=== block 1 ===
Figure 1. Clock network drawn from the DEF (block 1).
The bar under the picture is 100 µm long.
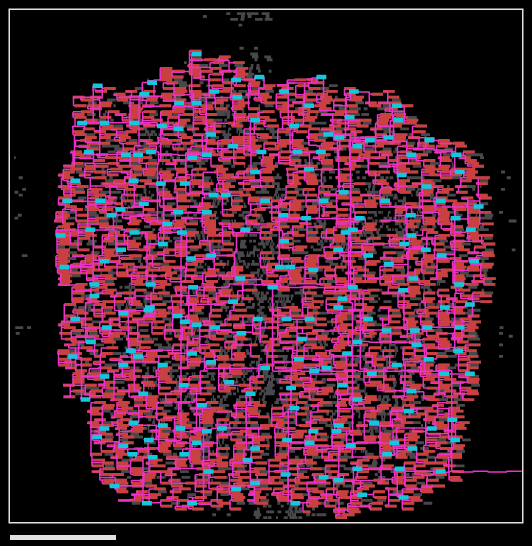
Figure 2. Routed metal, one colour a layer (block 1).
The bar under the picture is 100 µm long. Only two layers are drawn.
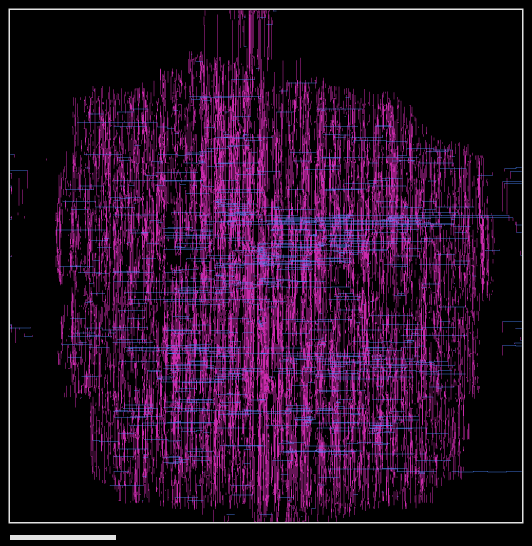
[config.mk]
export PLATFORM = sky130hd
export DESIGN_NAME = sdp_ram_bw
export DESIGN_NICKNAME = d
export VERILOG_FILES = /design/src/rtl/sdp_ram_pkg.sv /design/src/rtl/sdp_ram_array.sv /design/src/rtl/sdp_ram_bw.sv
export SDC_FILE = /design/constraint.sdc
export NUM_CORES = 2
export LEC_CHECK = 0
export CORE_UTILIZATION = 35
export CTS_CLUSTER_SIZE = 20
export DETAILED_ROUTE_END_ITERATION = 10
export HOLD_SLACK_MARGIN = 0.02
export PLACE_DENSITY = 0.56
export SLEW_MARGIN = 20
export SYNTH_ARGS = -nofsm -noshare
export SYNTH_HDL_FRONTEND = slang
export SYNTH_SLANG_ARGS = --single-unit
export TNS_END_PERCENT = 100
[constraint.sdc]
create_clock -name clk_i -period 4.4 [get_ports clk_i]
set_input_delay 1.1 -clock clk_i [delete_from_list [all_inputs] [get_ports clk_i]]
set_output_delay 1.1 -clock clk_i [all_outputs]
set_load 0.02 [all_outputs]
[src/rtl/sdp_ram_pkg.sv]
// Shared constants and FSM encoding for the byte-enabled simple-dual-port RAM.
package sdp_ram_pkg;

    localparam int unsigned RDW_OLD = 0;
    localparam int unsigned RDW_NEW = 1;

    typedef enum logic {
        ST_CLEAR = 1'b0,
        ST_RUN   = 1'b1
    } state_e;

endpackage

[src/rtl/sdp_ram_array.sv]
// Bare byte-enabled storage with a registered read port and selectable
// read-during-write behaviour; kept free of control logic so it maps to RAM.
module sdp_ram_array
    import sdp_ram_pkg::*;
#(
    parameter int unsigned DATA_WIDTH = 32,
    parameter int unsigned BYTE_WIDTH = 8,
    parameter int unsigned ADDR_WIDTH = 6,
    parameter int unsigned RDW_MODE   = RDW_OLD
) (
    input  logic                             clk_i,
    input  logic                             rst_i,
    input  logic                             wr_en_i,
    input  logic [ADDR_WIDTH-1:0]            wr_addr_i,
    input  logic [DATA_WIDTH-1:0]            wr_data_i,
    input  logic [DATA_WIDTH/BYTE_WIDTH-1:0] wr_be_i,
    input  logic                             rd_en_i,
    input  logic [ADDR_WIDTH-1:0]            rd_addr_i,
    output logic [DATA_WIDTH-1:0]            rd_data_o
);

    localparam int unsigned NumBytes = DATA_WIDTH / BYTE_WIDTH;
    localparam int unsigned Depth    = 2 ** ADDR_WIDTH;

    logic [DATA_WIDTH-1:0] mem_q [Depth];
    logic [DATA_WIDTH-1:0] rd_data_d, rd_data_q;

    always_ff @(posedge clk_i) begin
        if (wr_en_i) begin
            for (int unsigned b = 0; b < NumBytes; b++) begin
                if (wr_be_i[b]) begin
                    mem_q[wr_addr_i][b*BYTE_WIDTH +: BYTE_WIDTH] <=
                        wr_data_i[b*BYTE_WIDTH +: BYTE_WIDTH];
                end
            end
        end
    end

    // Write-first forwards only the enabled lanes; the rest come from the old word.
    always_comb begin
        rd_data_d = mem_q[rd_addr_i];
        if (RDW_MODE == RDW_NEW && wr_en_i && wr_addr_i == rd_addr_i) begin
            for (int unsigned b = 0; b < NumBytes; b++) begin
                if (wr_be_i[b]) begin
                    rd_data_d[b*BYTE_WIDTH +: BYTE_WIDTH] = wr_data_i[b*BYTE_WIDTH +: BYTE_WIDTH];
                end
            end
        end
    end

    always_ff @(posedge clk_i) begin
        if (rst_i) begin
            rd_data_q <= '0;
        end else if (rd_en_i) begin
            rd_data_q <= rd_data_d;
        end
    end

    assign rd_data_o = rd_data_q;

endmodule

[src/rtl/sdp_ram_bw.sv]
// Simple-dual-port RAM with per-byte write enables, a post-reset zeroing sweep
// and an optional output register stage.
module sdp_ram_bw
    import sdp_ram_pkg::*;
#(
    parameter int unsigned DATA_WIDTH     = 32,
    parameter int unsigned BYTE_WIDTH     = 8,
    parameter int unsigned ADDR_WIDTH     = 6,
    parameter int unsigned RDW_MODE       = RDW_OLD,
    parameter int unsigned OUT_REG        = 0,
    parameter int unsigned CLEAR_ON_RESET = 1
) (
    input  logic                             clk_i,
    input  logic                             rst_i,
    input  logic                             wr_en_i,
    input  logic [ADDR_WIDTH-1:0]            wr_addr_i,
    input  logic [DATA_WIDTH-1:0]            wr_data_i,
    input  logic [DATA_WIDTH/BYTE_WIDTH-1:0] wr_be_i,
    input  logic                             rd_en_i,
    input  logic [ADDR_WIDTH-1:0]            rd_addr_i,
    output logic [DATA_WIDTH-1:0]            rd_data_o,
    output logic                             rd_valid_o,
    output logic                             busy_o
);

    localparam int unsigned NumBytes = DATA_WIDTH / BYTE_WIDTH;

    if (DATA_WIDTH % BYTE_WIDTH != 0) begin : g_bad_width
        $error("sdp_ram_bw: DATA_WIDTH must be a multiple of BYTE_WIDTH");
    end

    state_e                  state_q, state_d;
    logic [ADDR_WIDTH-1:0]   ptr_q, ptr_d;
    logic                    clearing;
    logic                    busy;
    logic                    rd_acc;
    logic                    arr_we;
    logic [ADDR_WIDTH-1:0]   arr_waddr;
    logic [DATA_WIDTH-1:0]   arr_wdata;
    logic [NumBytes-1:0]     arr_be;
    logic [DATA_WIDTH-1:0]   arr_rdata;
    logic                    valid1_q;

    always_ff @(posedge clk_i) begin
        if (rst_i) begin
            state_q <= (CLEAR_ON_RESET != 0) ? ST_CLEAR : ST_RUN;
            ptr_q   <= '0;
        end else begin
            state_q <= state_d;
            ptr_q   <= ptr_d;
        end
    end

    always_comb begin
        state_d = state_q;
        ptr_d   = ptr_q;
        unique case (state_q)
            ST_CLEAR: begin
                ptr_d = ptr_q + ADDR_WIDTH'(1);
                if (ptr_q == '1) begin
                    state_d = ST_RUN;
                end
            end
            ST_RUN: begin
                state_d = ST_RUN;
            end
            default: begin
                state_d = ST_CLEAR;
            end
        endcase
    end

    assign clearing = (state_q == ST_CLEAR);
    // rst_i is folded in so requests are dropped on the reset edge as well.
    assign busy     = rst_i | clearing;
    assign busy_o   = busy;
    assign rd_acc   = rd_en_i & ~busy;

    // The sweep borrows the write port with a full-width zero write.
    assign arr_we    = clearing | (wr_en_i & ~busy);
    assign arr_waddr = clearing ? ptr_q : wr_addr_i;
    assign arr_wdata = clearing ? '0 : wr_data_i;
    assign arr_be    = clearing ? '1 : wr_be_i;

    sdp_ram_array #(
        .DATA_WIDTH (DATA_WIDTH),
        .BYTE_WIDTH (BYTE_WIDTH),
        .ADDR_WIDTH (ADDR_WIDTH),
        .RDW_MODE   (RDW_MODE)
    ) u_array (
        .clk_i     (clk_i),
        .rst_i     (rst_i),
        .wr_en_i   (arr_we),
        .wr_addr_i (arr_waddr),
        .wr_data_i (arr_wdata),
        .wr_be_i   (arr_be),
        .rd_en_i   (rd_acc),
        .rd_addr_i (rd_addr_i),
        .rd_data_o (arr_rdata)
    );

    always_ff @(posedge clk_i) begin
        if (rst_i) begin
            valid1_q <= 1'b0;
        end else begin
            valid1_q <= rd_acc;
        end
    end

    if (OUT_REG != 0) begin : g_out_reg
        logic [DATA_WIDTH-1:0] pipe_q;
        logic                  valid2_q;

        always_ff @(posedge clk_i) begin
            if (rst_i) begin
                pipe_q   <= '0;
                valid2_q <= 1'b0;
            end else begin
                valid2_q <= valid1_q;
                if (valid1_q) begin
                    pipe_q <= arr_rdata;
                end
            end
        end

        assign rd_data_o  = pipe_q;
        assign rd_valid_o = valid2_q;
    end else begin : g_no_out_reg
        assign rd_data_o  = arr_rdata;
        assign rd_valid_o = valid1_q;
    end

endmodule

==> impl_metrics.yaml <==
# flow metrics
outcome:
  outcome: "completed"
timing:
  setup_slack_ps: 191
  finalHoldViolCount: 0
  period_used_pct: 95.7
finish:
  drive_gt1_share_pct: 28.7
  sh_seq_area_pct: 65.4
  ff_count: 2088
  final_common_cell: "edfxtp_1"
  syn_to_final_growth_pct: 17.4
drt:
  drt-initial-drc-count: 4617
  drc: 0
synthesis:
  yosysWarnings: 0
  yosys.area_share.adder_pct: 0.0154
  ys_cells: 3873
  synthCells: 3873
  netlist_top_cells_count: "edfxtp_1, mux4_2, nor2_1"
  ys_sh_simple_pct: 3.24
  synth_area_per_cell_um2: 21.0
  synth-seq-cells: 2088
power_and_ir_drop:
  power.switching_mw: 8.72
  p_comb_mw: 1.89
  vdd_ir_drop_max_mv: 0.305
  p_total_mw: 40.5
  pwr-share-comb_pct: 4.7
worst_setup_path:
  cp_max_fo: 37
  max_stage_delay_ps: 850
  critPathLaunchType: "flop"
clock_tree:
  cts_resized: 0
  clk_pin_slew_ps: 60
  tritoncts.num_buffers: 210
  cts_tree: "done"
job:
  maxCapViolations: 0
  tool_warnings: 27
place:
  port_buffers: 85
  dp_hpwl_mm: 150
global_route:
  busiest_layer: "met2"
  grt_pass1_vias: 42208
die:
  die_w_um: 484
About Figure 1:
[clock wires] magenta | length: 23.7 mm
[flip-flops] red | count: 2088
[clock drivers] cyan | count: 210
routed clock nets: 211
P_clk: 17.0 mW
Worst Clk Skew: 43.9 ps
clk latency late pin: 860 ps
Clock Power Share: 41.9%

About Figure 2:
[metal 2] magenta | wire length: 110 mm
[metal 3] blue | wire length: 14900 µm

worst max-delay path: cells and delay by family, from the launching register on:
family,cells,cell delay [ps]
buffers and inverters,2,1060
and+or+nand+nor,1,340
DFF,1,850
worst paths after layout:
check / from / end / slack, ps / depth (start not counted)
setup / recovery: state_q / busy_o / 190 / 3
hold / removal: ptr_q[1] / ptr_q[1] / 530 / 2
hold reg to reg: ptr_q[1] / ptr_q[1] / 530 / 2
setup reg to reg: state_q / u_array.mem_q[56][5] / 1150 / 6

=== block 2 ===
[src/rtl/fir_mac_sequencer.sv]
// fir_mac_sequencer
//   Sequences one FIR output per accepted ADC sample through an external MAC16.
//   Each accepted sample is shifted into an NTAPS-deep window. The FSM then
//   fetches the coefficients, streams NTAPS coefficient/sample pairs into the
//   MAC, waits MAC_LAT cycles for the accumulator to settle, and registers the
//   scaled result.
//
//   Optional feature: define FIR_SATURATE_EN to saturate y_out when the Q2.30
//   accumulator overflows the Q1.15 output range. Without it, y_out is a plain
//   truncation of the accumulator.
//
// Parameters
//   NTAPS    number of taps and depth of the sample window (2..128)
//   MAC_LAT  MAC16 latency from operand to mac_result (1..3)
//
// Ports
//   clk          sole clock; all state changes on the rising edge
//   reset        synchronous, active-low
//   sample_en    new-sample strobe; honoured only in IDLE
//   sample       24-bit ADC word; the window keeps sample[23:8]
//   tap_addr     coefficient ROM address
//   tap_coeff    signed Q1.15 coefficient, valid one cycle after tap_addr
//   mac_a        signed coefficient operand
//   mac_b        unsigned sample operand
//   mac_load     start a new accumulation with this product
//   mac_accum    add this product to the accumulator
//   mac_result   MAC16 accumulator output
//   y_out        filtered sample, held until the next result
//   y_valid      one-cycle strobe marking a new y_out
//   busy         high from FETCH through OUTPUT
//   overrun      sticky flag: a sample arrived while busy and was dropped
//   overrun_clr  clears overrun (a drop in the same cycle wins)
//
// Strobe semantics: there is no back-pressure. A sample_en seen in IDLE is
// always taken; a sample_en seen in any other state is dropped and flagged.
// y_valid is a single-cycle pulse with no acknowledge.
//
// The FSM state is held in the 'state' signal (type state_t) for observation.

module fir_mac_sequencer #(
  parameter int NTAPS   = 4,
  parameter int MAC_LAT = 2
) (
  input  logic        clk,
  input  logic        reset,
  input  logic        sample_en,
  input  logic [23:0] sample,
  output logic [7:0]  tap_addr,
  input  logic [15:0] tap_coeff,
  output logic [15:0] mac_a,
  output logic [15:0] mac_b,
  output logic        mac_load,
  output logic        mac_accum,
  input  logic [31:0] mac_result,
  output logic [15:0] y_out,
  output logic        y_valid,
  output logic        busy,
  output logic        overrun,
  input  logic        overrun_clr
);

  typedef enum logic [2:0] {
    IDLE   = 3'd0,
    FETCH  = 3'd1,
    MAC    = 3'd2,
    DRAIN  = 3'd3,
    OUTPUT = 3'd4
  } state_t;

  localparam int          IW         = (NTAPS > 1) ? $clog2(NTAPS) : 1;
  localparam logic [7:0]  LAST_TAP   = 8'(NTAPS - 1);
  localparam logic [7:0]  LAST_DRAIN = 8'(MAC_LAT - 1);

  state_t        state;
  logic [15:0]   win [NTAPS];
  logic [7:0]    cnt;        // tap index in MAC, settle count in DRAIN
  logic [IW-1:0] nxt_idx;
  logic [15:0]   scaled;
  logic          in_mac;
  logic          unused;

  // Only the top 16 ADC bits are filtered; the Q1.15 result sits in [30:15].
  assign unused = ^{sample[7:0], mac_result[31], mac_result[14:0]};

  assign nxt_idx = cnt[IW-1:0] + IW'(1);

  // The ROM answers one cycle after tap_addr, which lines the coefficient up
  // with the registered sample operand, so mac_a is a gated pass-through.
  assign in_mac = (state == MAC);

  always_comb begin
    mac_a = 16'h0000;
    if (in_mac) mac_a = tap_coeff;
  end

  // Accumulator is Q2.30 (Q1.15 coefficient x unsigned sample); keep Q1.15.
  always_comb begin
    scaled = mac_result[30:15];
`ifdef FIR_SATURATE_EN
    if (mac_result[31] != mac_result[30])
      scaled = mac_result[31] ? 16'h8000 : 16'h7FFF;
`endif
  end

  always_ff @(posedge clk) begin
    if (!reset) begin
      state     <= IDLE;
      for (int i = 0; i < NTAPS; i++) win[i] <= 16'h0000;
      cnt       <= 8'd0;
      tap_addr  <= 8'd0;
      mac_b     <= 16'h0000;
      mac_load  <= 1'b0;
      mac_accum <= 1'b0;
      y_out     <= 16'h0000;
      y_valid   <= 1'b0;
      busy      <= 1'b0;
      overrun   <= 1'b0;
    end else begin
      y_valid <= 1'b0;

      // A drop in the same cycle as a clear leaves the flag set.
      if (sample_en && (state != IDLE)) overrun <= 1'b1;
      else if (overrun_clr)             overrun <= 1'b0;

      case (state)
        IDLE: begin
          if (sample_en) begin
            for (int i = NTAPS - 1; i > 0; i--) win[i] <= win[i-1];
            win[0]   <= sample[23:8];
            tap_addr <= 8'd0;
            busy     <= 1'b1;
            state    <= FETCH;
          end
        end

        FETCH: begin
          cnt      <= 8'd0;
          tap_addr <= 8'd1;
          mac_load <= 1'b1;
          mac_b    <= win[0];
          state    <= MAC;
        end

        MAC: begin
          // Operands for tap cnt+1 are registered while tap cnt is on the bus.
          if (cnt == LAST_TAP) begin
            cnt       <= 8'd0;
            mac_load  <= 1'b0;
            mac_accum <= 1'b0;
            mac_b     <= 16'h0000;
            state     <= DRAIN;
          end else begin
            cnt       <= cnt + 8'd1;
            tap_addr  <= cnt + 8'd2;
            mac_load  <= 1'b0;
            mac_accum <= 1'b1;
            mac_b     <= win[nxt_idx];
          end
        end

        DRAIN: begin
          // The last product reaches mac_result in the final DRAIN cycle.
          if (cnt == LAST_DRAIN) begin
            y_out   <= scaled;
            y_valid <= 1'b1;
            state   <= OUTPUT;
          end else begin
            cnt <= cnt + 8'd1;
          end
        end

        OUTPUT: begin
          busy  <= 1'b0;
          state <= IDLE;
        end

        default: begin
          busy  <= 1'b0;
          state <= IDLE;
        end
      endcase
    end
  end

endmodule

[config.mk]
export PLATFORM = sky130hd
export DESIGN_NAME = fir_mac_sequencer
export DESIGN_NICKNAME = d
export VERILOG_FILES = /design/src/rtl/fir_mac_sequencer.sv
export SDC_FILE = /design/constraint.sdc
export NUM_CORES = 1
export LEC_CHECK = 0
export CORE_UTILIZATION = 40
export CTS_BUF_LIST = sky130_fd_sc_hd__clkbuf_2
export CTS_CLUSTER_SIZE = 25
export DETAILED_ROUTE_END_ITERATION = 7
export MAX_ROUTING_LAYER = met4
export PLACE_DENSITY_LB_ADDON = 0.08
export SLEW_MARGIN = 20
export SYNTH_ARGS = -nofsm -noshare
export SYNTH_HDL_FRONTEND = slang
export SYNTH_SLANG_ARGS = --single-unit
[constraint.sdc]
create_clock -name clk -period 8.05 [get_ports clk]
set_input_delay 1.2075 -clock clk [delete_from_list [all_inputs] [get_ports clk]]
set_output_delay 1.2075 -clock clk [all_outputs]
set_load 0.01 [all_outputs]
Figure 3. Placed cells, one colour a class (block 2).
Fill, decap, tap and diode cells in grey.
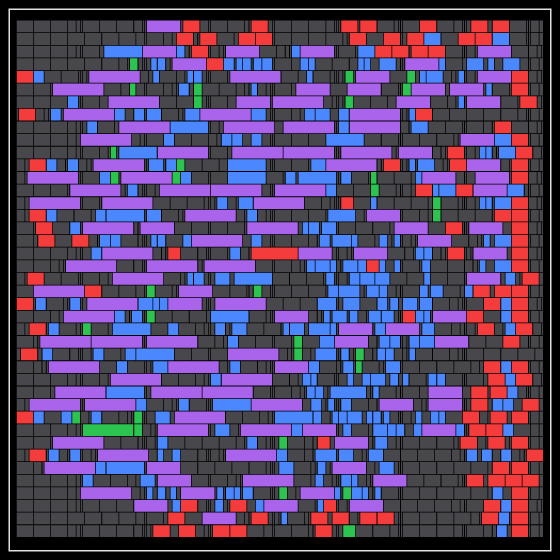
[other buffers and delay cells] red | cells: 119
[combinational and other logic] blue | cells: 289
[flops] purple | cells: 120
[clock drivers and dummy loads] green | cells: 32
final instance area: 6700 µm²
Cell Rows: 41

Figure 4. Clock network drawn from the DEF (block 2).
The bar under the picture is 20 µm long.
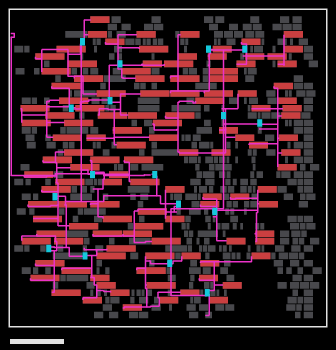
[clock wires] magenta | length: 1510 µm
[clock drivers] cyan | count: 17
[flip-flops] red | count: 120
routed clock nets: 18
flops lie: all over the die

==> impl_metrics.yaml <==
# flow metrics
global_route:
  grt_antenna_before_repair: 0
worst_setup_path:
  reg2reg_from: "state[1]"
  cp_max_fo: 21
timing:
  max_freq_ghz: 0.267
  setup_viol_count_final: 0
clock_tree:
  clkLatencyLatePin_ps: 690
  cts_setup_buffers: 0
synthesis:
  synth-edff-count: 64
  yosysUniqueCellTypes: 46
  yosys.area_share.adder_pct: 0.717
  ys_dominant_reg_cell: "edfxtp_1"
  netlist_top_cells_count: "and2_1, edfxtp_1, dfxtp_1"
  syn_nets: 518
finish:
  most-common-layout-cells: "clkdlybuf4s50_1, and2_1, edfxtp_1, dfxtp_1, nor2_1"
  drive_gt1_share_pct: 10.0
power_and_ir_drop:
  power.leakage_nw: 2.55
outcome:
  outcome: "completed"
place:
  dpl_cell_area_um2: 6490
-- final cells by class --
type                    count  area share, %
clock inverters            13           1.31
well taps                 172           3.21
flip-flops and latches    120           45.4
multi-input cells         285           30.6
clock buffers              19           1.42
diodes                      1         0.0373
repair buffers            119           17.8
inverters                   4          0.224
-- report_power, final --
part	switching [mW]	internal [mW]
clock network	0.218	0.106
logic	0.172	0.181
registers	0.0418	0.721
-- routing by layer --
metal	vias to the layer above	part of all wire [%]	track usage, %
li1	1807	-	-
met1	1802	45	21.7
met2	112	46	27.4
met3	15	7.3	5.19
met4	0	1.9	9.06
met5	-	0	-

=== block 3 ===
Figure 5. Register map, names as in the netlist (block 3).
The bar under the picture is 20 µm long.
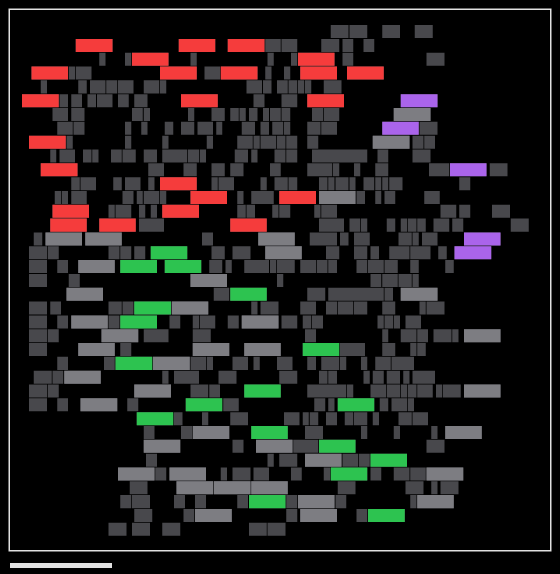
==> src/rtl/swsel_pkg.sv <==
`default_nettype none
// ============================================================================
//  Module      : swsel_pkg
//  Description : Shared types and constants for the switch selection front end.
//  Revision    : 1.0 - initial release
// ============================================================================
package swsel_pkg;

    typedef enum logic [1:0] {
        IDLE   = 2'd0,
        SETTLE = 2'd1,
        ISSUE  = 2'd2,
        HOLD   = 2'd3
    } state_t;

    localparam int c_N_SW      = 18;
    localparam int c_CODE_W    = 5;
    localparam int c_CODE_NONE = 0;

    // Width able to hold max(a, b) - 1, never narrower than one bit.
    function automatic int cnt_width(input int a, input int b);
        int m;
        m = (a > b) ? a : b;
        if (m < 2) m = 2;
        return $clog2(m);
    endfunction

endpackage
`default_nettype wire

==> src/rtl/sw_onehot_enc.sv <==
`default_nettype none
// ============================================================================
//  Module      : sw_onehot_enc
//  Description : One-hot switch pattern to selection code (bit i -> i+1).
//  Revision    : 1.0 - initial release
// ============================================================================
module sw_onehot_enc
    import swsel_pkg::*;
#(
    parameter int N_SW   = c_N_SW,
    parameter int CODE_W = c_CODE_W
) (
    input  logic [N_SW-1:0]   sw_s,
    output logic [CODE_W-1:0] code,
    output logic              onehot
);

    localparam logic [N_SW-1:0] c_ONE = N_SW'(1);

    always_comb begin
        onehot = (sw_s != '0) && ((sw_s & (sw_s - c_ONE)) == '0);
        code   = CODE_W'(c_CODE_NONE);
        for (int i = 0; i < N_SW; i++) begin
            if (onehot && sw_s[i]) code = CODE_W'(i + 1);
        end
    end

endmodule
`default_nettype wire

==> src/rtl/switch_select_ctrl.sv <==
`default_nettype none
// ============================================================================
//  Module      : switch_select_ctrl
//  Description : Debounced single-switch selection issued over valid/ready.
//                Optional auto-repeat in HOLD when SWSEL_REPEAT_EN is defined.
//  Revision    : 1.0 - initial release
// ============================================================================
module switch_select_ctrl
    import swsel_pkg::*;
#(
    parameter int N_SW          = c_N_SW,
    parameter int CODE_W        = c_CODE_W,
    parameter int DEB_CYCLES    = 50000,
    parameter int REPEAT_CYCLES = 5000000
) (
    input  logic              clk,
    input  logic              rst,
    input  logic [N_SW-1:0]   sw,
    input  logic              cmd_ready,
    output logic              cmd_valid,
    output logic [CODE_W-1:0] cmd_code,
    output logic              err_multi,
    output logic              busy
);

    localparam int                 c_CNT_W    = cnt_width(DEB_CYCLES, REPEAT_CYCLES);
    localparam logic [c_CNT_W-1:0] c_DEB_LAST = c_CNT_W'(DEB_CYCLES - 1);
    localparam logic [c_CNT_W-1:0] c_CNT_MAX  = '1;
    localparam logic [CODE_W-1:0]  c_CODE_0   = CODE_W'(c_CODE_NONE);

    logic [N_SW-1:0]    r_sw_m, r_sw_s, r_snap, w_snap_nxt;
    state_t             r_state, w_state_nxt;
    logic [c_CNT_W-1:0] r_cnt, w_cnt_nxt, w_cnt_inc;
    logic [CODE_W-1:0]  r_code, w_code_nxt, w_enc_code;
    logic               r_err, w_err_nxt, w_enc_onehot;

`ifdef SWSEL_REPEAT_EN
    localparam logic [c_CNT_W-1:0] c_RPT_LAST = c_CNT_W'(REPEAT_CYCLES - 1);
    logic [c_CNT_W-1:0] r_rpt, w_rpt_nxt, w_rpt_inc;
    assign w_rpt_inc = (r_rpt == c_CNT_MAX) ? r_rpt : r_rpt + c_CNT_W'(1);
`endif

    assign w_cnt_inc = (r_cnt == c_CNT_MAX) ? r_cnt : r_cnt + c_CNT_W'(1);

    sw_onehot_enc #(
        .N_SW   (N_SW),
        .CODE_W (CODE_W)
    ) u_enc (
        .sw_s   (r_sw_s),
        .code   (w_enc_code),
        .onehot (w_enc_onehot)
    );

    always_ff @(posedge clk) begin
        if (rst) begin
            r_sw_m  <= '0;
            r_sw_s  <= '0;
            r_state <= IDLE;
            r_cnt   <= '0;
            r_snap  <= '0;
            r_code  <= c_CODE_0;
            r_err   <= 1'b0;
`ifdef SWSEL_REPEAT_EN
            r_rpt   <= '0;
`endif
        end else begin
            r_sw_m  <= sw;
            r_sw_s  <= r_sw_m;
            r_state <= w_state_nxt;
            r_cnt   <= w_cnt_nxt;
            r_snap  <= w_snap_nxt;
            r_code  <= w_code_nxt;
            r_err   <= w_err_nxt;
`ifdef SWSEL_REPEAT_EN
            r_rpt   <= w_rpt_nxt;
`endif
        end
    end

    always_comb begin
        w_state_nxt = r_state;
        w_cnt_nxt   = r_cnt;
        w_snap_nxt  = r_snap;
        w_code_nxt  = r_code;
        w_err_nxt   = r_err;
`ifdef SWSEL_REPEAT_EN
        w_rpt_nxt   = r_rpt;
`endif
        case (r_state)
            IDLE: begin
                if (r_sw_s != '0) begin
                    w_snap_nxt  = r_sw_s;
                    w_cnt_nxt   = '0;
                    w_state_nxt = SETTLE;
                end
            end
            SETTLE: begin
                // A pattern change outranks the terminal count.
                if (r_sw_s == '0) begin
                    w_state_nxt = IDLE;
                end else if (r_sw_s != r_snap) begin
                    w_snap_nxt = r_sw_s;
                    w_cnt_nxt  = '0;
                end else if (r_cnt == c_DEB_LAST) begin
                    w_cnt_nxt = '0;
                    if (w_enc_onehot) begin
                        w_code_nxt  = w_enc_code;
                        w_state_nxt = ISSUE;
                    end else begin
                        w_err_nxt   = 1'b1;
                        w_state_nxt = HOLD;
                    end
                end else begin
                    w_cnt_nxt = w_cnt_inc;
                end
            end
            ISSUE: begin
                if (cmd_ready) begin
                    w_cnt_nxt   = '0;
                    w_state_nxt = HOLD;
`ifdef SWSEL_REPEAT_EN
                    w_rpt_nxt   = '0;
`endif
                end
            end
            HOLD: begin
                if (r_sw_s != '0) begin
                    w_cnt_nxt = '0;
                end else if (r_cnt == c_DEB_LAST) begin
                    w_cnt_nxt   = '0;
                    w_err_nxt   = 1'b0;
                    w_code_nxt  = c_CODE_0;
                    w_state_nxt = IDLE;
                end else begin
                    w_cnt_nxt = w_cnt_inc;
                end
`ifdef SWSEL_REPEAT_EN
                // Still holding the issued switch: reissue the same code.
                if (!r_err && (r_sw_s == r_snap)) begin
                    if (r_rpt == c_RPT_LAST) begin
                        w_rpt_nxt   = '0;
                        w_state_nxt = ISSUE;
                    end else begin
                        w_rpt_nxt = w_rpt_inc;
                    end
                end else begin
                    w_rpt_nxt = '0;
                end
`endif
            end
            default: w_state_nxt = IDLE;
        endcase
    end

    assign cmd_valid = (r_state == ISSUE);
    assign cmd_code  = r_code;
    assign err_multi = r_err;
    assign busy      = (r_state != IDLE);

endmodule
`default_nettype wire

==> config.mk <==
export PLATFORM = sky130hd
export DESIGN_NAME = switch_select_ctrl
export DESIGN_NICKNAME = d
export VERILOG_FILES = /design/src/rtl/swsel_pkg.sv /design/src/rtl/sw_onehot_enc.sv /design/src/rtl/switch_select_ctrl.sv
export SDC_FILE = /design/constraint.sdc
export NUM_CORES = 1
export LEC_CHECK = 0
export CORE_UTILIZATION = 35
export DETAILED_ROUTE_END_ITERATION = 8
export HOLD_SLACK_MARGIN = 0.03
export PLACE_DENSITY = 0.52
export SLEW_MARGIN = 20
export SYNTH_ARGS = -nofsm -noshare
export SYNTH_HDL_FRONTEND = slang
export SYNTH_SLANG_ARGS = --single-unit
==> constraint.sdc <==
create_clock -name clk -period 3.5 [get_ports clk]
set_input_delay 0.7 -clock clk [delete_from_list [all_inputs] [get_ports clk]]
set_output_delay 0.7 -clock clk [all_outputs]
set_load 0.005 [all_outputs]
==> impl_metrics.yaml <==
# flow metrics
synthesis:
  xor_share_pct: 7.83
  yosys.area_share.adder_pct: 0.888
  ys_area_um2: 3800
  syn-cell-area_um2: 3800
  logic_family: "simple AND/OR/NAND/NOR gates"
  synth-edff-count: 0
  yosysUniqueCellTypes: 57
  yosys-top-cells-area: "dfxtp_1, xor2_1, nor2b_1"
  synth_area_per_cell_um2: 9.01
  synthMostInstantiatedCell: "dfxtp_1"
power_and_ir_drop:
  vdd_ir_drop_max_mv: 0.194
  pwr-share-comb_pct: 9.8
  power_per_cell_area_nw_per_um2: 441
  clock_power_mw: 0.735
timing:
  holdWs_ps: 436
  rsz0062_at_grt: "no"
  fin_crit_ps: 3010
  drv_slew: 0
outcome:
  outcome: "completed"
clock_tree:
  cts_setup_buffers: 0
  root_buffer: "clkbuf_8"
  h-tree-depth: 3
  clkLatencyLatePin_ps: 350
place:
  dp_hpwl_mm: 5.65
  dpl_cell_area_um2: 4190
  port_buffers: 28
  gp_congestion: 0.835
finish:
  fill_cells: 1058
  layout.nets: 466
  final_common_cell: "dfxtp_1"
  antenna_cells: 0
  clk_share_pct: 4.65
  signal_buffer_area_fraction_pct: 7.60
  signal_buffers: 35
  nClkBuffers: 11
  final-comb-area_um2: 1980
die:
  die_area_um2: 11300
worst_setup_path:
  max_stage_delay_ps: 460
  critPathLaunch: "r_sw_s[1]"
  worstSetupEndpoint: "cmd_code[0]"
  critPathLaunchType: "flop"
  path_buffers: 0
global_route:
  busiest_layer: "met1"
drt:
  wl_per_cell_um: 13.5
Notes on Figure 5 above:
[r_sw_s] green | flops: 18
[cmd_code] purple | flops: 5
[r_cnt] red | flops: 23
not coloured: 39
Seq. pwr: 1.02 mW
sequential fraction of total cell area: 38.6%
Flop area: 1700 µm²
Util after Layout: 42.3%

==> state kept, by name, indices dropped and copies added (netlist names), named ones only <==
name and cells:
r_cnt 23, r_snap 18, r_sw_m 18, r_sw_s 18
cmd_code 5, err_multi 1, r_state 1
==> per-stage QoR <==
step                      instances  setup slack [ps]
after global routing            584               272
after detailed placement        568               532
after global placement          568               542
final                           584               492
after CTS                       583               507
after floorplan                 422               659
==> per-layer routing <==
metal / up-vias / share of wire [%]
met1: 1324 / 54
li1: 1498 / -
met2: 54 / 42
met4: 0 / 0.92
met5: - / 0
met3: 8 / 3.4

=== block 4 ===
===== config.mk =====
export PLATFORM = sky130hd
export DESIGN_NAME = operand_entry_flat
export DESIGN_NICKNAME = d
export VERILOG_FILES = /design/src/rtl/operand_if.sv /design/src/rtl/operand_entry.sv /design/src/flat_wrapper.sv
export SDC_FILE = /design/constraint.sdc
export NUM_CORES = 1
export LEC_CHECK = 0
export CORE_ASPECT_RATIO = 0.75
export CORE_MARGIN = 3
export CORE_UTILIZATION = 35
export DETAILED_ROUTE_END_ITERATION = 8
export GPL_ROUTABILITY_DRIVEN = 1
export HOLD_SLACK_MARGIN = 0.06
export PLACE_DENSITY = 0.62
export SYNTH_ARGS = -nofsm -noshare
export SYNTH_HDL_FRONTEND = slang
export SYNTH_SLANG_ARGS = --single-unit

===== constraint.sdc =====
create_clock -name clk -period 4.75 [get_ports clk]
set_input_delay 0.95 -clock clk [delete_from_list [all_inputs] [get_ports clk]]
set_output_delay 0.95 -clock clk [all_outputs]
set_load 0.1 [all_outputs]

===== src/rtl/operand_if.sv =====
// Operand-entry bus: the board side drives switches and buttons, and the
// adder side reads the captured operands and status.
interface operand_if;
    logic [8:0] sw;
    logic       btn_load;
    logic       btn_clear;
    logic [3:0] a;
    logic [3:0] b;
    logic       cin;
    logic       op_valid;
    logic       load_pulse;
    logic       busy;

    // Stimulus/board side
    modport master (
        output sw, btn_load, btn_clear,
        input  a, b, cin, op_valid, load_pulse, busy
    );

    // Operand-entry block side
    modport slave (
        input  sw, btn_load, btn_clear,
        output a, b, cin, op_valid, load_pulse, busy
    );
endinterface


===== src/rtl/operand_entry.sv =====
// Operand entry: synchronizes the board switches and buttons, debounces the
// load button with a four-state FSM, and captures {cin, b, a} from the
// switches once per clean press. The clear button zeroes the captured operands.
// Optional build macro OPERAND_TMR_EN keeps a, b, cin and op_valid in three
// register copies and drives the outputs from a bitwise 2-of-3 vote.
module operand_entry #(
    parameter int DEBOUNCE_CYCLES = 500000,
    parameter int SYNC_STAGES     = 2
) (
    input  logic clk,
    input  logic rst,
    operand_if.slave io
);

    localparam int                CNT_W    = $clog2(DEBOUNCE_CYCLES);
    localparam logic [CNT_W-1:0]  CNT_LAST = CNT_W'(DEBOUNCE_CYCLES - 1);

    typedef enum logic [1:0] {IDLE, PRESS, HOLD, RELEASE} state_e;

    typedef struct packed {
        logic       valid;
        logic       cin;
        logic [3:0] b;
        logic [3:0] a;
    } opnd_t;

    // Synchronizer chain: bit 10 = clear, bit 9 = load, bits 8:0 = switches.
    logic [SYNC_STAGES-1:0][10:0] sync_q, sync_d;
    logic [10:0] sync_s;
    logic [8:0]  sw_s;
    logic        load_s;
    logic        clear_s;

    state_e           state_q, state_d;
    logic [CNT_W-1:0] cnt_q, cnt_d;
    logic             capture;
    logic             load_pulse_q, load_pulse_d;
    logic             busy_q, busy_d;
    opnd_t            opnd;
    opnd_t            opnd_d;

    // Shift the raw asynchronous inputs one stage down the synchronizer chain.
    always_comb begin
        sync_d = {sync_q[SYNC_STAGES-2:0], {io.btn_clear, io.btn_load, io.sw}};
    end

    // Synchronizer flops.
    // NOTE: every flop here uses <= so all stages update from pre-edge values;
    // a blocking = would collapse the chain into a single stage.
    always_ff @(posedge clk or posedge rst) begin
        if (rst) sync_q <= '0;
        else     sync_q <= sync_d;
    end

    assign sync_s  = sync_q[SYNC_STAGES-1];
    assign sw_s    = sync_s[8:0];
    assign load_s  = sync_s[9];
    assign clear_s = sync_s[10];

    // Debounce FSM next-state logic; the counter restarts on every state entry.
    // NOTE: each variable gets its hold value first so no path leaves it
    // unassigned, which would infer a latch.
    always_comb begin
        state_d = state_q;
        cnt_d   = cnt_q;
        capture = 1'b0;
        unique case (state_q)
            IDLE: begin
                if (load_s) begin
                    state_d = PRESS;
                    cnt_d   = '0;
                end
            end
            PRESS: begin
                if (!load_s) begin
                    state_d = IDLE;
                    cnt_d   = '0;
                end else if (cnt_q == CNT_LAST) begin
                    capture = 1'b1;
                    state_d = HOLD;
                    cnt_d   = '0;
                end else begin
                    cnt_d = cnt_q + 1'b1;
                end
            end
            HOLD: begin
                if (!load_s) begin
                    state_d = RELEASE;
                    cnt_d   = '0;
                end
            end
            RELEASE: begin
                if (load_s) begin
                    state_d = HOLD;
                    cnt_d   = '0;
                end else if (cnt_q == CNT_LAST) begin
                    state_d = IDLE;
                    cnt_d   = '0;
                end else begin
                    cnt_d = cnt_q + 1'b1;
                end
            end
            default: begin
                state_d = IDLE;
                cnt_d   = '0;
            end
        endcase
    end

    // Operand update and registered strobes; clear beats a same-cycle capture.
    always_comb begin
        opnd_d = opnd;
        if (clear_s) begin
            opnd_d = '0;
        end else if (capture) begin
            opnd_d = '{valid: 1'b1, cin: sw_s[8], b: sw_s[7:4], a: sw_s[3:0]};
        end
        load_pulse_d = capture & ~clear_s;
        busy_d       = (state_d != IDLE);
    end

    // FSM state, debounce counter and registered status outputs.
    always_ff @(posedge clk or posedge rst) begin
        if (rst) begin
            state_q      <= IDLE;
            cnt_q        <= '0;
            load_pulse_q <= 1'b0;
            busy_q       <= 1'b0;
        end else begin
            state_q      <= state_d;
            cnt_q        <= cnt_d;
            load_pulse_q <= load_pulse_d;
            busy_q       <= busy_d;
        end
    end

`ifdef OPERAND_TMR_EN
    opnd_t opnd0_q, opnd1_q, opnd2_q;

    // Three operand copies, always written, cleared and reset together.
    always_ff @(posedge clk or posedge rst) begin
        if (rst) begin
            opnd0_q <= '0;
            opnd1_q <= '0;
            opnd2_q <= '0;
        end else begin
            opnd0_q <= opnd_d;
            opnd1_q <= opnd_d;
            opnd2_q <= opnd_d;
        end
    end

    assign opnd = opnd_t'((opnd0_q & opnd1_q) | (opnd1_q & opnd2_q) | (opnd0_q & opnd2_q));
`else
    opnd_t opnd_q;

    // Single operand copy.
    always_ff @(posedge clk or posedge rst) begin
        if (rst) opnd_q <= '0;
        else     opnd_q <= opnd_d;
    end

    assign opnd = opnd_q;
`endif

    assign io.a          = opnd.a;
    assign io.b          = opnd.b;
    assign io.cin        = opnd.cin;
    assign io.op_valid   = opnd.valid;
    assign io.load_pulse = load_pulse_q;
    assign io.busy       = busy_q;

endmodule


===== src/flat_wrapper.sv =====
// flat-port wrapper written by rule: the top's interface ports become plain ports
module operand_entry_flat 
#(
    parameter int DEBOUNCE_CYCLES = 500000,
    parameter int SYNC_STAGES     = 2
)
  (clk, rst, io_sw, io_btn_load, io_btn_clear, io_a, io_b, io_cin, io_op_valid, io_load_pulse, io_busy);
  operand_if io_i ();
  input  logic clk;
  input  logic rst;
  input wire logic [$bits(io_i.sw)-1:0] io_sw;
  input wire logic [$bits(io_i.btn_load)-1:0] io_btn_load;
  input wire logic [$bits(io_i.btn_clear)-1:0] io_btn_clear;
  output wire logic [$bits(io_i.a)-1:0] io_a;
  output wire logic [$bits(io_i.b)-1:0] io_b;
  output wire logic [$bits(io_i.cin)-1:0] io_cin;
  output wire logic [$bits(io_i.op_valid)-1:0] io_op_valid;
  output wire logic [$bits(io_i.load_pulse)-1:0] io_load_pulse;
  output wire logic [$bits(io_i.busy)-1:0] io_busy;
  assign io_i.sw = io_sw;
  assign io_i.btn_load = io_btn_load;
  assign io_i.btn_clear = io_btn_clear;
  assign io_a = io_i.a;
  assign io_b = io_i.b;
  assign io_cin = io_i.cin;
  assign io_op_valid = io_i.op_valid;
  assign io_load_pulse = io_i.load_pulse;
  assign io_busy = io_i.busy;
  operand_entry #(.DEBOUNCE_CYCLES(DEBOUNCE_CYCLES), .SYNC_STAGES(SYNC_STAGES)) u_core (.clk(clk), .rst(rst), .io(io_i));
endmodule

==> impl_metrics.yaml <==
# flow metrics
synthesis:
  ys_area_um2: 2240
  synth_area_per_cell_um2: 11.6
  mux_share_pct: 5.86
  yosysUniqueCellTypes: 43
  largest_area_cell: "dfrtp_1"
  ys_sh_aoi_pct: 9.54
  ys_cells: 193
  synthMostInstantiatedCell: "dfrtp_1"
  netlist_top_cells_count: "dfrtp_1, nand2_1, nor2_1"
place:
  port_buffers: 24
  dp_hpwl_mm: 2.92
finish:
  syn_to_final_growth_pct: 18.7
  comb_cells: 123
  clk_share_pct: 4.42
  regArea_um2: 1380
  nClkBuffers: 6
  largest_reg_flops: 19
  final-comb-area_um2: 779
  regMostFlops: "u_core.cnt_q"
  largest_class: "flip-flops and latches"
  drive_gt1_share_pct: 10.9
worst_setup_path:
  cpMaxStageDelayCell: "clkdlybuf4s50_1"
  crit_chain: "clkdlybuf4s50_1"
  reg2reg_slack_ps: 2000
  critPathLaunchType: "flop"
  reg2reg_from: "u_core.cnt_q[5]"
  critPathKind: "flop to output pin"
  end_kind: "output pin"
  cp_max_fo: 2
clock_tree:
  root_buffer: "clkbuf_8"
  h-tree-depth: 2
  cts_hold_buffers: 0
  cts_tree: "done"
  cts_max_path_buffers: 2
  tritoncts.num_buffers: 5
job:
  tool_warnings: 26
power_and_ir_drop:
  power_per_cell_area_nw_per_um2: 318
  vdd_ir_drop_max_mv: 0.118
timing:
  drv_slew: 0
  setup_slack_ps: 1980
  slew_headroom_pct: 31.7
  fin_crit_ps: 2770
  rsz0062_at_grt: "no"
  finalHoldViolCount: 0
  period_used_pct: 58.2
outcome:
  outcome: "completed"
die:
  pin_count: 25
  die_h_um: 75.3
  fp_util_pct: 37.4
  core_um2: 6010
  die_area_um2: 7420
min_path:
  hold-path-cell-count: 0
drt:
  drtPass1Iterations: 4
  drc: 0
  viasPerCell: 5.05
global_route:
  grt_antenna_before_repair: 0
  grt_pass1_vias: 1486
report_power, final:
part           switching (mW)  internal (mW)  total (mW)  leakage [nW]
combinational          0.0253         0.0168      0.0421         0.334
sequential            0.00680          0.479       0.486         0.712
clock                   0.149          0.171       0.320        0.0612
per-stage QoR:
step,total power [mW],instances,hold WS [ps]
global route,0.887,298,363
detailed placement,0.539,290,336
floorplan,0.519,193,331
finish,0.848,298,352
CTS,0.858,298,350
global placement,0.538,290,332
metal layers:
metal	vias up	routed length (µm)	GRT usage (%)
li1	730	-	-
met1	743	2280	17.9
met2	24	1730	17.9
met3	8	142	2.93
met4	0	84	5.91
met5	-	0	0
Figure 6. Routed metal, one colour a layer (block 4).
The bar under the picture is 20 µm long. Only two layers are drawn.
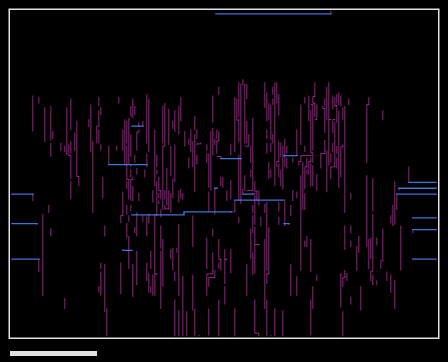
[metal 3] blue | wire length: 142 µm
[metal 2] magenta | wire length: 1730 µm
Tot GR Track Use: 12.4%
final WL: 4.23 mm
WL per Instance: 14.2 µm


=== block 5 ===
Figure 7. Placed cells, one colour a class (block 5).
Fill, decap, tap and diode cells in grey.
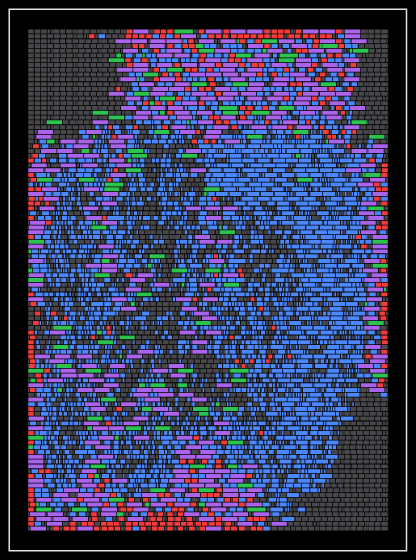
Figure 8. M1 wires (block 5).
The bar under the picture is 50 µm long.
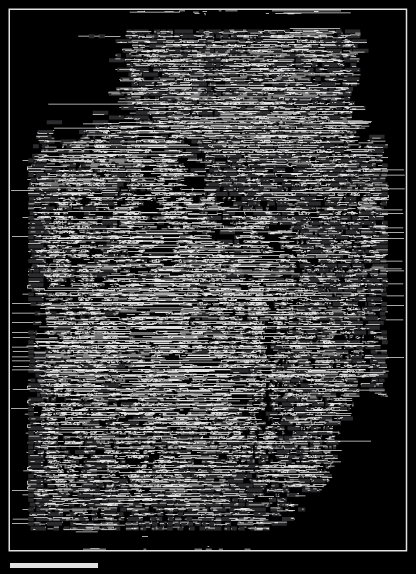
**src/rtl/vtx_xform_pkg.sv**
```systemverilog
// Shared Q8.8 constants, FSM state encoding and saturating add/sub helpers
// for the model-space vertex transform stage.
package vtx_xform_pkg;

  localparam int DW   = 16;
  localparam int FRAC = 8;

  localparam logic [15:0] SAT_MAX = 16'h7FFF;
  localparam logic [15:0] SAT_MIN = 16'h8000;

  typedef enum logic [2:0] {
    ST_IDLE   = 3'd0,
    ST_SCALE  = 3'd1,
    ST_ROLL   = 3'd2,
    ST_PITCH  = 3'd3,
    ST_YAW    = 3'd4,
    ST_TRANSL = 3'd5,
    ST_OUT    = 3'd6
  } state_t;

  // Clamp a 17-bit signed intermediate back into DW bits.
  function automatic logic [DW-1:0] satNarrow(input logic [DW:0] v);
    logic [DW-1:0] r;
    if (v[DW] != v[DW-1]) begin
      r = v[DW] ? SAT_MIN : SAT_MAX;
    end else begin
      r = v[DW-1:0];
    end
    return r;
  endfunction

  function automatic logic [DW-1:0] addSat(input logic [DW-1:0] a, input logic [DW-1:0] b);
    return satNarrow({a[DW-1], a} + {b[DW-1], b});
  endfunction

  function automatic logic [DW-1:0] subSat(input logic [DW-1:0] a, input logic [DW-1:0] b);
    return satNarrow({a[DW-1], a} - {b[DW-1], b});
  endfunction

endpackage

```
**src/rtl/vtx_xform_mulsat.sv**
```systemverilog
// Combinational signed Q8.8 multiply: full product, arithmetic shift (floor),
// saturate to the DW-bit range.
module vtx_xform_mulsat
  import vtx_xform_pkg::*;
(
  input  logic signed [DW-1:0] opA,
  input  logic signed [DW-1:0] opB,
  output logic        [DW-1:0] product
);

  logic signed [2*DW-1:0] prod_s;
  logic signed [2*DW-1:0] shifted_s;

  // Multiply, rescale and clamp.
  always_comb begin
    prod_s    = opA * opB;
    shifted_s = prod_s >>> FRAC;
    if (shifted_s > 32'sh0000_7FFF) begin
      product = SAT_MAX;
    end else if (shifted_s < 32'shFFFF_8000) begin
      product = SAT_MIN;
    end else begin
      product = shifted_s[DW-1:0];
    end
  end

endmodule

```
**src/rtl/vtx_xform.sv**
```systemverilog
// Vertex transform stage: scale, roll, pitch, yaw, translate on one shared
// multiplier, result presented through a valid/ready handshake.
module vtx_xform
  import vtx_xform_pkg::*;
(
  input  logic          iClock,
  input  logic          iReset,
  input  logic          iEnable,
  input  logic          iInitObj,
  input  logic          iInitVtx,
  input  logic [DW-1:0] iScaleX,
  input  logic [DW-1:0] iScaleY,
  input  logic [DW-1:0] iScaleZ,
  input  logic [DW-1:0] iCosRoll,
  input  logic [DW-1:0] iCosPitch,
  input  logic [DW-1:0] iCosYaw,
  input  logic [DW-1:0] iSenRoll,
  input  logic [DW-1:0] iSenPitch,
  input  logic [DW-1:0] iSenYaw,
  input  logic [DW-1:0] iTranslX,
  input  logic [DW-1:0] iTranslY,
  input  logic [DW-1:0] iTranslZ,
  input  logic [DW-1:0] iVertexX,
  input  logic [DW-1:0] iVertexY,
  input  logic [DW-1:0] iVertexZ,
  input  logic          iReady,
  output logic          oValid,
  output logic [DW-1:0] oVtxX,
  output logic [DW-1:0] oVtxY,
  output logic [DW-1:0] oVtxZ,
  output logic          oBusy,
  output logic          oOverrun
);

  state_t        state_r;
  logic [1:0]    step_r;
  logic [DW-1:0] scaleX_r, scaleY_r, scaleZ_r;
  logic [DW-1:0] cosR_r, cosP_r, cosY_r, senR_r, senP_r, senY_r;
  logic [DW-1:0] trX_r, trY_r, trZ_r;
  logic [DW-1:0] vx_r, vy_r, vz_r;
  logic [DW-1:0] t0_r, t1_r, t2_r;
  logic [DW-1:0] mulA_s, mulB_s, mulP_s;
  logic          paramOpen_s;

  assign paramOpen_s = (state_r == ST_IDLE) || (state_r == ST_OUT);

  vtx_xform_mulsat uMul (
    .opA     (mulA_s),
    .opB     (mulB_s),
    .product (mulP_s)
  );

  // Per-state/step operand selection; steps 0..3 of a rotation produce the
  // four products in the order the combine step consumes them.
  always_comb begin
    mulA_s = 16'h0000;
    mulB_s = 16'h0000;
    case (state_r)
      ST_SCALE: begin
        case (step_r)
          2'd0:    begin mulA_s = vx_r; mulB_s = scaleX_r; end
          2'd1:    begin mulA_s = vy_r; mulB_s = scaleY_r; end
          default: begin mulA_s = vz_r; mulB_s = scaleZ_r; end
        endcase
      end
      ST_ROLL: begin
        case (step_r)
          2'd0:    begin mulA_s = vy_r; mulB_s = cosR_r; end
          2'd1:    begin mulA_s = vz_r; mulB_s = senR_r; end
          2'd2:    begin mulA_s = vy_r; mulB_s = senR_r; end
          default: begin mulA_s = vz_r; mulB_s = cosR_r; end
        endcase
      end
      ST_PITCH: begin
        case (step_r)
          2'd0:    begin mulA_s = vx_r; mulB_s = cosP_r; end
          2'd1:    begin mulA_s = vz_r; mulB_s = senP_r; end
          2'd2:    begin mulA_s = vx_r; mulB_s = senP_r; end
          default: begin mulA_s = vz_r; mulB_s = cosP_r; end
        endcase
      end
      ST_YAW: begin
        case (step_r)
          2'd0:    begin mulA_s = vx_r; mulB_s = cosY_r; end
          2'd1:    begin mulA_s = vy_r; mulB_s = senY_r; end
          2'd2:    begin mulA_s = vx_r; mulB_s = senY_r; end
          default: begin mulA_s = vy_r; mulB_s = cosY_r; end
        endcase
      end
      default: begin
        mulA_s = 16'h0000;
        mulB_s = 16'h0000;
      end
    endcase
  end

  // Transform FSM, parameter latch and registered outputs.
  always_ff @(posedge iClock or posedge iReset) begin
    if (iReset) begin
      state_r  <= ST_IDLE;
      step_r   <= 2'd0;
      scaleX_r <= 16'h0000; scaleY_r <= 16'h0000; scaleZ_r <= 16'h0000;
      cosR_r   <= 16'h0000; cosP_r   <= 16'h0000; cosY_r   <= 16'h0000;
      senR_r   <= 16'h0000; senP_r   <= 16'h0000; senY_r   <= 16'h0000;
      trX_r    <= 16'h0000; trY_r    <= 16'h0000; trZ_r    <= 16'h0000;
      vx_r     <= 16'h0000; vy_r     <= 16'h0000; vz_r     <= 16'h0000;
      t0_r     <= 16'h0000; t1_r     <= 16'h0000; t2_r     <= 16'h0000;
      oValid   <= 1'b0;
      oVtxX    <= 16'h0000; oVtxY    <= 16'h0000; oVtxZ    <= 16'h0000;
      oBusy    <= 1'b0;
      oOverrun <= 1'b0;
    end else if (!iEnable) begin
      state_r <= ST_IDLE;
      step_r  <= 2'd0;
      oValid  <= 1'b0;
      oBusy   <= 1'b0;
    end else begin
      if ((iInitObj && !paramOpen_s) || (iInitVtx && (state_r != ST_IDLE))) begin
        oOverrun <= 1'b1;
      end
      if (iInitObj && paramOpen_s) begin
        scaleX_r <= iScaleX;   scaleY_r <= iScaleY;   scaleZ_r <= iScaleZ;
        cosR_r   <= iCosRoll;  cosP_r   <= iCosPitch; cosY_r   <= iCosYaw;
        senR_r   <= iSenRoll;  senP_r   <= iSenPitch; senY_r   <= iSenYaw;
        trX_r    <= iTranslX;  trY_r    <= iTranslY;  trZ_r    <= iTranslZ;
      end
      case (state_r)
        ST_IDLE: begin
          if (iInitVtx) begin
            vx_r    <= iVertexX;
            vy_r    <= iVertexY;
            vz_r    <= iVertexZ;
            step_r  <= 2'd0;
            state_r <= ST_SCALE;
            oBusy   <= 1'b1;
          end
        end
        ST_SCALE: begin
          case (step_r)
            2'd0:    vx_r <= mulP_s;
            2'd1:    vy_r <= mulP_s;
            default: vz_r <= mulP_s;
          endcase
          if (step_r == 2'd2) begin
            step_r  <= 2'd0;
            state_r <= ST_ROLL;
          end else begin
            step_r <= step_r + 2'd1;
          end
        end
        ST_ROLL, ST_PITCH, ST_YAW: begin
          step_r <= step_r + 2'd1;
          case (step_r)
            2'd0: t0_r <= mulP_s;
            2'd1: t1_r <= mulP_s;
            2'd2: t2_r <= mulP_s;
            default: begin
              // Last product arrives straight from the multiplier.
              case (state_r)
                ST_ROLL: begin
                  vy_r    <= subSat(t0_r, t1_r);
                  vz_r    <= addSat(t2_r, mulP_s);
                  state_r <= ST_PITCH;
                end
                ST_PITCH: begin
                  vx_r    <= addSat(t0_r, t1_r);
                  vz_r    <= subSat(mulP_s, t2_r);
                  state_r <= ST_YAW;
                end
                default: begin
                  vx_r    <= subSat(t0_r, t1_r);
                  vy_r    <= addSat(t2_r, mulP_s);
                  state_r <= ST_TRANSL;
                end
              endcase
            end
          endcase
        end
        ST_TRANSL: begin
          vx_r    <= addSat(vx_r, trX_r);
          vy_r    <= addSat(vy_r, trY_r);
          vz_r    <= addSat(vz_r, trZ_r);
          state_r <= ST_OUT;
        end
        ST_OUT: begin
          if (!oValid) begin
            oVtxX  <= vx_r;
            oVtxY  <= vy_r;
            oVtxZ  <= vz_r;
            oValid <= 1'b1;
          end else if (iReady) begin
            oValid  <= 1'b0;
            oBusy   <= 1'b0;
            state_r <= ST_IDLE;
          end
        end
        default: begin
          state_r <= ST_IDLE;
          step_r  <= 2'd0;
          oValid  <= 1'b0;
          oBusy   <= 1'b0;
        end
      endcase
    end
  end

endmodule

```
**config.mk**
```make
export PLATFORM = sky130hd
export DESIGN_NAME = vtx_xform
export DESIGN_NICKNAME = d
export VERILOG_FILES = /design/src/rtl/vtx_xform_pkg.sv /design/src/rtl/vtx_xform_mulsat.sv /design/src/rtl/vtx_xform.sv
export SDC_FILE = /design/constraint.sdc
export NUM_CORES = 2
export LEC_CHECK = 0
export CAP_MARGIN = 20
export CORE_ASPECT_RATIO = 1.4
export CORE_MARGIN = 10
export CORE_UTILIZATION = 55
export CTS_CLUSTER_DIAMETER = 30
export DETAILED_ROUTE_END_ITERATION = 8
export PLACE_DENSITY = 0.82
export SLEW_MARGIN = 20
export SYNTH_ARGS = -nofsm -noshare
export SYNTH_HDL_FRONTEND = slang
export SYNTH_HIERARCHICAL = 1
export SYNTH_SLANG_ARGS = --single-unit
```
**constraint.sdc**
```tcl
create_clock -name iClock -period 23.2 [get_ports iClock]
set_input_delay 4.64 -clock iClock [delete_from_list [all_inputs] [get_ports iClock]]
set_output_delay 4.64 -clock iClock [all_outputs]
set_load 0.005 [all_outputs]
```
==> impl_metrics.yaml <==
# flow metrics
timing:
  period_used_pct: 61.5
  drv_slew: 0
  setup_slack_ps: 8930
  holdWs_ps: 497
  slew_headroom_pct: 24.0
  max_freq_ghz: 0.0701
  tightestPinTransition_ps: 1140
  rsz0062_at_grt: "no"
  fin_crit_ps: 14270
finish:
  clk_share_pct: 6.48
  largest_class: "logic gates"
  drive_gt1_share_pct: 14.6
  final_common_cell: "inv_1"
  fill_cells: 4506
  syn_to_final_growth_pct: 19.1
  comb_cells: 2476
  nClkBuffers: 88
  sh_seq_area_pct: 22.3
  layoutNonFillerInstCount: 4437
clock_tree:
  clk_pin_slew_ps: 40
  cts_setup_buffers: 0
  root_buffer: "clkbuf_16"
  h-tree-depth: 3
  cts_max_path_buffers: 3
drt:
  highest_layer: "met4"
  drc: 0
  viasPerCell: 6.32
  met1Wirelength_mm: 39.1
min_path:
  hp-class: "flop to flop"
  holdCritStartpoint: "oOverrun"
die:
  core_um2: 58600
  pin_count: 297
  fp_util_pct: 55.4
synthesis:
  ys_seq_share_pct: 26.5
  synth_area_per_cell_um2: 9.62
  mux_share_pct: 11.1
  syn-cell-area_um2: 32500
  ys_area_um2: 32500
  synth_top_area_share_pct: 26.5
  yosys-top-cells-area: "dfrtp_1, fa_1, mux2_2"
place:
  place_ws_ps: 9240
  dp.cells: 4299
  dp_hpwl_mm: 88.7
global_route:
  met2_usage_pct: 57.1
  grt_antenna_before_repair: 7
  grt_pass1_vias: 29552
worst_setup_path:
  worstRegToRegCells: 39
  critPathLaunchType: "flop"
  cp_max_fo: 39
outcome:
  outcome: "completed"
job:
  maxCapViolations: 0
Notes on Figure 7 above:
[combinational and other logic] blue | cells: 2861
[flops] purple | cells: 344
[other buffers and delay cells] red | cells: 346
[clock drivers and dummy loads] green | cells: 131

Notes on Figure 8 above:
nets with wire on the layer: 4051
wire length on this layer: 39.1 mm
main direction: horizontal
share of all routed wire: 34%
final WL: 114 mm
vias post-DR: 28.0k
GR Util met1: 35.4%

[cell families (layout without fill, tap and decap cells)]
group,after synthesis,after routing
xor+xnor,119,119
other cells,0,6
fa+ha+maj,470,470
simple gates,748,748
mux,323,323
buf+inv,554,862
compound gates,816,816
flops,344,344
[worst max-delay path: cells and delay by family (launching register included)]
kind                     cells  cell delay [ps]
adder cells (fa/ha/maj)      9             4790
flip-flops                   1              310
AND-OR/OR-AND               10             3950
XOR/XNOR                     2              600
buffers and inverters        9             1260
AND/OR/NAND/NOR              9             3150

=== block 6 ===
Figure 9. Placed cells, one colour a class (block 6).
Fill, decap, tap and diode cells in grey.
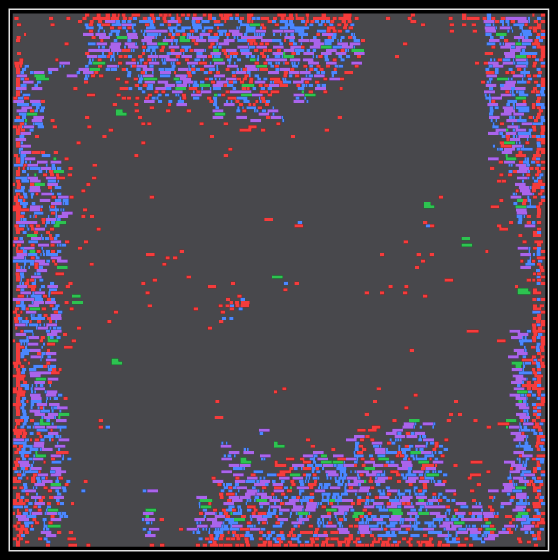
<file path="src/rtl/psum_gbf_drain_pkg.sv">
// psum_gbf_drain_pkg: shared psum gbf geometry defaults and drain FSM states,
// so the gbf wrapper, the drain top and its line serializer agree.
package psum_gbf_drain_pkg;

    localparam int PSUM_GBF_DATA_BITWIDTH = 512;
    localparam int PSUM_GBF_ADDR_BITWIDTH = 5;
    localparam int PSUM_GBF_DEPTH         = 32;
    localparam int STREAM_BITWIDTH        = 128;
    localparam int BEATS = PSUM_GBF_DATA_BITWIDTH / STREAM_BITWIDTH;

    typedef enum logic [2:0] {
        ST_IDLE    = 3'd0,
        ST_FETCH   = 3'd1,
        ST_CAPTURE = 3'd2,
        ST_SEND    = 3'd3,
        ST_FIN     = 3'd4
    } drain_state_e;

    // Width of a beat index; never zero even for a single-beat line.
    function automatic int beat_idx_w(input int beats);
        return (beats > 1) ? $clog2(beats) : 1;
    endfunction

endpackage

</file>
<file path="src/rtl/psum_gbf_drain_line_serializer.sv">
// psum_gbf_drain_line_serializer: holds one psum line and emits it as
// D/S beats (LSB slice first) on a valid/ready stream.
// Ports: load/line_in/last_in (new line), m_valid/m_ready/m_data/m_last
// (beat stream), line_done (handshake of the final beat of the line).
module psum_gbf_drain_line_serializer
    import psum_gbf_drain_pkg::*;
#(
    parameter int D = PSUM_GBF_DATA_BITWIDTH,
    parameter int S = STREAM_BITWIDTH
) (
    input  logic         clk,
    input  logic         rst_n,
    input  logic         load,
    input  logic [D-1:0] line_in,
    input  logic         last_in,
    output logic         m_valid,
    input  logic         m_ready,
    output logic [S-1:0] m_data,
    output logic         m_last,
    output logic         line_done
);

    localparam int NB = D / S;
    localparam int BW = beat_idx_w(NB);
    localparam logic [BW-1:0] LAST_BEAT = BW'(NB - 1);
    localparam logic [BW-1:0] BEAT_ONE  = BW'(1);

    logic [D-1:0]  line_q, line_d;
    logic [BW-1:0] beat_q, beat_d;
    logic          valid_q, valid_d;
    logic          last_q, last_d;

    logic [S-1:0]  beat_data [NB];
    logic          fire;
    logic          on_last;

    for (genvar g = 0; g < NB; g++) begin : g_beat
        assign beat_data[g] = line_q[g*S +: S];
    end

    assign fire    = valid_q && m_ready;
    assign on_last = (beat_q == LAST_BEAT);

    always_comb begin
        line_d  = line_q;
        beat_d  = beat_q;
        valid_d = valid_q;
        last_d  = last_q;
        if (load) begin
            line_d  = line_in;
            last_d  = last_in;
            valid_d = 1'b1;
            beat_d  = '0;
        end else if (fire) begin
            if (on_last) begin
                valid_d = 1'b0;
                beat_d  = '0;
            end else begin
                beat_d = beat_q + BEAT_ONE;
            end
        end
    end

    always_ff @(posedge clk or negedge rst_n) begin
        if (!rst_n) begin
            line_q  <= '0;
            beat_q  <= '0;
            valid_q <= 1'b0;
            last_q  <= 1'b0;
        end else begin
            line_q  <= line_d;
            beat_q  <= beat_d;
            valid_q <= valid_d;
            last_q  <= last_d;
        end
    end

    assign m_valid   = valid_q;
    assign m_data    = beat_data[beat_q];
    assign m_last    = valid_q && last_q && on_last;
    assign line_done = fire && on_last;

endmodule

</file>
<file path="src/rtl/psum_gbf_drain.sv">
// psum_gbf_drain: drains a retired psum gbf bank line by line, zeroing each
// line after reading it and streaming it out as narrow beats.
// Ports: drain_start/bank/len (command), r_en/r_addr/r_data1b/r_data2b
// (gbf read), init_en/init_addr (zero-init write), m_* (beat stream),
// busy/done (status).
module psum_gbf_drain
    import psum_gbf_drain_pkg::*;
#(
    parameter int PSUM_GBF_DATA_BITWIDTH_P = PSUM_GBF_DATA_BITWIDTH,
    parameter int PSUM_GBF_ADDR_BITWIDTH_P = PSUM_GBF_ADDR_BITWIDTH,
    parameter int PSUM_GBF_DEPTH_P         = PSUM_GBF_DEPTH,
    parameter int STREAM_BITWIDTH_P        = STREAM_BITWIDTH
) (
    input  logic                                clk,
    input  logic                                rst_n,
    input  logic                                drain_start,
    input  logic                                drain_bank,
    input  logic [PSUM_GBF_ADDR_BITWIDTH_P:0]   drain_len,
    output logic                                r_en,
    output logic [PSUM_GBF_ADDR_BITWIDTH_P-1:0] r_addr,
    input  logic [PSUM_GBF_DATA_BITWIDTH_P-1:0] r_data1b,
    input  logic [PSUM_GBF_DATA_BITWIDTH_P-1:0] r_data2b,
    output logic                                init_en,
    output logic [PSUM_GBF_ADDR_BITWIDTH_P-1:0] init_addr,
    output logic                                m_valid,
    input  logic                                m_ready,
    output logic [STREAM_BITWIDTH_P-1:0]        m_data,
    output logic                                m_last,
    output logic                                busy,
    output logic                                done
);

    localparam int A   = PSUM_GBF_ADDR_BITWIDTH_P;
    localparam int D   = PSUM_GBF_DATA_BITWIDTH_P;
    localparam int S   = STREAM_BITWIDTH_P;
    localparam int AW1 = A + 1;
    localparam logic [A:0] DEPTH_L = AW1'(PSUM_GBF_DEPTH_P);
    localparam logic [A:0] CNT_ONE = AW1'(1);

    drain_state_e state_q, state_d;
    logic         bank_q, bank_d;
    logic [A:0]   len_q, len_d;
    logic [A:0]   line_cnt_q, line_cnt_d;
    logic         r_en_q, r_en_d;
    logic [A-1:0] r_addr_q, r_addr_d;
    logic         init_en_q, init_en_d;
    logic [A-1:0] init_addr_q, init_addr_d;
    logic         busy_q, busy_d;
    logic         done_q, done_d;

    logic [A:0]   len_clamp;
    logic [A:0]   cnt_inc;
    logic [D-1:0] line_sel;
    logic         ser_load;
    logic         ser_last;
    logic         ser_line_done;

    // Oversized requests drain the whole bank and never wrap the address.
    assign len_clamp = (drain_len > DEPTH_L) ? DEPTH_L : drain_len;
    assign cnt_inc   = line_cnt_q + CNT_ONE;
    assign line_sel  = bank_q ? r_data2b : r_data1b;

    always_comb begin
        state_d     = state_q;
        bank_d      = bank_q;
        len_d       = len_q;
        line_cnt_d  = line_cnt_q;
        r_en_d      = 1'b0;
        r_addr_d    = '0;
        init_en_d   = 1'b0;
        init_addr_d = '0;
        busy_d      = busy_q;
        done_d      = 1'b0;
        ser_load    = 1'b0;
        ser_last    = 1'b0;
        unique case (state_q)
            ST_IDLE: begin
                if (drain_start) begin
                    bank_d     = drain_bank;
                    len_d      = len_clamp;
                    line_cnt_d = '0;
                    if (len_clamp == '0) begin
                        state_d = ST_FIN;
                        done_d  = 1'b1;
                    end else begin
                        state_d = ST_FETCH;
                        r_en_d  = 1'b1;
                        busy_d  = 1'b1;
                    end
                end
            end
            ST_FETCH: begin
                // Zero the line in the same cycle its read data is captured.
                state_d     = ST_CAPTURE;
                init_en_d   = 1'b1;
                init_addr_d = line_cnt_q[A-1:0];
            end
            ST_CAPTURE: begin
                state_d  = ST_SEND;
                ser_load = 1'b1;
                ser_last = (cnt_inc == len_q);
            end
            ST_SEND: begin
                if (ser_line_done) begin
                    line_cnt_d = cnt_inc;
                    if (cnt_inc < len_q) begin
                        state_d  = ST_FETCH;
                        r_en_d   = 1'b1;
                        r_addr_d = cnt_inc[A-1:0];
                    end else begin
                        state_d = ST_FIN;
                        done_d  = 1'b1;
                        busy_d  = 1'b0;
                    end
                end
            end
            ST_FIN: begin
                state_d = ST_IDLE;
                busy_d  = 1'b0;
            end
            default: begin
                state_d = ST_IDLE;
                busy_d  = 1'b0;
            end
        endcase
    end

    always_ff @(posedge clk or negedge rst_n) begin
        if (!rst_n) begin
            state_q     <= ST_IDLE;
            bank_q      <= 1'b0;
            len_q       <= '0;
            line_cnt_q  <= '0;
            r_en_q      <= 1'b0;
            r_addr_q    <= '0;
            init_en_q   <= 1'b0;
            init_addr_q <= '0;
            busy_q      <= 1'b0;
            done_q      <= 1'b0;
        end else begin
            state_q     <= state_d;
            bank_q      <= bank_d;
            len_q       <= len_d;
            line_cnt_q  <= line_cnt_d;
            r_en_q      <= r_en_d;
            r_addr_q    <= r_addr_d;
            init_en_q   <= init_en_d;
            init_addr_q <= init_addr_d;
            busy_q      <= busy_d;
            done_q      <= done_d;
        end
    end

    psum_gbf_drain_line_serializer #(
        .D (D),
        .S (S)
    ) u_ser (
        .clk       (clk),
        .rst_n     (rst_n),
        .load      (ser_load),
        .line_in   (line_sel),
        .last_in   (ser_last),
        .m_valid   (m_valid),
        .m_ready   (m_ready),
        .m_data    (m_data),
        .m_last    (m_last),
        .line_done (ser_line_done)
    );

    assign r_en      = r_en_q;
    assign r_addr    = r_addr_q;
    assign init_en   = init_en_q;
    assign init_addr = init_addr_q;
    assign busy      = busy_q;
    assign done      = done_q;

endmodule

</file>
<file path="config.mk">
export PLATFORM = sky130hd
export DESIGN_NAME = psum_gbf_drain
export DESIGN_NICKNAME = d
export VERILOG_FILES = /design/src/rtl/psum_gbf_drain_pkg.sv /design/src/rtl/psum_gbf_drain_line_serializer.sv /design/src/rtl/psum_gbf_drain.sv
export SDC_FILE = /design/constraint.sdc
export NUM_CORES = 1
export LEC_CHECK = 0
export CAP_MARGIN = 25
export CORE_AREA = 2 2 456 458
export DETAILED_ROUTE_END_ITERATION = 16
export DIE_AREA = 0 0 458 460
export GPL_ROUTABILITY_DRIVEN = 0
export SETUP_SLACK_MARGIN = 0.5
export SLEW_MARGIN = 10
export SYNTH_ARGS = -nofsm -noshare
export SYNTH_HDL_FRONTEND = slang
export SYNTH_SLANG_ARGS = --single-unit
</file>
<file path="constraint.sdc">
create_clock -name clk -period 3.67 [get_ports clk]
set_clock_uncertainty 0.15 [all_clocks]
set_input_delay 0.5505 -clock clk [delete_from_list [all_inputs] [get_ports clk]]
set_output_delay 0.5505 -clock clk [all_outputs]
set_load 0.02 [all_outputs]
</file>
==> impl_metrics.yaml <==
# flow metrics
finish:
  drive_gt1_share_pct: 11.7
  syn_to_final_growth_pct: 65.0
  final_util_pct: 22.3
clock_tree:
  tritoncts.num_buffers: 71
  clkLatencyLatePin_ps: 670
  cts.sink_count: 546
global_route:
  use_met3_pct: 8.36
  grt_max_degree: 136
die:
  die_area_um2: 211000
  fp_util_pct: 13.5
  pin_count: 1179
  die_h_um: 460
  core_um2: 206000
drt:
  met1Wirelength_mm: 66.7
  viasPerCell: 4.02
  wl_mm: 186
  wl_per_cell_um: 28.6
synthesis:
  synthCells: 2526
  yosys-top-cells-area: "dfrtp_1, mux2i_1, mux4_2"
  syn-cell-area_um2: 27800
worst_setup_path:
  reg2reg_slack_ps: 1180
power_and_ir_drop:
  power.leakage_nw: 17.6
  pwr-share-comb_pct: 44.1
  p_total_mw: 33.9
  p_clk_share_pct: 22.1
  clock_power_mw: 7.50
timing:
  period_used_pct: 85.4
  tightestPinTransition_ps: 1040
place:
  place_ws_ps: 725
outcome:
  outcome: "completed"
min_path:
  hp-class: "input port to flop"
Notes on Figure 9 above:
[combinational and other logic] blue | cells: 1776
[clock drivers and dummy loads] green | cells: 123
[other buffers and delay cells] red | cells: 1300
[flops] purple | cells: 546

[repair_timing]
| item | CTS | global route |
|---|---|---|
| hold buffers | 1 | 0 |
| resized | 206 | 108 |
| pin swaps | 0 | 0 |
| buffers inserted | 15 | 2 |
| cloned | 5 | 5 |
| endpoints found under the setup margin | 129 | 118 |
| hold endpoints to repair | 55 | 0 |
[area by class of cell]
type | instances | area share [%]
inverters | 9 | 0.0736
flip-flops and latches | 546 | 29.8
well taps | 2704 | 7.37
multi-input cells | 1767 | 28.6
repair buffers | 1300 | 28.4
clock buffers | 96 | 4.47
diodes | 61 | 0.333
clock inverters | 27 | 0.865

=== block 7 ===
<file path="src/rtl/rom_stream_reader.sv">
// rom_stream_reader
// Read-side sequencer for a 16x16 synchronous single-address ROM. A start
// command walks a contiguous, wrapping address range. The block drives the
// ROM en/addr pins and absorbs the ROM's one-cycle read latency. Words are
// returned on a valid/ready stream through a 2-entry FIFO, so a stalled
// consumer never loses data.
//
// Read issue is qualified by the consumer's handshake in the same cycle.
// This keeps buffer occupancy plus the in-flight read at two words or fewer,
// and still sustains one word per cycle while out_ready_i stays high.
// rom_addr_o, the FSM and the FIFO are all flops.

module rom_stream_reader #(
  parameter int ADDR_W = 4,
  parameter int DATA_W = 16
) (
  input  logic              clk,
  input  logic              rst,
  input  logic              start_i,
  input  logic [ADDR_W-1:0] base_addr_i,
  input  logic [ADDR_W:0]   count_i,
  output logic              busy_o,
  output logic              done_o,
  output logic              rom_en_o,
  output logic [ADDR_W-1:0] rom_addr_o,
  input  logic [DATA_W-1:0] rom_data_i,
  output logic              out_valid_o,
  output logic [DATA_W-1:0] out_data_o,
  output logic              out_last_o,
  input  logic              out_ready_i
);

  localparam logic [1:0] ST_IDLE  = 2'd0;
  localparam logic [1:0] ST_FETCH = 2'd1;
  localparam logic [1:0] ST_DRAIN = 2'd2;

  localparam logic [ADDR_W-1:0] ADDR_ONE = {{(ADDR_W-1){1'b0}}, 1'b1};
  localparam logic [ADDR_W:0]   CNT_ZERO = '0;
  localparam logic [ADDR_W:0]   CNT_ONE  = {{ADDR_W{1'b0}}, 1'b1};

  // Sequencer state
  logic [1:0]        state_q, state_d;
  logic [ADDR_W-1:0] addr_q, addr_d;           // next address to read
  logic [ADDR_W:0]   issue_left_q, issue_left_d;
  logic [ADDR_W:0]   deliver_left_q, deliver_left_d;
  logic              done_q, done_d;

  // A read whose data is on rom_data_i this cycle and is captured at the
  // coming edge.
  logic              cap_q, cap_d;

  // Two-entry output FIFO
  logic [DATA_W-1:0] mem_q [2];
  logic [1:0]        occ_q, occ_d;
  logic              wr_ptr_q, wr_ptr_d;
  logic              rd_ptr_q, rd_ptr_d;

  logic              out_valid;
  logic              pop;
  logic [2:0]        fill_after_pop;
  logic              room;
  logic              issue;

  assign out_valid = (occ_q != 2'd0);
  assign pop       = out_valid & out_ready_i;

  // Words already committed to the buffer once this cycle's capture and pop
  // settle. A new read is allowed only if that leaves a free slot for it.
  assign fill_after_pop = {1'b0, occ_q} + {2'b00, cap_q} - {2'b00, pop};
  assign room           = (fill_after_pop < 3'd2);
  assign issue          = (state_q == ST_FETCH) && (issue_left_q != CNT_ZERO) && room;

  // Next-state logic for the burst sequencer
  // NOTE: every always_comb output is assigned a default first, so no path
  // through the case leaves a signal unassigned and no latch is inferred.
  always_comb begin
    state_d        = state_q;
    addr_d         = addr_q;
    issue_left_d   = issue_left_q;
    deliver_left_d = deliver_left_q;
    done_d         = 1'b0;

    if (pop) begin
      deliver_left_d = deliver_left_q - CNT_ONE;
    end

    case (state_q)
      ST_IDLE: begin
        if (start_i) begin
          if (count_i != CNT_ZERO) begin
            state_d        = ST_FETCH;
            addr_d         = base_addr_i;
            issue_left_d   = count_i;
            deliver_left_d = count_i;
          end else begin
            // An empty burst makes no ROM access and only acknowledges.
            done_d = 1'b1;
          end
        end
      end

      ST_FETCH: begin
        if (issue) begin
          addr_d       = addr_q + ADDR_ONE;   // wraps modulo 2^ADDR_W
          issue_left_d = issue_left_q - CNT_ONE;
          if (issue_left_q == CNT_ONE) begin
            state_d = ST_DRAIN;
          end
        end
      end

      ST_DRAIN: begin
        if (pop && (deliver_left_q == CNT_ONE)) begin
          state_d = ST_IDLE;
          done_d  = 1'b1;
        end
      end

      default: begin
        state_d = ST_IDLE;
      end
    endcase
  end

  // FIFO pointer and occupancy bookkeeping
  always_comb begin
    cap_d    = issue;
    occ_d    = occ_q + {1'b0, cap_q} - {1'b0, pop};
    wr_ptr_d = wr_ptr_q ^ cap_q;
    rd_ptr_d = rd_ptr_q ^ pop;
  end

  // Sequencer registers; reset discards any read that is in flight
  // NOTE: sequential state uses non-blocking assignments only, so every flop
  // samples the values from before the edge regardless of statement order.
  always_ff @(posedge clk or posedge rst) begin
    if (rst) begin
      state_q        <= ST_IDLE;
      addr_q         <= '0;
      issue_left_q   <= '0;
      deliver_left_q <= '0;
      done_q         <= 1'b0;
      cap_q          <= 1'b0;
    end else begin
      state_q        <= state_d;
      addr_q         <= addr_d;
      issue_left_q   <= issue_left_d;
      deliver_left_q <= deliver_left_d;
      done_q         <= done_d;
      cap_q          <= cap_d;
    end
  end

  // FIFO storage and pointers; flushed by reset
  // NOTE: the two data entries are reset as well. The array is tiny, and
  // reset then gives out_data a defined value before anything is written.
  always_ff @(posedge clk or posedge rst) begin
    if (rst) begin
      mem_q[0] <= '0;
      mem_q[1] <= '0;
      occ_q    <= 2'd0;
      wr_ptr_q <= 1'b0;
      rd_ptr_q <= 1'b0;
    end else begin
      if (cap_q) begin
        mem_q[wr_ptr_q] <= rom_data_i;
      end
      occ_q    <= occ_d;
      wr_ptr_q <= wr_ptr_d;
      rd_ptr_q <= rd_ptr_d;
    end
  end

  assign busy_o      = (state_q != ST_IDLE);
  assign done_o      = done_q;
  assign rom_en_o    = issue;
  assign rom_addr_o  = addr_q;
  assign out_valid_o = out_valid;
  assign out_data_o  = out_valid ? mem_q[rd_ptr_q] : '0;
  assign out_last_o  = out_valid && (deliver_left_q == CNT_ONE);

endmodule

</file>
<file path="config.mk">
export PLATFORM = sky130hd
export DESIGN_NAME = rom_stream_reader
export DESIGN_NICKNAME = d
export VERILOG_FILES = /design/src/rtl/rom_stream_reader.sv
export SDC_FILE = /design/constraint.sdc
export NUM_CORES = 1
export LEC_CHECK = 0
export CAP_MARGIN = 5
export CELL_PAD_IN_SITES_DETAIL_PLACEMENT = 1
export CELL_PAD_IN_SITES_GLOBAL_PLACEMENT = 1
export CORE_MARGIN = 2
export CORE_UTILIZATION = 42
export CTS_BUF_LIST = sky130_fd_sc_hd__clkbuf_2
export CTS_CLUSTER_DIAMETER = 40
export DETAILED_ROUTE_END_ITERATION = 10
export PLACE_DENSITY = 0.81
export SLEW_MARGIN = 30
export SYNTH_ARGS = -nofsm -noshare
export SYNTH_HDL_FRONTEND = slang
export SYNTH_SLANG_ARGS = --single-unit
</file>
<file path="constraint.sdc">
create_clock -name clk -period 3.4 [get_ports clk]
set_input_delay 1.02 -clock clk [delete_from_list [all_inputs] [get_ports clk]]
set_output_delay 1.02 -clock clk [all_outputs]
set_load 0.1 [all_outputs]
</file>
Figure 10. Register map, names as in the netlist (block 7).
The bar under the picture is 20 µm long.
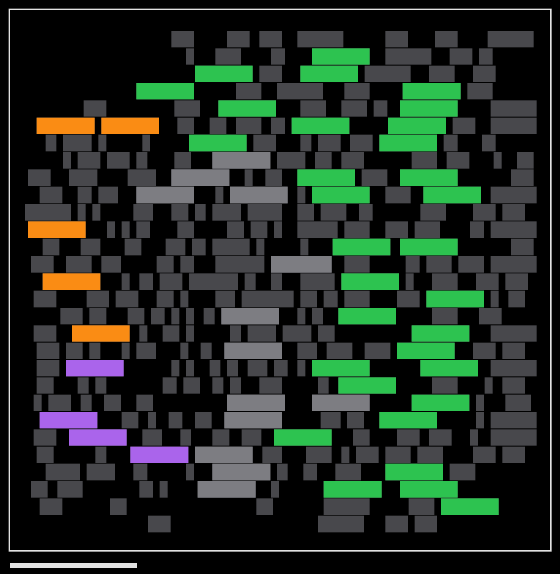
[rom_addr_o] purple | flops: 4 | where: lower left
[mem_q] green | flops: 32
[issue_left_q] orange | flops: 5
not coloured: 13

==> impl_metrics.yaml <==
# flow metrics
global_route:
  use_met3_pct: 3.40
  grt_pass1_wl_mm: 10.9
  met1_usage_pct: 23.6
  grt_max_degree: 23
  grt_antenna_before_repair: 0
  overflow: 0
  busiest_layer: "met2"
  track_usage_pct: 19.1
finish:
  inverters: 15
  sh_seq_area_pct: 36.5
  top_regs: "mem_q: 32 flops, deliver_left_q: 5 flops, issue_left_q: 5 flops"
  largest_class: "flip-flops and latches"
  clk_share_pct: 1.11
  comb_share_pct: 36.1
  final-comb-area_um2: 1340
  signal_buffer_area_fraction_pct: 22.1
  comb_cells: 156
  layout.nets: 342
die:
  num_tap_cells: 77
  die_w_um: 84.8
  die_area_um2: 7200
drt:
  drtPass1Iterations: 4
  met1Wirelength_mm: 2.69
  wl_mm: 6.31
  wl_met2_mm: 3.32
  detail-route-antenna-nets: 0
  wl_per_cell_um: 16.6
  wl_met3_um: 234
  drt-initial-drc-count: 59
timing:
  drv_slew: 0
  rsz0062_at_grt: "yes"
  finalHoldViolCount: 0
  fin_crit_ps: 3550
  tightestPinTransition_ps: 877
  max_freq_ghz: 0.281
  setup_viol_count_final: 1
  fin_setup_tns_ps: -154
  setup_slack_ps: -154
synthesis:
  syn_nets: 277
  synthMostInstantiatedCell: "dfrtp_1"
  ys_cells: 238
  yosys-top-cells-area: "dfrtp_1, mux2_2, mux2i_1"
  yosysUniqueCellTypes: 42
  ys_area_um2: 2740
  mux_share_pct: 22.2
  netlist_top_cells_count: "dfrtp_1, mux2_2, nor2_1"
min_path:
  hp-class: "flop to flop"
  hold-path-cell-count: 1
worst_setup_path:
  end_kind: "output pin"
  critPathLaunchType: "input port"
  cp_max_fo: 3
  worstPathRequired_ps: 2380
  r2r_end: "rom_addr_o[1]"
outcome:
  violations: "setup timing"
  outcome: "finished, violations left"
place:
  gp_congestion: 0.859
clock_tree:
  cts_hold_buffers: 0
job:
  tool_warnings: 33
Figure 11. Clock wiring as the flow saved it (block 7).
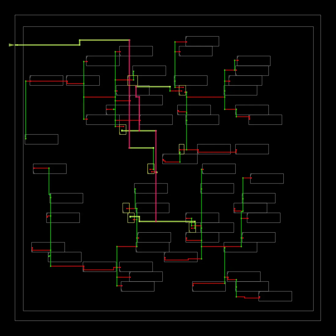
CLK BUF: 5
FF+latch count: 54
clk latency late pin: 440 ps

-- worst max-delay path: stages --
cell and delay (ps):
buf_8 110, nand3_4 80, o21ai_2 60, ha_2 190
fa_2 480, nor4_4 360, buf_12 230
-- metrics by stage --
step | utilization [%] | hold slack (ps) | setup WS, ps | cell area (µm²) | cells
global placement | 57.3 | 461 | -621 | 3640 | 370
floorplan | - | 480 | -602 | 2810 | 238
global route | 58.4 | 529 | -197 | 3710 | 381
finish | 58.4 | 506 | -154 | 3710 | 381
detailed placement | 57.3 | 468 | -691 | 3640 | 370
CTS | 58.4 | 501 | -128 | 3710 | 381

=== block 8 ===
Figure 12. Placed cells, one colour a class (block 8).
Fill, decap, tap and diode cells in grey.
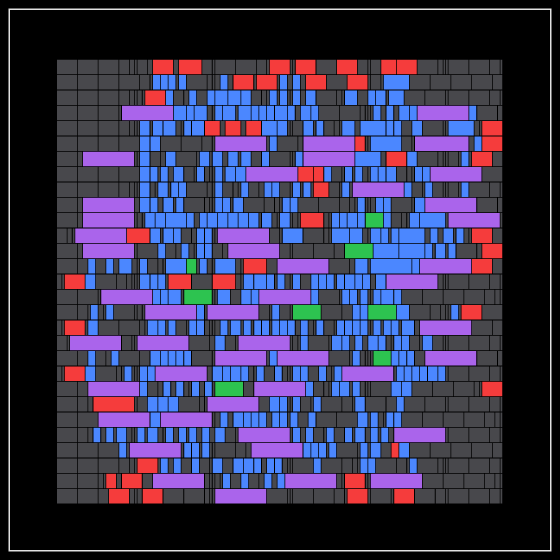
Figure 13. Register map, names as in the netlist (block 8).
The bar under the picture is 20 µm long.
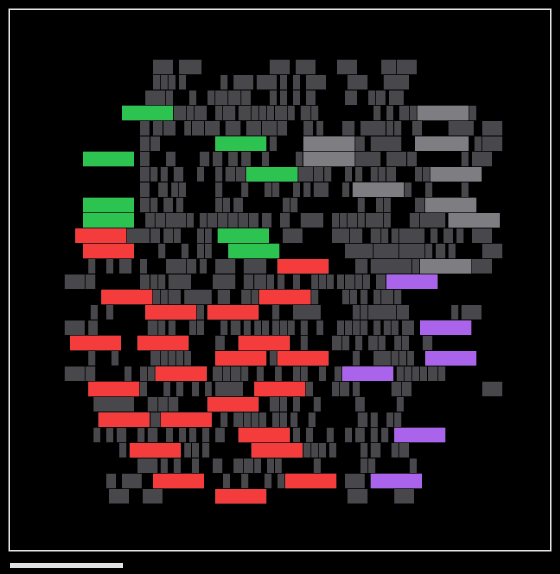
`config.mk`:
```
export PLATFORM = sky130hd
export DESIGN_NAME = snoop_bus_controller
export DESIGN_NICKNAME = d
export VERILOG_FILES = /design/src/rtl/snoop_pkg.sv /design/src/rtl/snoop_line_store.sv /design/src/rtl/snoop_bus_controller.sv
export SDC_FILE = /design/constraint.sdc
export NUM_CORES = 1
export LEC_CHECK = 0
export ABC_AREA = 1
export CORE_MARGIN = 8
export CORE_UTILIZATION = 45
export DETAILED_ROUTE_END_ITERATION = 7
export GPL_TIMING_DRIVEN = 0
export PLACE_DENSITY = 0.69
export SLEW_MARGIN = 5
export SYNTH_ARGS = -nofsm -noshare
export SYNTH_HDL_FRONTEND = slang
export SYNTH_SLANG_ARGS = --single-unit
```
`constraint.sdc`:
```
create_clock -name clock -period 2.45 [get_ports clock]
set_input_delay 0.245 -clock clock [delete_from_list [all_inputs] [get_ports clock]]
set_output_delay 0.245 -clock clock [all_outputs]
set_load 0.05 [all_outputs]
```
`src/rtl/snoop_pkg.sv`:
```
// snoop_pkg: shared encodings for the snoop bus controller.
//   line_state_e  - per-line coherence state (invalid / exclusive / shared)
//   bus_op_e      - snooped bus operation
//   fsm_state_e   - controller FSM state
//   to_line_state - maps a raw 2-bit CPU state to a legal line state
package snoop_pkg;

  typedef enum logic [1:0] {
    LsInvalid   = 2'b00,
    LsExclusive = 2'b01,
    LsShared    = 2'b10
  } line_state_e;

  typedef enum logic [1:0] {
    OpReadMiss   = 2'b00,
    OpWriteMiss  = 2'b01,
    OpInvalidate = 2'b10,
    OpReserved   = 2'b11
  } bus_op_e;

  typedef enum logic [1:0] {
    StIdle   = 2'b00,
    StLookup = 2'b01,
    StFlush  = 2'b10,
    StDone   = 2'b11
  } fsm_state_e;

  // The unused encoding 11 is stored as invalid.
  function automatic line_state_e to_line_state(logic [1:0] raw);
    case (raw)
      2'b01:   return LsExclusive;
      2'b10:   return LsShared;
      default: return LsInvalid;
    endcase
  endfunction

endpackage

```
`src/rtl/snoop_line_store.sv`:
```
// snoop_line_store: direct-mapped tag/state array.
//   i_clk, i_rst_n                      - clock, async active-low reset
//   i_rd_index -> o_rd_tag, o_rd_state  - combinational read port (snoop side)
//   i_snp_we/index/state                - snoop write port (state only, has priority)
//   i_cpu_we/index/tag/state            - CPU write port (tag and state)
module snoop_line_store
  import snoop_pkg::*;
#(
  parameter int unsigned LINES = 4,
  parameter int unsigned TAG_W = 6,
  localparam int unsigned IDX_W = $clog2(LINES)
) (
  input  logic              i_clk,
  input  logic              i_rst_n,
  input  logic [IDX_W-1:0]  i_rd_index,
  output logic [TAG_W-1:0]  o_rd_tag,
  output line_state_e       o_rd_state,
  input  logic              i_snp_we,
  input  logic [IDX_W-1:0]  i_snp_index,
  input  line_state_e       i_snp_state,
  input  logic              i_cpu_we,
  input  logic [IDX_W-1:0]  i_cpu_index,
  input  logic [TAG_W-1:0]  i_cpu_tag,
  input  line_state_e       i_cpu_state
);

  logic [TAG_W-1:0] r_tag   [LINES];
  line_state_e      r_state [LINES];

  assign o_rd_tag   = r_tag[i_rd_index];
  assign o_rd_state = r_state[i_rd_index];

  always_ff @(posedge i_clk or negedge i_rst_n) begin
    if (!i_rst_n) begin
      for (int i = 0; i < int'(LINES); i++) begin
        r_tag[i]   <= '0;
        r_state[i] <= LsInvalid;
      end
    end else begin
      for (int i = 0; i < int'(LINES); i++) begin
        if (i_snp_we && (i_snp_index == IDX_W'(i))) begin
          r_state[i] <= i_snp_state;
        end else if (i_cpu_we && (i_cpu_index == IDX_W'(i))) begin
          r_tag[i]   <= i_cpu_tag;
          r_state[i] <= i_cpu_state;
        end
      end
    end
  end

endmodule

```
`src/rtl/snoop_bus_controller.sv`:
```
// snoop_bus_controller: services bus snoops against a direct-mapped line store
// while the local CPU updates lines on a second port.
//   clock, reset_n                      - clock, async active-low reset
//   snoop_valid/op/index/tag, snoop_ready - snoop request handshake
//   cpu_upd_valid/index/tag/state, cpu_upd_stall - CPU line update, stalled on index clash
//   snoop_done, snoop_hit               - one-cycle completion pulse and hit result
//   write_back, abort_mem               - asserted while a dirty line is flushed
//   proto_err                           - pulse with snoop_done for invalidate of an exclusive line
module snoop_bus_controller
  import snoop_pkg::*;
#(
  parameter int unsigned LINES     = 4,
  parameter int unsigned TAG_W     = 6,
  parameter int unsigned WB_CYCLES = 2,
  localparam int unsigned IDX_W = $clog2(LINES)
) (
  input  logic              clock,
  input  logic              reset_n,
  input  logic              snoop_valid,
  input  logic [1:0]        snoop_op,
  input  logic [IDX_W-1:0]  snoop_index,
  input  logic [TAG_W-1:0]  snoop_tag,
  output logic              snoop_ready,
  input  logic              cpu_upd_valid,
  input  logic [IDX_W-1:0]  cpu_upd_index,
  input  logic [TAG_W-1:0]  cpu_upd_tag,
  input  logic [1:0]        cpu_upd_state,
  output logic              cpu_upd_stall,
  output logic              snoop_done,
  output logic              snoop_hit,
  output logic              write_back,
  output logic              abort_mem,
  output logic              proto_err
);

  localparam int unsigned CNT_W = (WB_CYCLES > 1) ? $clog2(WB_CYCLES) : 1;
  localparam logic [CNT_W-1:0] CntLoad = CNT_W'(WB_CYCLES - 1);

  fsm_state_e        r_state, w_state_next;
  bus_op_e           r_op;
  logic [IDX_W-1:0]  r_index;
  logic [TAG_W-1:0]  r_tag;
  logic [CNT_W-1:0]  r_cnt;
  logic              r_hit, r_err;

  logic              w_accept;
  logic [TAG_W-1:0]  w_rd_tag;
  line_state_e       w_rd_state;
  logic              w_hit, w_snp_we, w_go_flush, w_err, w_cpu_we, w_idx_busy;
  line_state_e       w_snp_state;

  assign w_accept = snoop_valid && snoop_ready;
  assign w_cpu_we = cpu_upd_valid && !cpu_upd_stall;

  snoop_line_store #(
    .LINES (LINES),
    .TAG_W (TAG_W)
  ) u_store (
    .i_clk       (clock),
    .i_rst_n     (reset_n),
    .i_rd_index  (r_index),
    .o_rd_tag    (w_rd_tag),
    .o_rd_state  (w_rd_state),
    .i_snp_we    (w_snp_we),
    .i_snp_index (r_index),
    .i_snp_state (w_snp_state),
    .i_cpu_we    (w_cpu_we),
    .i_cpu_index (cpu_upd_index),
    .i_cpu_tag   (cpu_upd_tag),
    .i_cpu_state (to_line_state(cpu_upd_state))
  );

  // Lookup decode: the line-state change is committed on the edge leaving LOOKUP.
  always_comb begin
    w_hit       = (r_op != OpReserved) && (w_rd_state != LsInvalid) && (w_rd_tag == r_tag);
    w_snp_we    = 1'b0;
    w_snp_state = w_rd_state;
    w_go_flush  = 1'b0;
    w_err       = 1'b0;
    if ((r_state == StLookup) && w_hit) begin
      case (r_op)
        OpReadMiss: begin
          if (w_rd_state == LsExclusive) begin
            w_snp_we    = 1'b1;
            w_snp_state = LsShared;
            w_go_flush  = 1'b1;
          end
        end
        OpWriteMiss: begin
          w_snp_we    = 1'b1;
          w_snp_state = LsInvalid;
          w_go_flush  = (w_rd_state == LsExclusive);
        end
        OpInvalidate: begin
          // An exclusive owner should never see a bare invalidate.
          w_snp_we    = 1'b1;
          w_snp_state = LsInvalid;
          w_err       = (w_rd_state == LsExclusive);
        end
        default: ;
      endcase
    end
  end

  // FSM state register.
  always_ff @(posedge clock or negedge reset_n) begin
    if (!reset_n) r_state <= StIdle;
    else          r_state <= w_state_next;
  end

  // FSM next state.
  always_comb begin
    w_state_next = r_state;
    unique case (r_state)
      StIdle:   if (w_accept) w_state_next = StLookup;
      StLookup: w_state_next = w_go_flush ? StFlush : StDone;
      StFlush:  if (r_cnt == '0) w_state_next = StDone;
      StDone:   w_state_next = StIdle;
      default:  w_state_next = StIdle;
    endcase
  end

  // FSM outputs.
  always_comb begin
    snoop_ready   = (r_state == StIdle);
    snoop_done    = (r_state == StDone);
    snoop_hit     = (r_state == StDone) && r_hit;
    proto_err     = (r_state == StDone) && r_err;
    write_back    = (r_state == StFlush);
    abort_mem     = (r_state == StFlush);
    // Index held by an in-flight snoop, or by one being accepted right now.
    w_idx_busy    = ((r_state != StIdle) && (cpu_upd_index == r_index)) ||
                    (w_accept && (cpu_upd_index == snoop_index));
    cpu_upd_stall = reset_n && cpu_upd_valid && w_idx_busy;
  end

  // Request latch, lookup result and flush down-counter.
  always_ff @(posedge clock or negedge reset_n) begin
    if (!reset_n) begin
      r_op    <= OpReadMiss;
      r_index <= '0;
      r_tag   <= '0;
      r_cnt   <= '0;
      r_hit   <= 1'b0;
      r_err   <= 1'b0;
    end else begin
      if (w_accept) begin
        r_op    <= bus_op_e'(snoop_op);
        r_index <= snoop_index;
        r_tag   <= snoop_tag;
      end
      if (r_state == StLookup) begin
        r_hit <= w_hit;
        r_err <= w_err;
        r_cnt <= w_go_flush ? CntLoad : '0;
      end else if ((r_state == StFlush) && (r_cnt != '0)) begin
        r_cnt <= r_cnt - CNT_W'(1);
      end
    end
  end

endmodule
```
==> impl_metrics.yaml <==
# flow metrics
outcome:
  outcome: "completed"
synthesis:
  synth-edff-count: 0
  mux_share_pct: 0
  yosys.area_share.adder_pct: 3.93
  synthCells: 408
  ys_cells: 408
  ys_area_um2: 2870
  ys_seq_share_pct: 41.0
  syn_nets: 441
worst_setup_path:
  max_stage_delay_ps: 450
  cpMaxStageDelayCell: "dfrtp_2"
  worstSetupPathDepth: 9
  worst_ep_arrival_time_ps: 2040
  path_delay_family: "buffers and inverters"
  reg2reg_slack_ps: 270
  critPathLaunch: "r_state[0]"
timing:
  slew_headroom_pct: 65.7
  finalHoldViolCount: 0
  max_freq_ghz: 0.437
  finClkSkew_ps: 10.8
  period_used_pct: 93.3
  tightestPinTransition_ps: 513
power_and_ir_drop:
  power.leakage_nw: 1.81
  vdd_ir_drop_max_mv: 0.648
finish:
  fill_cells: 623
  largest_reg_flops: 24
  largest_class: "logic gates"
  comb_cells: 314
  final_util_pct: 54.7
  final-comb-area_um2: 1470
  comb_share_pct: 43.0
  most-common-layout-cells: "nand2_1, nand3_1, dfrtp_1, inv_1, clkdlybuf4s50_1"
  sh_seq_area_pct: 34.5
  design_area_um2: 3410
  layout.nets: 483
clock_tree:
  cts_setup_buffers: 2
  cts_max_path_buffers: 2
  cts_hold_buffers: 1
  root_buffer: "clkbuf_8"
  cts_tree: "done"
drt:
  viasPerCell: 5.07
  drc: 0
  met1Wirelength_mm: 3.20
  wl_met3_um: 324
  highest_layer: "met4"
job:
  maxCapViolations: 0
  tool_warnings: 33
global_route:
  grt_max_degree: 37
  grt_antenna_before_repair: 0
  met2_usage_pct: 26.1
  use_met3_pct: 3.04
  overflow: 0
place:
  gp_congestion: 0.867
About Figure 12:
[other buffers and delay cells] red | cells: 46
[flops] purple | cells: 47
[clock drivers and dummy loads] green | cells: 8
[combinational and other logic] blue | cells: 350
Cell Rows: 29
Core ar.: 6240 µm²

About Figure 13:
[u_store.r_state] green | flops: 8
[u_store.r_tag] red | flops: 24
[r_tag] purple | flops: 6

metrics by stage:
step	worst slack [ps]	instances	power, mW	setup TNS (ps)
final	163	528	3.37	0
after global routing	-8.04	528	3.67	-8.04
after CTS	26.7	527	3.36	0
after detailed placement	-431	516	2.86	-608
after global placement	-1530	515	2.82	-54400
after floorplan	176	408	2.40	0
report_power, final:
| group | total (mW) | switching [mW] | internal, mW | leakage (nW) |
|---|---|---|---|---|
| Sequential | 1.15 | 0.151 | 1.00 | 0.590 |
| Clock | 0.489 | 0.284 | 0.205 | 0.0485 |
| Combinational | 1.72 | 1.13 | 0.591 | 1.17 |

=== block 9 ===
**src/rtl/sine_gen_pkg.sv**
```systemverilog
// Shared definitions for the UART-tunable sine generator.
//   factor_t  : divide factor carried from the UART loader to clk_divider
//   state_t   : frame parser states of uart_factor_loader
//   *_DEFAULT : default header byte, minimum factor and reset factor
//   frame_chk : checksum of a command frame (XOR of header and payload)
package sine_gen_pkg;

  typedef logic [15:0] factor_t;

  typedef enum logic [1:0] {
    IDLE,
    GET_HI,
    GET_LO,
    GET_CHK
  } state_t;

  localparam logic [7:0] HEADER_DEFAULT     = 8'hA5;
  localparam factor_t    MIN_FACTOR_DEFAULT = 16'd2;
  localparam factor_t    FACTOR_DEFAULT     = 16'd1000;

  function automatic logic [7:0] frame_chk(input logic [7:0] hdr,
                                           input logic [7:0] hi,
                                           input logic [7:0] lo);
    return hdr ^ hi ^ lo;
  endfunction

endpackage

```
**src/rtl/frame_timeout.sv**
```systemverilog
// Idle-gap watchdog for the frame parser.
//   clk, rst : clock and synchronous active-high reset
//   clear    : restart the gap count (byte seen, or parser idle)
//   enable   : count this cycle (parser is inside a frame)
//   expired  : combinational pulse on the last allowed idle cycle; the
//              parser abandons the frame on the following edge
module frame_timeout #(
  parameter int unsigned TIMEOUT_CYCLES = 100000
) (
  input  logic clk,
  input  logic rst,
  input  logic clear,
  input  logic enable,
  output logic expired
);

  localparam int unsigned   CW   = $clog2(TIMEOUT_CYCLES);
  localparam logic [CW-1:0] LAST = CW'(TIMEOUT_CYCLES - 1);

  logic [CW-1:0] count;

  // NOTE: sequential state is written with <= so every flop samples the
  // pre-edge values, independent of process evaluation order.
  always_ff @(posedge clk) begin
    if (rst || clear) begin
      count <= '0;
    end else if (enable) begin
      count <= count + CW'(1);
    end
  end

  // A byte arriving on the final cycle clears the count, so it wins.
  assign expired = enable && !clear && (count == LAST);

endmodule

```
**src/rtl/uart_factor_loader.sv**
```systemverilog
// Parses 4-byte command frames (HEADER, HI, LO, CHK) from the UART receiver
// and holds the divide factor for clk_divider.
//   clk, rst      : clock and synchronous active-high reset
//   rx_data       : received byte, valid while rx_valid is high
//   rx_valid      : one-cycle byte strobe
//   factor        : current divide factor (last accepted value)
//   factor_update : one-cycle pulse, factor was (re)loaded
//   frame_error   : one-cycle pulse, frame rejected (checksum, range, timeout)
//   busy          : parser is inside a frame
//   err_count     : saturating count of rejected frames
module uart_factor_loader
  import sine_gen_pkg::*;
#(
  parameter logic [7:0]  HEADER         = HEADER_DEFAULT,
  parameter factor_t     DEFAULT_FACTOR = FACTOR_DEFAULT,
  parameter factor_t     MIN_FACTOR     = MIN_FACTOR_DEFAULT,
  parameter int unsigned TIMEOUT_CYCLES = 100000
) (
  input  logic       clk,
  input  logic       rst,
  input  logic [7:0] rx_data,
  input  logic       rx_valid,
  output factor_t    factor,
  output logic       factor_update,
  output logic       frame_error,
  output logic       busy,
  output logic [7:0] err_count
);

  state_t     state, state_next;
  logic [7:0] hi_q, lo_q;
  logic       timeout_expired;
  logic       accept, reject;
  factor_t    value;

  assign value = {hi_q, lo_q};

  frame_timeout #(
    .TIMEOUT_CYCLES(TIMEOUT_CYCLES)
  ) u_frame_timeout (
    .clk    (clk),
    .rst    (rst),
    .clear  (rx_valid || (state == IDLE)),
    .enable (state != IDLE),
    .expired(timeout_expired)
  );

  // State register
  always_ff @(posedge clk) begin
    if (rst) begin
      state <= IDLE;
    end else begin
      state <= state_next;
    end
  end

  // Next-state logic. Bytes inside a frame are always data, even when they
  // equal HEADER: there is no resynchronisation mid-frame.
  always_comb begin
    // NOTE: default assignment first so no path leaves state_next unassigned
    // (which would infer a latch).
    state_next = state;
    case (state)
      IDLE:    if (rx_valid && (rx_data == HEADER)) state_next = GET_HI;
      GET_HI:  if (rx_valid) state_next = GET_LO;
      GET_LO:  if (rx_valid) state_next = GET_CHK;
      GET_CHK: if (rx_valid) state_next = IDLE;
      default: state_next = IDLE;
    endcase
    if (timeout_expired) state_next = IDLE;
  end

  // Output / decision logic. A timeout can never coincide with the CHK byte
  // because any rx_valid clears the watchdog, so accept and reject are
  // mutually exclusive.
  always_comb begin
    busy   = (state != IDLE);
    accept = 1'b0;
    reject = 1'b0;
    if ((state == GET_CHK) && rx_valid) begin
      if ((rx_data == frame_chk(HEADER, hi_q, lo_q)) && (value >= MIN_FACTOR)) begin
        accept = 1'b1;
      end else begin
        reject = 1'b1;
      end
    end
    if (timeout_expired) reject = 1'b1;
  end

  // Registered datapath: payload capture, factor, pulses and error count.
  always_ff @(posedge clk) begin
    if (rst) begin
      hi_q          <= '0;
      lo_q          <= '0;
      factor        <= DEFAULT_FACTOR;
      factor_update <= 1'b0;
      frame_error   <= 1'b0;
      err_count     <= '0;
    end else begin
      factor_update <= accept;
      frame_error   <= reject;
      if ((state == GET_HI) && rx_valid) hi_q <= rx_data;
      if ((state == GET_LO) && rx_valid) lo_q <= rx_data;
      if (accept) factor <= value;
      if (reject && (err_count != 8'hFF)) err_count <= err_count + 8'd1;
    end
  end

endmodule

```
**config.mk**
```make
export PLATFORM = sky130hd
export DESIGN_NAME = uart_factor_loader
export DESIGN_NICKNAME = d
export VERILOG_FILES = /design/src/rtl/sine_gen_pkg.sv /design/src/rtl/frame_timeout.sv /design/src/rtl/uart_factor_loader.sv
export SDC_FILE = /design/constraint.sdc
export NUM_CORES = 1
export LEC_CHECK = 0
export ABC_CLOCK_PERIOD_IN_PS = 7400
export CAP_MARGIN = 20
export CORE_ASPECT_RATIO = 1.4
export CORE_MARGIN = 2
export CORE_UTILIZATION = 23
export DETAILED_ROUTE_END_ITERATION = 7
export SYNTH_ARGS = -nofsm -noshare
export SYNTH_HDL_FRONTEND = slang
export SYNTH_SLANG_ARGS = --single-unit
```
**constraint.sdc**
```tcl
create_clock -name clk -period 7.4 [get_ports clk]
set_input_delay 1.48 -clock clk [delete_from_list [all_inputs] [get_ports clk]]
set_output_delay 1.48 -clock clk [all_outputs]
set_load 0.05 [all_outputs]
```
Figure 14. Clock wiring as the flow saved it (block 9).
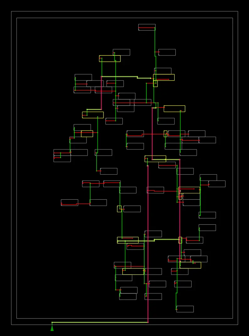
clock sinks: 61
Worst Clk Skew: 2.49 ps
P_clk: 0.366 mW
clk latency late pin: 320 ps
CLK BUF: 13

Figure 15. Routed metal, one colour a layer (block 9).
The bar under the picture is 20 µm long. Only two layers are drawn.
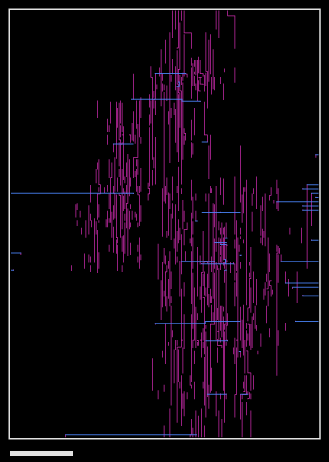
[metal 2] magenta | wire length: 3370 µm
[metal 3] blue | wire length: 288 µm

Figure 16. Register map, names as in the netlist (block 9).
The bar under the picture is 20 µm long.
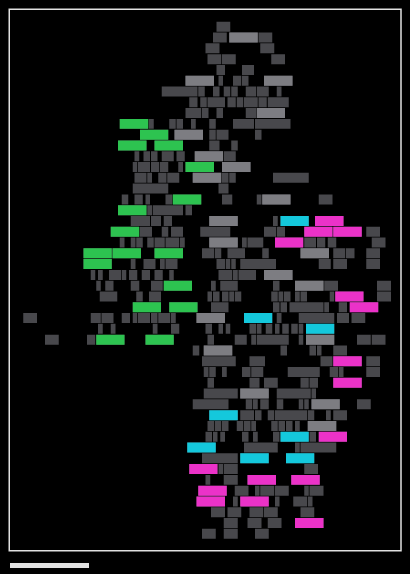
[factor] magenta | flops: 16
[hi_q] cyan | flops: 8
[u_frame_timeout.count] green | flops: 17
not coloured: 20
Flop area: 1220 µm²
Util after Layout: 29.4%
sequential fraction of total cell area: 33.9%
Seq. pwr: 0.339 mW

cell families after synthesis:
kind of cell    share of synthesized area, %
simple gates                            26.5
xor+xnor                                9.86
compound gates                          9.90
buf+inv                                 3.84
fa+ha+maj                               2.62
flops                                   42.6
mux                                     4.75
registers in the layout (all words and copies together), names as in the netlist:
register               count
state                      2
lo_q                       8
err_count                  8
frame_error                1
factor                    16
factor_update              1
hi_q                       8
u_frame_timeout.count     17
metal layers:
layer  vias up  routed length [µm]  GRT usage, %
met4         0                 159          5.86
met5         -                   0             0
li1       1153                   -             -
met2        49                3370          17.9
met3        12                 288          3.50
met1      1082                2590          10.8
==> impl_metrics.yaml <==
# flow metrics
worst_setup_path:
  max_stage_delay_ps: 900
  cp_max_fo: 26
  r2r_end: "err_count[6]"
  worstSetupEndpoint: "err_count[6]"
  cpMaxStageDelayCell: "clkdlybuf4s50_1"
  crit_chain: "clkdlybuf4s50_1, nand4b_1, nor4_4, a31oi_4, or4b_2, and3b_1"
  reg2reg_from: "state[0]"
  worstPathRequired_ps: 7620
  worst_ep_arrival_time_ps: 4170
  path_delay_family: "simple AND/OR/NAND/NOR gates"
  worstSetupPathDepth: 6
finish:
  layoutNonFillerInstCount: 493
  fill_cells: 1304
  antenna_cells: 0
  drive_gt1_share_pct: 8.16
  comb_share_pct: 42.7
  signal_buffer_area_fraction_pct: 10.5
  signal_buffers: 38
  final_common_cell: "dfxtp_1"
  final-comb-area_um2: 1540
  clk_share_pct: 7.22
clock_tree:
  cts_tree: "done"
  root_buffer: "clkbuf_16"
  cts_hold_buffers: 0
  tritoncts.num_buffers: 9
timing:
  finalHoldViolCount: 0
  fin_crit_ps: 3960
  holdWs_ps: 437
  drv_slew: 0
  rsz0062_at_grt: "no"
  fin_setup_tns_ps: 0
power_and_ir_drop:
  top_power_group: "clock"
  power.leakage_nw: 1.18
  power_frac_seq_pct: 44.2
  p_clk_share_pct: 47.6
place:
  dp_hpwl_mm: 4.67
  dp.cells: 478
  port_buffers: 37
min_path:
  holdPathEnd: "u_frame_timeout.count[0]"
synthesis:
  synth_area_per_cell_um2: 9.38
  ys_dominant_reg_cell: "dfxtp_1"
  ys_cells: 306
  synth_top_area_share_pct: 42.6
  syn-cell-area_um2: 2870
  yosysUniqueCellTypes: 48
  yosys-top-cells-area: "dfxtp_1, nand3_1, a21oi_1"
  syn_nets: 323
  synth-edff-count: 0
  ys_seq_share_pct: 42.6
  largest_area_cell: "dfxtp_1"
drt:
  drc: 0
  vias: 2296
  drtPass1Iterations: 4
  wl_per_cell_um: 13.0
die:
  pin_count: 38
  die_w_um: 98.4
  die_h_um: 136
  core_um2: 12300
  fp_util_pct: 23.4
global_route:
  grt_pass1_vias: 2255
outcome:
  outcome: "completed"

=== block 10 ===
$ cat src/rtl/seg7_scan_driver_if.sv
// Bundle between the seven-segment scan driver and its user: digit data and
// masks flow towards the driver, scanned segment/anode drive flows back.
interface seg7_scan_driver_if #(
    parameter int NUM_DIGITS = 8
) ();
    logic [4*NUM_DIGITS-1:0] value;
    logic [NUM_DIGITS-1:0]   blank_mask;
    logic [NUM_DIGITS-1:0]   blink_mask;
    logic [NUM_DIGITS-1:0]   dp_mask;
    logic                    lz_blank;
    logic [6:0]              segments;
    logic                    dp;
    logic [NUM_DIGITS-1:0]   anodes;
    logic                    frame_start;

    modport master (
        output value, blank_mask, blink_mask, dp_mask, lz_blank,
        input  segments, dp, anodes, frame_start
    );

    modport slave (
        input  value, blank_mask, blink_mask, dp_mask, lz_blank,
        output segments, dp, anodes, frame_start
    );
endinterface

$ cat src/rtl/seg7_scan_driver.sv
// Multiplexed seven-segment scanner: walks NUM_DIGITS hex digits at SCAN_DIV
// clocks per digit, showing a per-frame snapshot with blank/blink/dp/LZ control.
module seg7_scan_driver #(
    parameter int NUM_DIGITS     = 8,
    parameter int SCAN_DIV       = 50000,
    parameter int BLINK_HALF     = 64,
    parameter bit SEG_ACTIVE_LOW = 1'b1,
    parameter bit AN_ACTIVE_LOW  = 1'b1
) (
    input  logic                clk,
    input  logic                reset,
    seg7_scan_driver_if.slave   bus
);
    localparam int PS_W  = (SCAN_DIV > 1)   ? $clog2(SCAN_DIV)   : 1;
    localparam int IDX_W = (NUM_DIGITS > 1) ? $clog2(NUM_DIGITS) : 1;
    localparam int FC_W  = (BLINK_HALF > 1) ? $clog2(BLINK_HALF) : 1;
    localparam int VAL_W = 4 * NUM_DIGITS;

    localparam logic [PS_W-1:0]       PS_LAST  = PS_W'(SCAN_DIV - 1);
    localparam logic [IDX_W-1:0]      IDX_LAST = IDX_W'(NUM_DIGITS - 1);
    localparam logic [FC_W-1:0]       FC_LAST  = FC_W'(BLINK_HALF - 1);
    localparam logic [NUM_DIGITS-1:0] AN_ONE   = NUM_DIGITS'(1'b1);
    localparam logic [6:0]            SEG_INV  = {7{SEG_ACTIVE_LOW}};
    localparam logic [NUM_DIGITS-1:0] AN_INV   = {NUM_DIGITS{AN_ACTIVE_LOW}};

    function automatic logic [6:0] hex_glyph(input logic [3:0] nib);
        logic [6:0] g;
        case (nib)
            4'h0:    g = 7'h3F;
            4'h1:    g = 7'h06;
            4'h2:    g = 7'h5B;
            4'h3:    g = 7'h4F;
            4'h4:    g = 7'h66;
            4'h5:    g = 7'h6D;
            4'h6:    g = 7'h7D;
            4'h7:    g = 7'h07;
            4'h8:    g = 7'h7F;
            4'h9:    g = 7'h6F;
            4'hA:    g = 7'h77;
            4'hB:    g = 7'h7C;
            4'hC:    g = 7'h39;
            4'hD:    g = 7'h5E;
            4'hE:    g = 7'h79;
            4'hF:    g = 7'h71;
            default: g = 7'h00;
        endcase
        return g;
    endfunction

    logic [PS_W-1:0]       prescaler_q, prescaler_d;
    logic [IDX_W-1:0]      index_q, index_d;
    logic [FC_W-1:0]       frame_cnt_q, frame_cnt_d;
    logic                  phase_q, phase_d;
    logic                  started_q, started_d;
    logic [VAL_W-1:0]      value_snap_q, value_snap_d;
    logic [NUM_DIGITS-1:0] blank_snap_q, blank_snap_d;
    logic [NUM_DIGITS-1:0] blink_snap_q, blink_snap_d;
    logic [NUM_DIGITS-1:0] dp_snap_q, dp_snap_d;
    logic                  lz_snap_q, lz_snap_d;
    logic [6:0]            segments_q, segments_d;
    logic                  dp_q, dp_d;
    logic [NUM_DIGITS-1:0] anodes_q, anodes_d;
    logic                  frame_start_q, frame_start_d;

    logic                  tick_s, wrap_s, dark_s, lz_dark_s;
    logic [VAL_W-1:0]      upper_s;

    // Scan timing, per-frame snapshot and blink phase.
    always_comb begin
        tick_s       = (prescaler_q == PS_LAST);
        wrap_s       = tick_s && (index_q == IDX_LAST);
        prescaler_d  = tick_s ? '0 : prescaler_q + 1'b1;
        index_d      = index_q;
        frame_cnt_d  = frame_cnt_q;
        phase_d      = phase_q;
        started_d    = started_q | wrap_s;
        value_snap_d = value_snap_q;
        blank_snap_d = blank_snap_q;
        blink_snap_d = blink_snap_q;
        dp_snap_d    = dp_snap_q;
        lz_snap_d    = lz_snap_q;
        if (wrap_s) begin
            index_d      = '0;
            value_snap_d = bus.value;
            blank_snap_d = bus.blank_mask;
            blink_snap_d = bus.blink_mask;
            dp_snap_d    = bus.dp_mask;
            lz_snap_d    = bus.lz_blank;
            if (frame_cnt_q == FC_LAST) begin
                frame_cnt_d = '0;
                phase_d     = ~phase_q;
            end else begin
                frame_cnt_d = frame_cnt_q + 1'b1;
            end
        end else if (tick_s) begin
            index_d = index_q + 1'b1;
        end else begin
            index_d = index_q;
        end
    end

    // Display decode for the currently selected digit; everything stays dark until the first snapshot.
    always_comb begin
        upper_s       = value_snap_q >> {index_q, 2'b00};
        lz_dark_s     = (index_q != '0) && (upper_s == '0);
        dark_s        = !started_q
                        || blank_snap_q[index_q]
                        || (blink_snap_q[index_q] && !phase_q)
                        || (lz_snap_q && lz_dark_s);
        segments_d    = SEG_INV;
        dp_d          = SEG_ACTIVE_LOW;
        anodes_d      = AN_INV;
        frame_start_d = started_q && (index_q == '0) && (prescaler_q == '0);
        if (!dark_s) begin
            segments_d = hex_glyph(upper_s[3:0]) ^ SEG_INV;
            dp_d       = dp_snap_q[index_q] ^ SEG_ACTIVE_LOW;
            anodes_d   = (AN_ONE << index_q) ^ AN_INV;
        end else begin
            segments_d = SEG_INV;
        end
    end

    // State and output registers.
    always_ff @(posedge clk or posedge reset) begin
        if (reset) begin
            prescaler_q   <= '0;
            index_q       <= '0;
            frame_cnt_q   <= '0;
            phase_q       <= 1'b1;
            started_q     <= 1'b0;
            value_snap_q  <= '0;
            blank_snap_q  <= '0;
            blink_snap_q  <= '0;
            dp_snap_q     <= '0;
            lz_snap_q     <= 1'b0;
            segments_q    <= SEG_INV;
            dp_q          <= SEG_ACTIVE_LOW;
            anodes_q      <= AN_INV;
            frame_start_q <= 1'b0;
        end else begin
            prescaler_q   <= prescaler_d;
            index_q       <= index_d;
            frame_cnt_q   <= frame_cnt_d;
            phase_q       <= phase_d;
            started_q     <= started_d;
            value_snap_q  <= value_snap_d;
            blank_snap_q  <= blank_snap_d;
            blink_snap_q  <= blink_snap_d;
            dp_snap_q     <= dp_snap_d;
            lz_snap_q     <= lz_snap_d;
            segments_q    <= segments_d;
            dp_q          <= dp_d;
            anodes_q      <= anodes_d;
            frame_start_q <= frame_start_d;
        end
    end

    assign bus.segments    = segments_q;
    assign bus.dp          = dp_q;
    assign bus.anodes      = anodes_q;
    assign bus.frame_start = frame_start_q;
endmodule
$ cat src/flat_wrapper.sv
// flat-port wrapper written by rule: the top's interface ports become plain ports
module seg7_scan_driver_flat 
#(
    parameter int NUM_DIGITS     = 8,
    parameter int SCAN_DIV       = 50000,
    parameter int BLINK_HALF     = 64,
    parameter bit SEG_ACTIVE_LOW = 1'b1,
    parameter bit AN_ACTIVE_LOW  = 1'b1
)
  (clk, reset, bus_value, bus_blank_mask, bus_blink_mask, bus_dp_mask, bus_lz_blank, bus_segments, bus_dp, bus_anodes, bus_frame_start);
  seg7_scan_driver_if #(.NUM_DIGITS(NUM_DIGITS)) bus_i ();
  input  logic clk;
  input  logic reset;
  input wire logic [$bits(bus_i.value)-1:0] bus_value;
  input wire logic [$bits(bus_i.blank_mask)-1:0] bus_blank_mask;
  input wire logic [$bits(bus_i.blink_mask)-1:0] bus_blink_mask;
  input wire logic [$bits(bus_i.dp_mask)-1:0] bus_dp_mask;
  input wire logic [$bits(bus_i.lz_blank)-1:0] bus_lz_blank;
  output wire logic [$bits(bus_i.segments)-1:0] bus_segments;
  output wire logic [$bits(bus_i.dp)-1:0] bus_dp;
  output wire logic [$bits(bus_i.anodes)-1:0] bus_anodes;
  output wire logic [$bits(bus_i.frame_start)-1:0] bus_frame_start;
  assign bus_i.value = bus_value;
  assign bus_i.blank_mask = bus_blank_mask;
  assign bus_i.blink_mask = bus_blink_mask;
  assign bus_i.dp_mask = bus_dp_mask;
  assign bus_i.lz_blank = bus_lz_blank;
  assign bus_segments = bus_i.segments;
  assign bus_dp = bus_i.dp;
  assign bus_anodes = bus_i.anodes;
  assign bus_frame_start = bus_i.frame_start;
  seg7_scan_driver #(.NUM_DIGITS(NUM_DIGITS), .SCAN_DIV(SCAN_DIV), .BLINK_HALF(BLINK_HALF), .SEG_ACTIVE_LOW(SEG_ACTIVE_LOW), .AN_ACTIVE_LOW(AN_ACTIVE_LOW)) u_core (.clk(clk), .reset(reset), .bus(bus_i));
endmodule
$ cat config.mk
export PLATFORM = sky130hd
export DESIGN_NAME = seg7_scan_driver_flat
export DESIGN_NICKNAME = d
export VERILOG_FILES = /design/src/rtl/seg7_scan_driver_if.sv /design/src/rtl/seg7_scan_driver.sv /design/src/flat_wrapper.sv
export SDC_FILE = /design/constraint.sdc
export NUM_CORES = 1
export LEC_CHECK = 0
export ABC_CLOCK_PERIOD_IN_PS = 7000
export CORE_AREA = 2 2 126 128
export DETAILED_ROUTE_END_ITERATION = 8
export DIE_AREA = 0 0 128 130
export HOLD_SLACK_MARGIN = 0.02
export SLEW_MARGIN = 5
export SYNTH_ARGS = -nofsm -noshare
export SYNTH_HDL_FRONTEND = slang
export SYNTH_SLANG_ARGS = --single-unit
$ cat constraint.sdc
create_clock -name clk -period 7 [get_ports clk]
set_input_delay 1.75 -clock clk [delete_from_list [all_inputs] [get_ports clk]]
set_output_delay 1.75 -clock clk [all_outputs]
set_load 0.03 [all_outputs]
Figure 17. Clock wiring as the flow saved it (block 10).
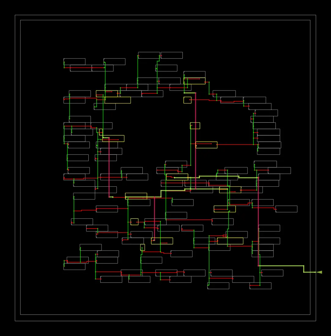
P_clk: 0.540 mW
CLK BUF: 10
clock sinks: 101
clk latency late pin: 340 ps

==> impl_metrics.yaml <==
# flow metrics
synthesis:
  ys_dominant_reg_cell: "dfrtp_1"
  synthCells: 528
  ys_area_um2: 4970
  netlist_top_cells_count: "nand2_1, dfrtp_1, nor2_1"
  syn_nets: 601
  synth_top_area_share_pct: 42.3
  ys_cells: 528
  synth_area_per_cell_um2: 9.42
  largest_area_cell: "dfrtp_1"
  synth-edff-count: 0
timing:
  period_used_pct: 47.1
  fin_setup_tns_ps: 0
  max_freq_ghz: 0.303
clock_tree:
  h-tree-depth: 3
  tritoncts.num_buffers: 9
  cts_tree: "done"
  cts_hold_buffers: 0
  clk_pin_slew_ps: 70
worst_setup_path:
  crit_chain: "clkdlybuf4s50_1"
  end_kind: "output pin"
  cpMaxStageDelayCell: "clkdlybuf4s50_1"
  path_buffers: 1
  max_stage_delay_ps: 660
power_and_ir_drop:
  power.switching_mw: 0.238
  p_clk_share_pct: 46.2
  p_comb_mw: 0.0442
  power.leakage_nw: 2.52
drt:
  wl_met3_um: 557
  drc: 0
  met1Wirelength_mm: 5.22
  detail-route-antenna-nets: 0
  wl_per_cell_um: 14.3
global_route:
  busiest_layer: "met2"
  grt_antenna_before_repair: 0
die:
  num_rows: 46
  fp_util_pct: 32.2
finish:
  syn_to_final_growth_pct: 24.5
  sh_seq_area_pct: 41.2
  antenna_cells: 0
  drive_gt1_share_pct: 11.7
  layout.nets: 667
place:
  place_ws_ps: 3620
  dpl_cell_area_um2: 5870
min_path:
  holdCritStartpoint: "u_core.dp_snap_q[7]"
outcome:
  outcome: "completed"
[registers in the layout, indices dropped and copies added (netlist names)]
signal	cells
u_core.value_snap_q	32
u_core.prescaler_q	16
u_core.blank_snap_q	8
u_core.blink_snap_q	8
u_core.bus.anodes	8
u_core.dp_snap_q	8
u_core.bus.segments	7
u_core.frame_cnt_q	6
u_core.index_q	3
u_core.bus.dp	1
u_core.bus.frame_start	1
u_core.lz_snap_q	1
u_core.phase_q	1
u_core.started_q	1


==> notes/layouts.md <==
Pictures saved along the way, in no particular order.

Routed metal, one colour a layer.
Plate I
The bar under the picture is 50 µm long. Only two layers are drawn.
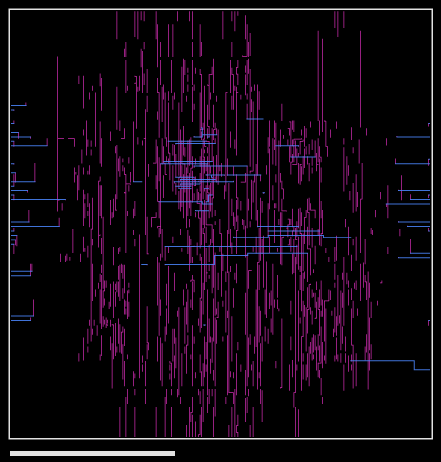
Plate II
The bar under the picture is 100 µm long. Only two layers are drawn.
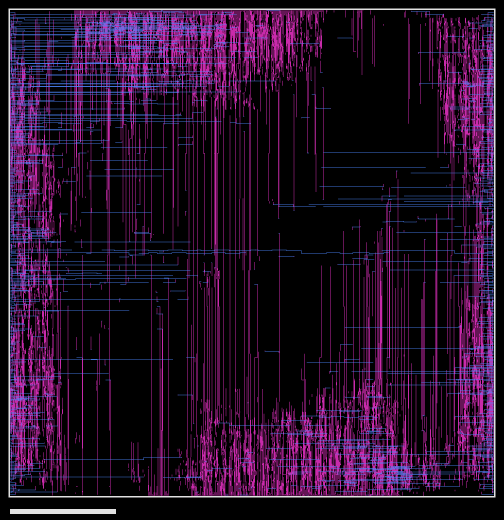
Plate III
The bar under the picture is 20 µm long. Only two layers are drawn.
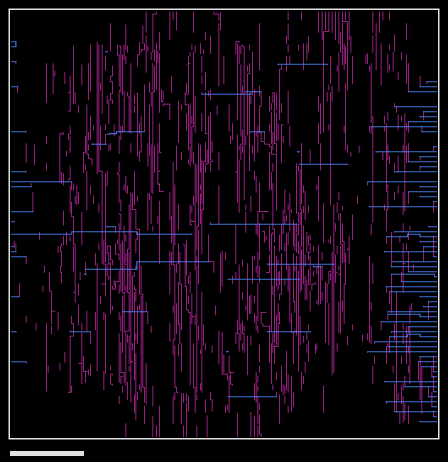
Plate IV
The bar under the picture is 20 µm long. Only two layers are drawn.
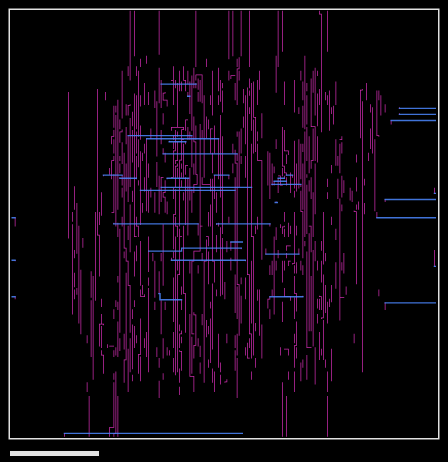
Plate V
The bar under the picture is 20 µm long. Only two layers are drawn.
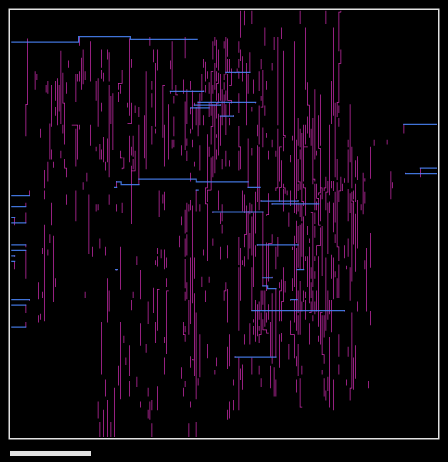
Plate VI
The bar under the picture is 20 µm long. Only two layers are drawn.
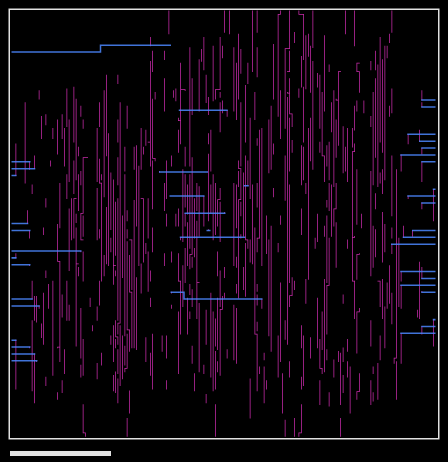
- most wire: Plate II
- smallest die: Plate VI
block 2 -> Plate III
block 10 -> Plate I
block 7 -> Plate VI
block 6 -> Plate II
block 3 -> Plate V
block 8 -> Plate IV


==> layout pictures side by side <==
Clock wiring as the flow saved it.
shot_01.png
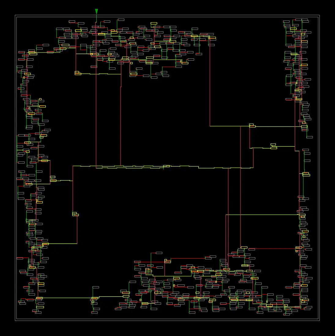
shot_02.png
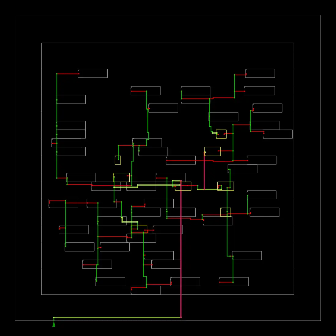
shot_03.png
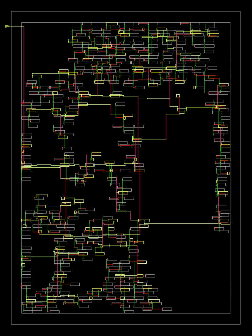
shot_04.png
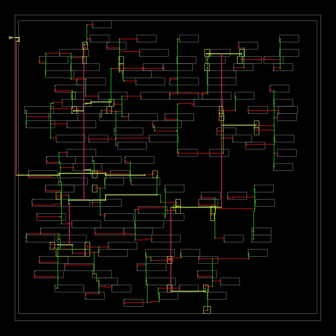
shot_05.png
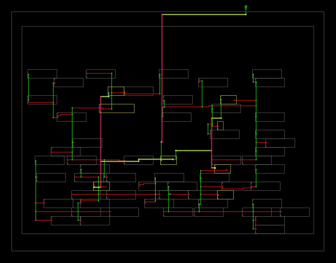
shot_06.png
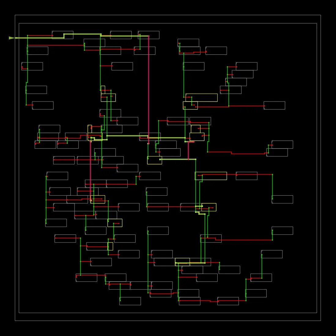
shot_04.png comes from block 2.
shot_03.png comes from block 5.
shot_06.png comes from block 3.
shot_05.png comes from block 4.
shot_02.png comes from block 8.
shot_01.png comes from block 6.
The one with the most sequential cells is shot_01.png.

Power and IR drop assume default switching activity.
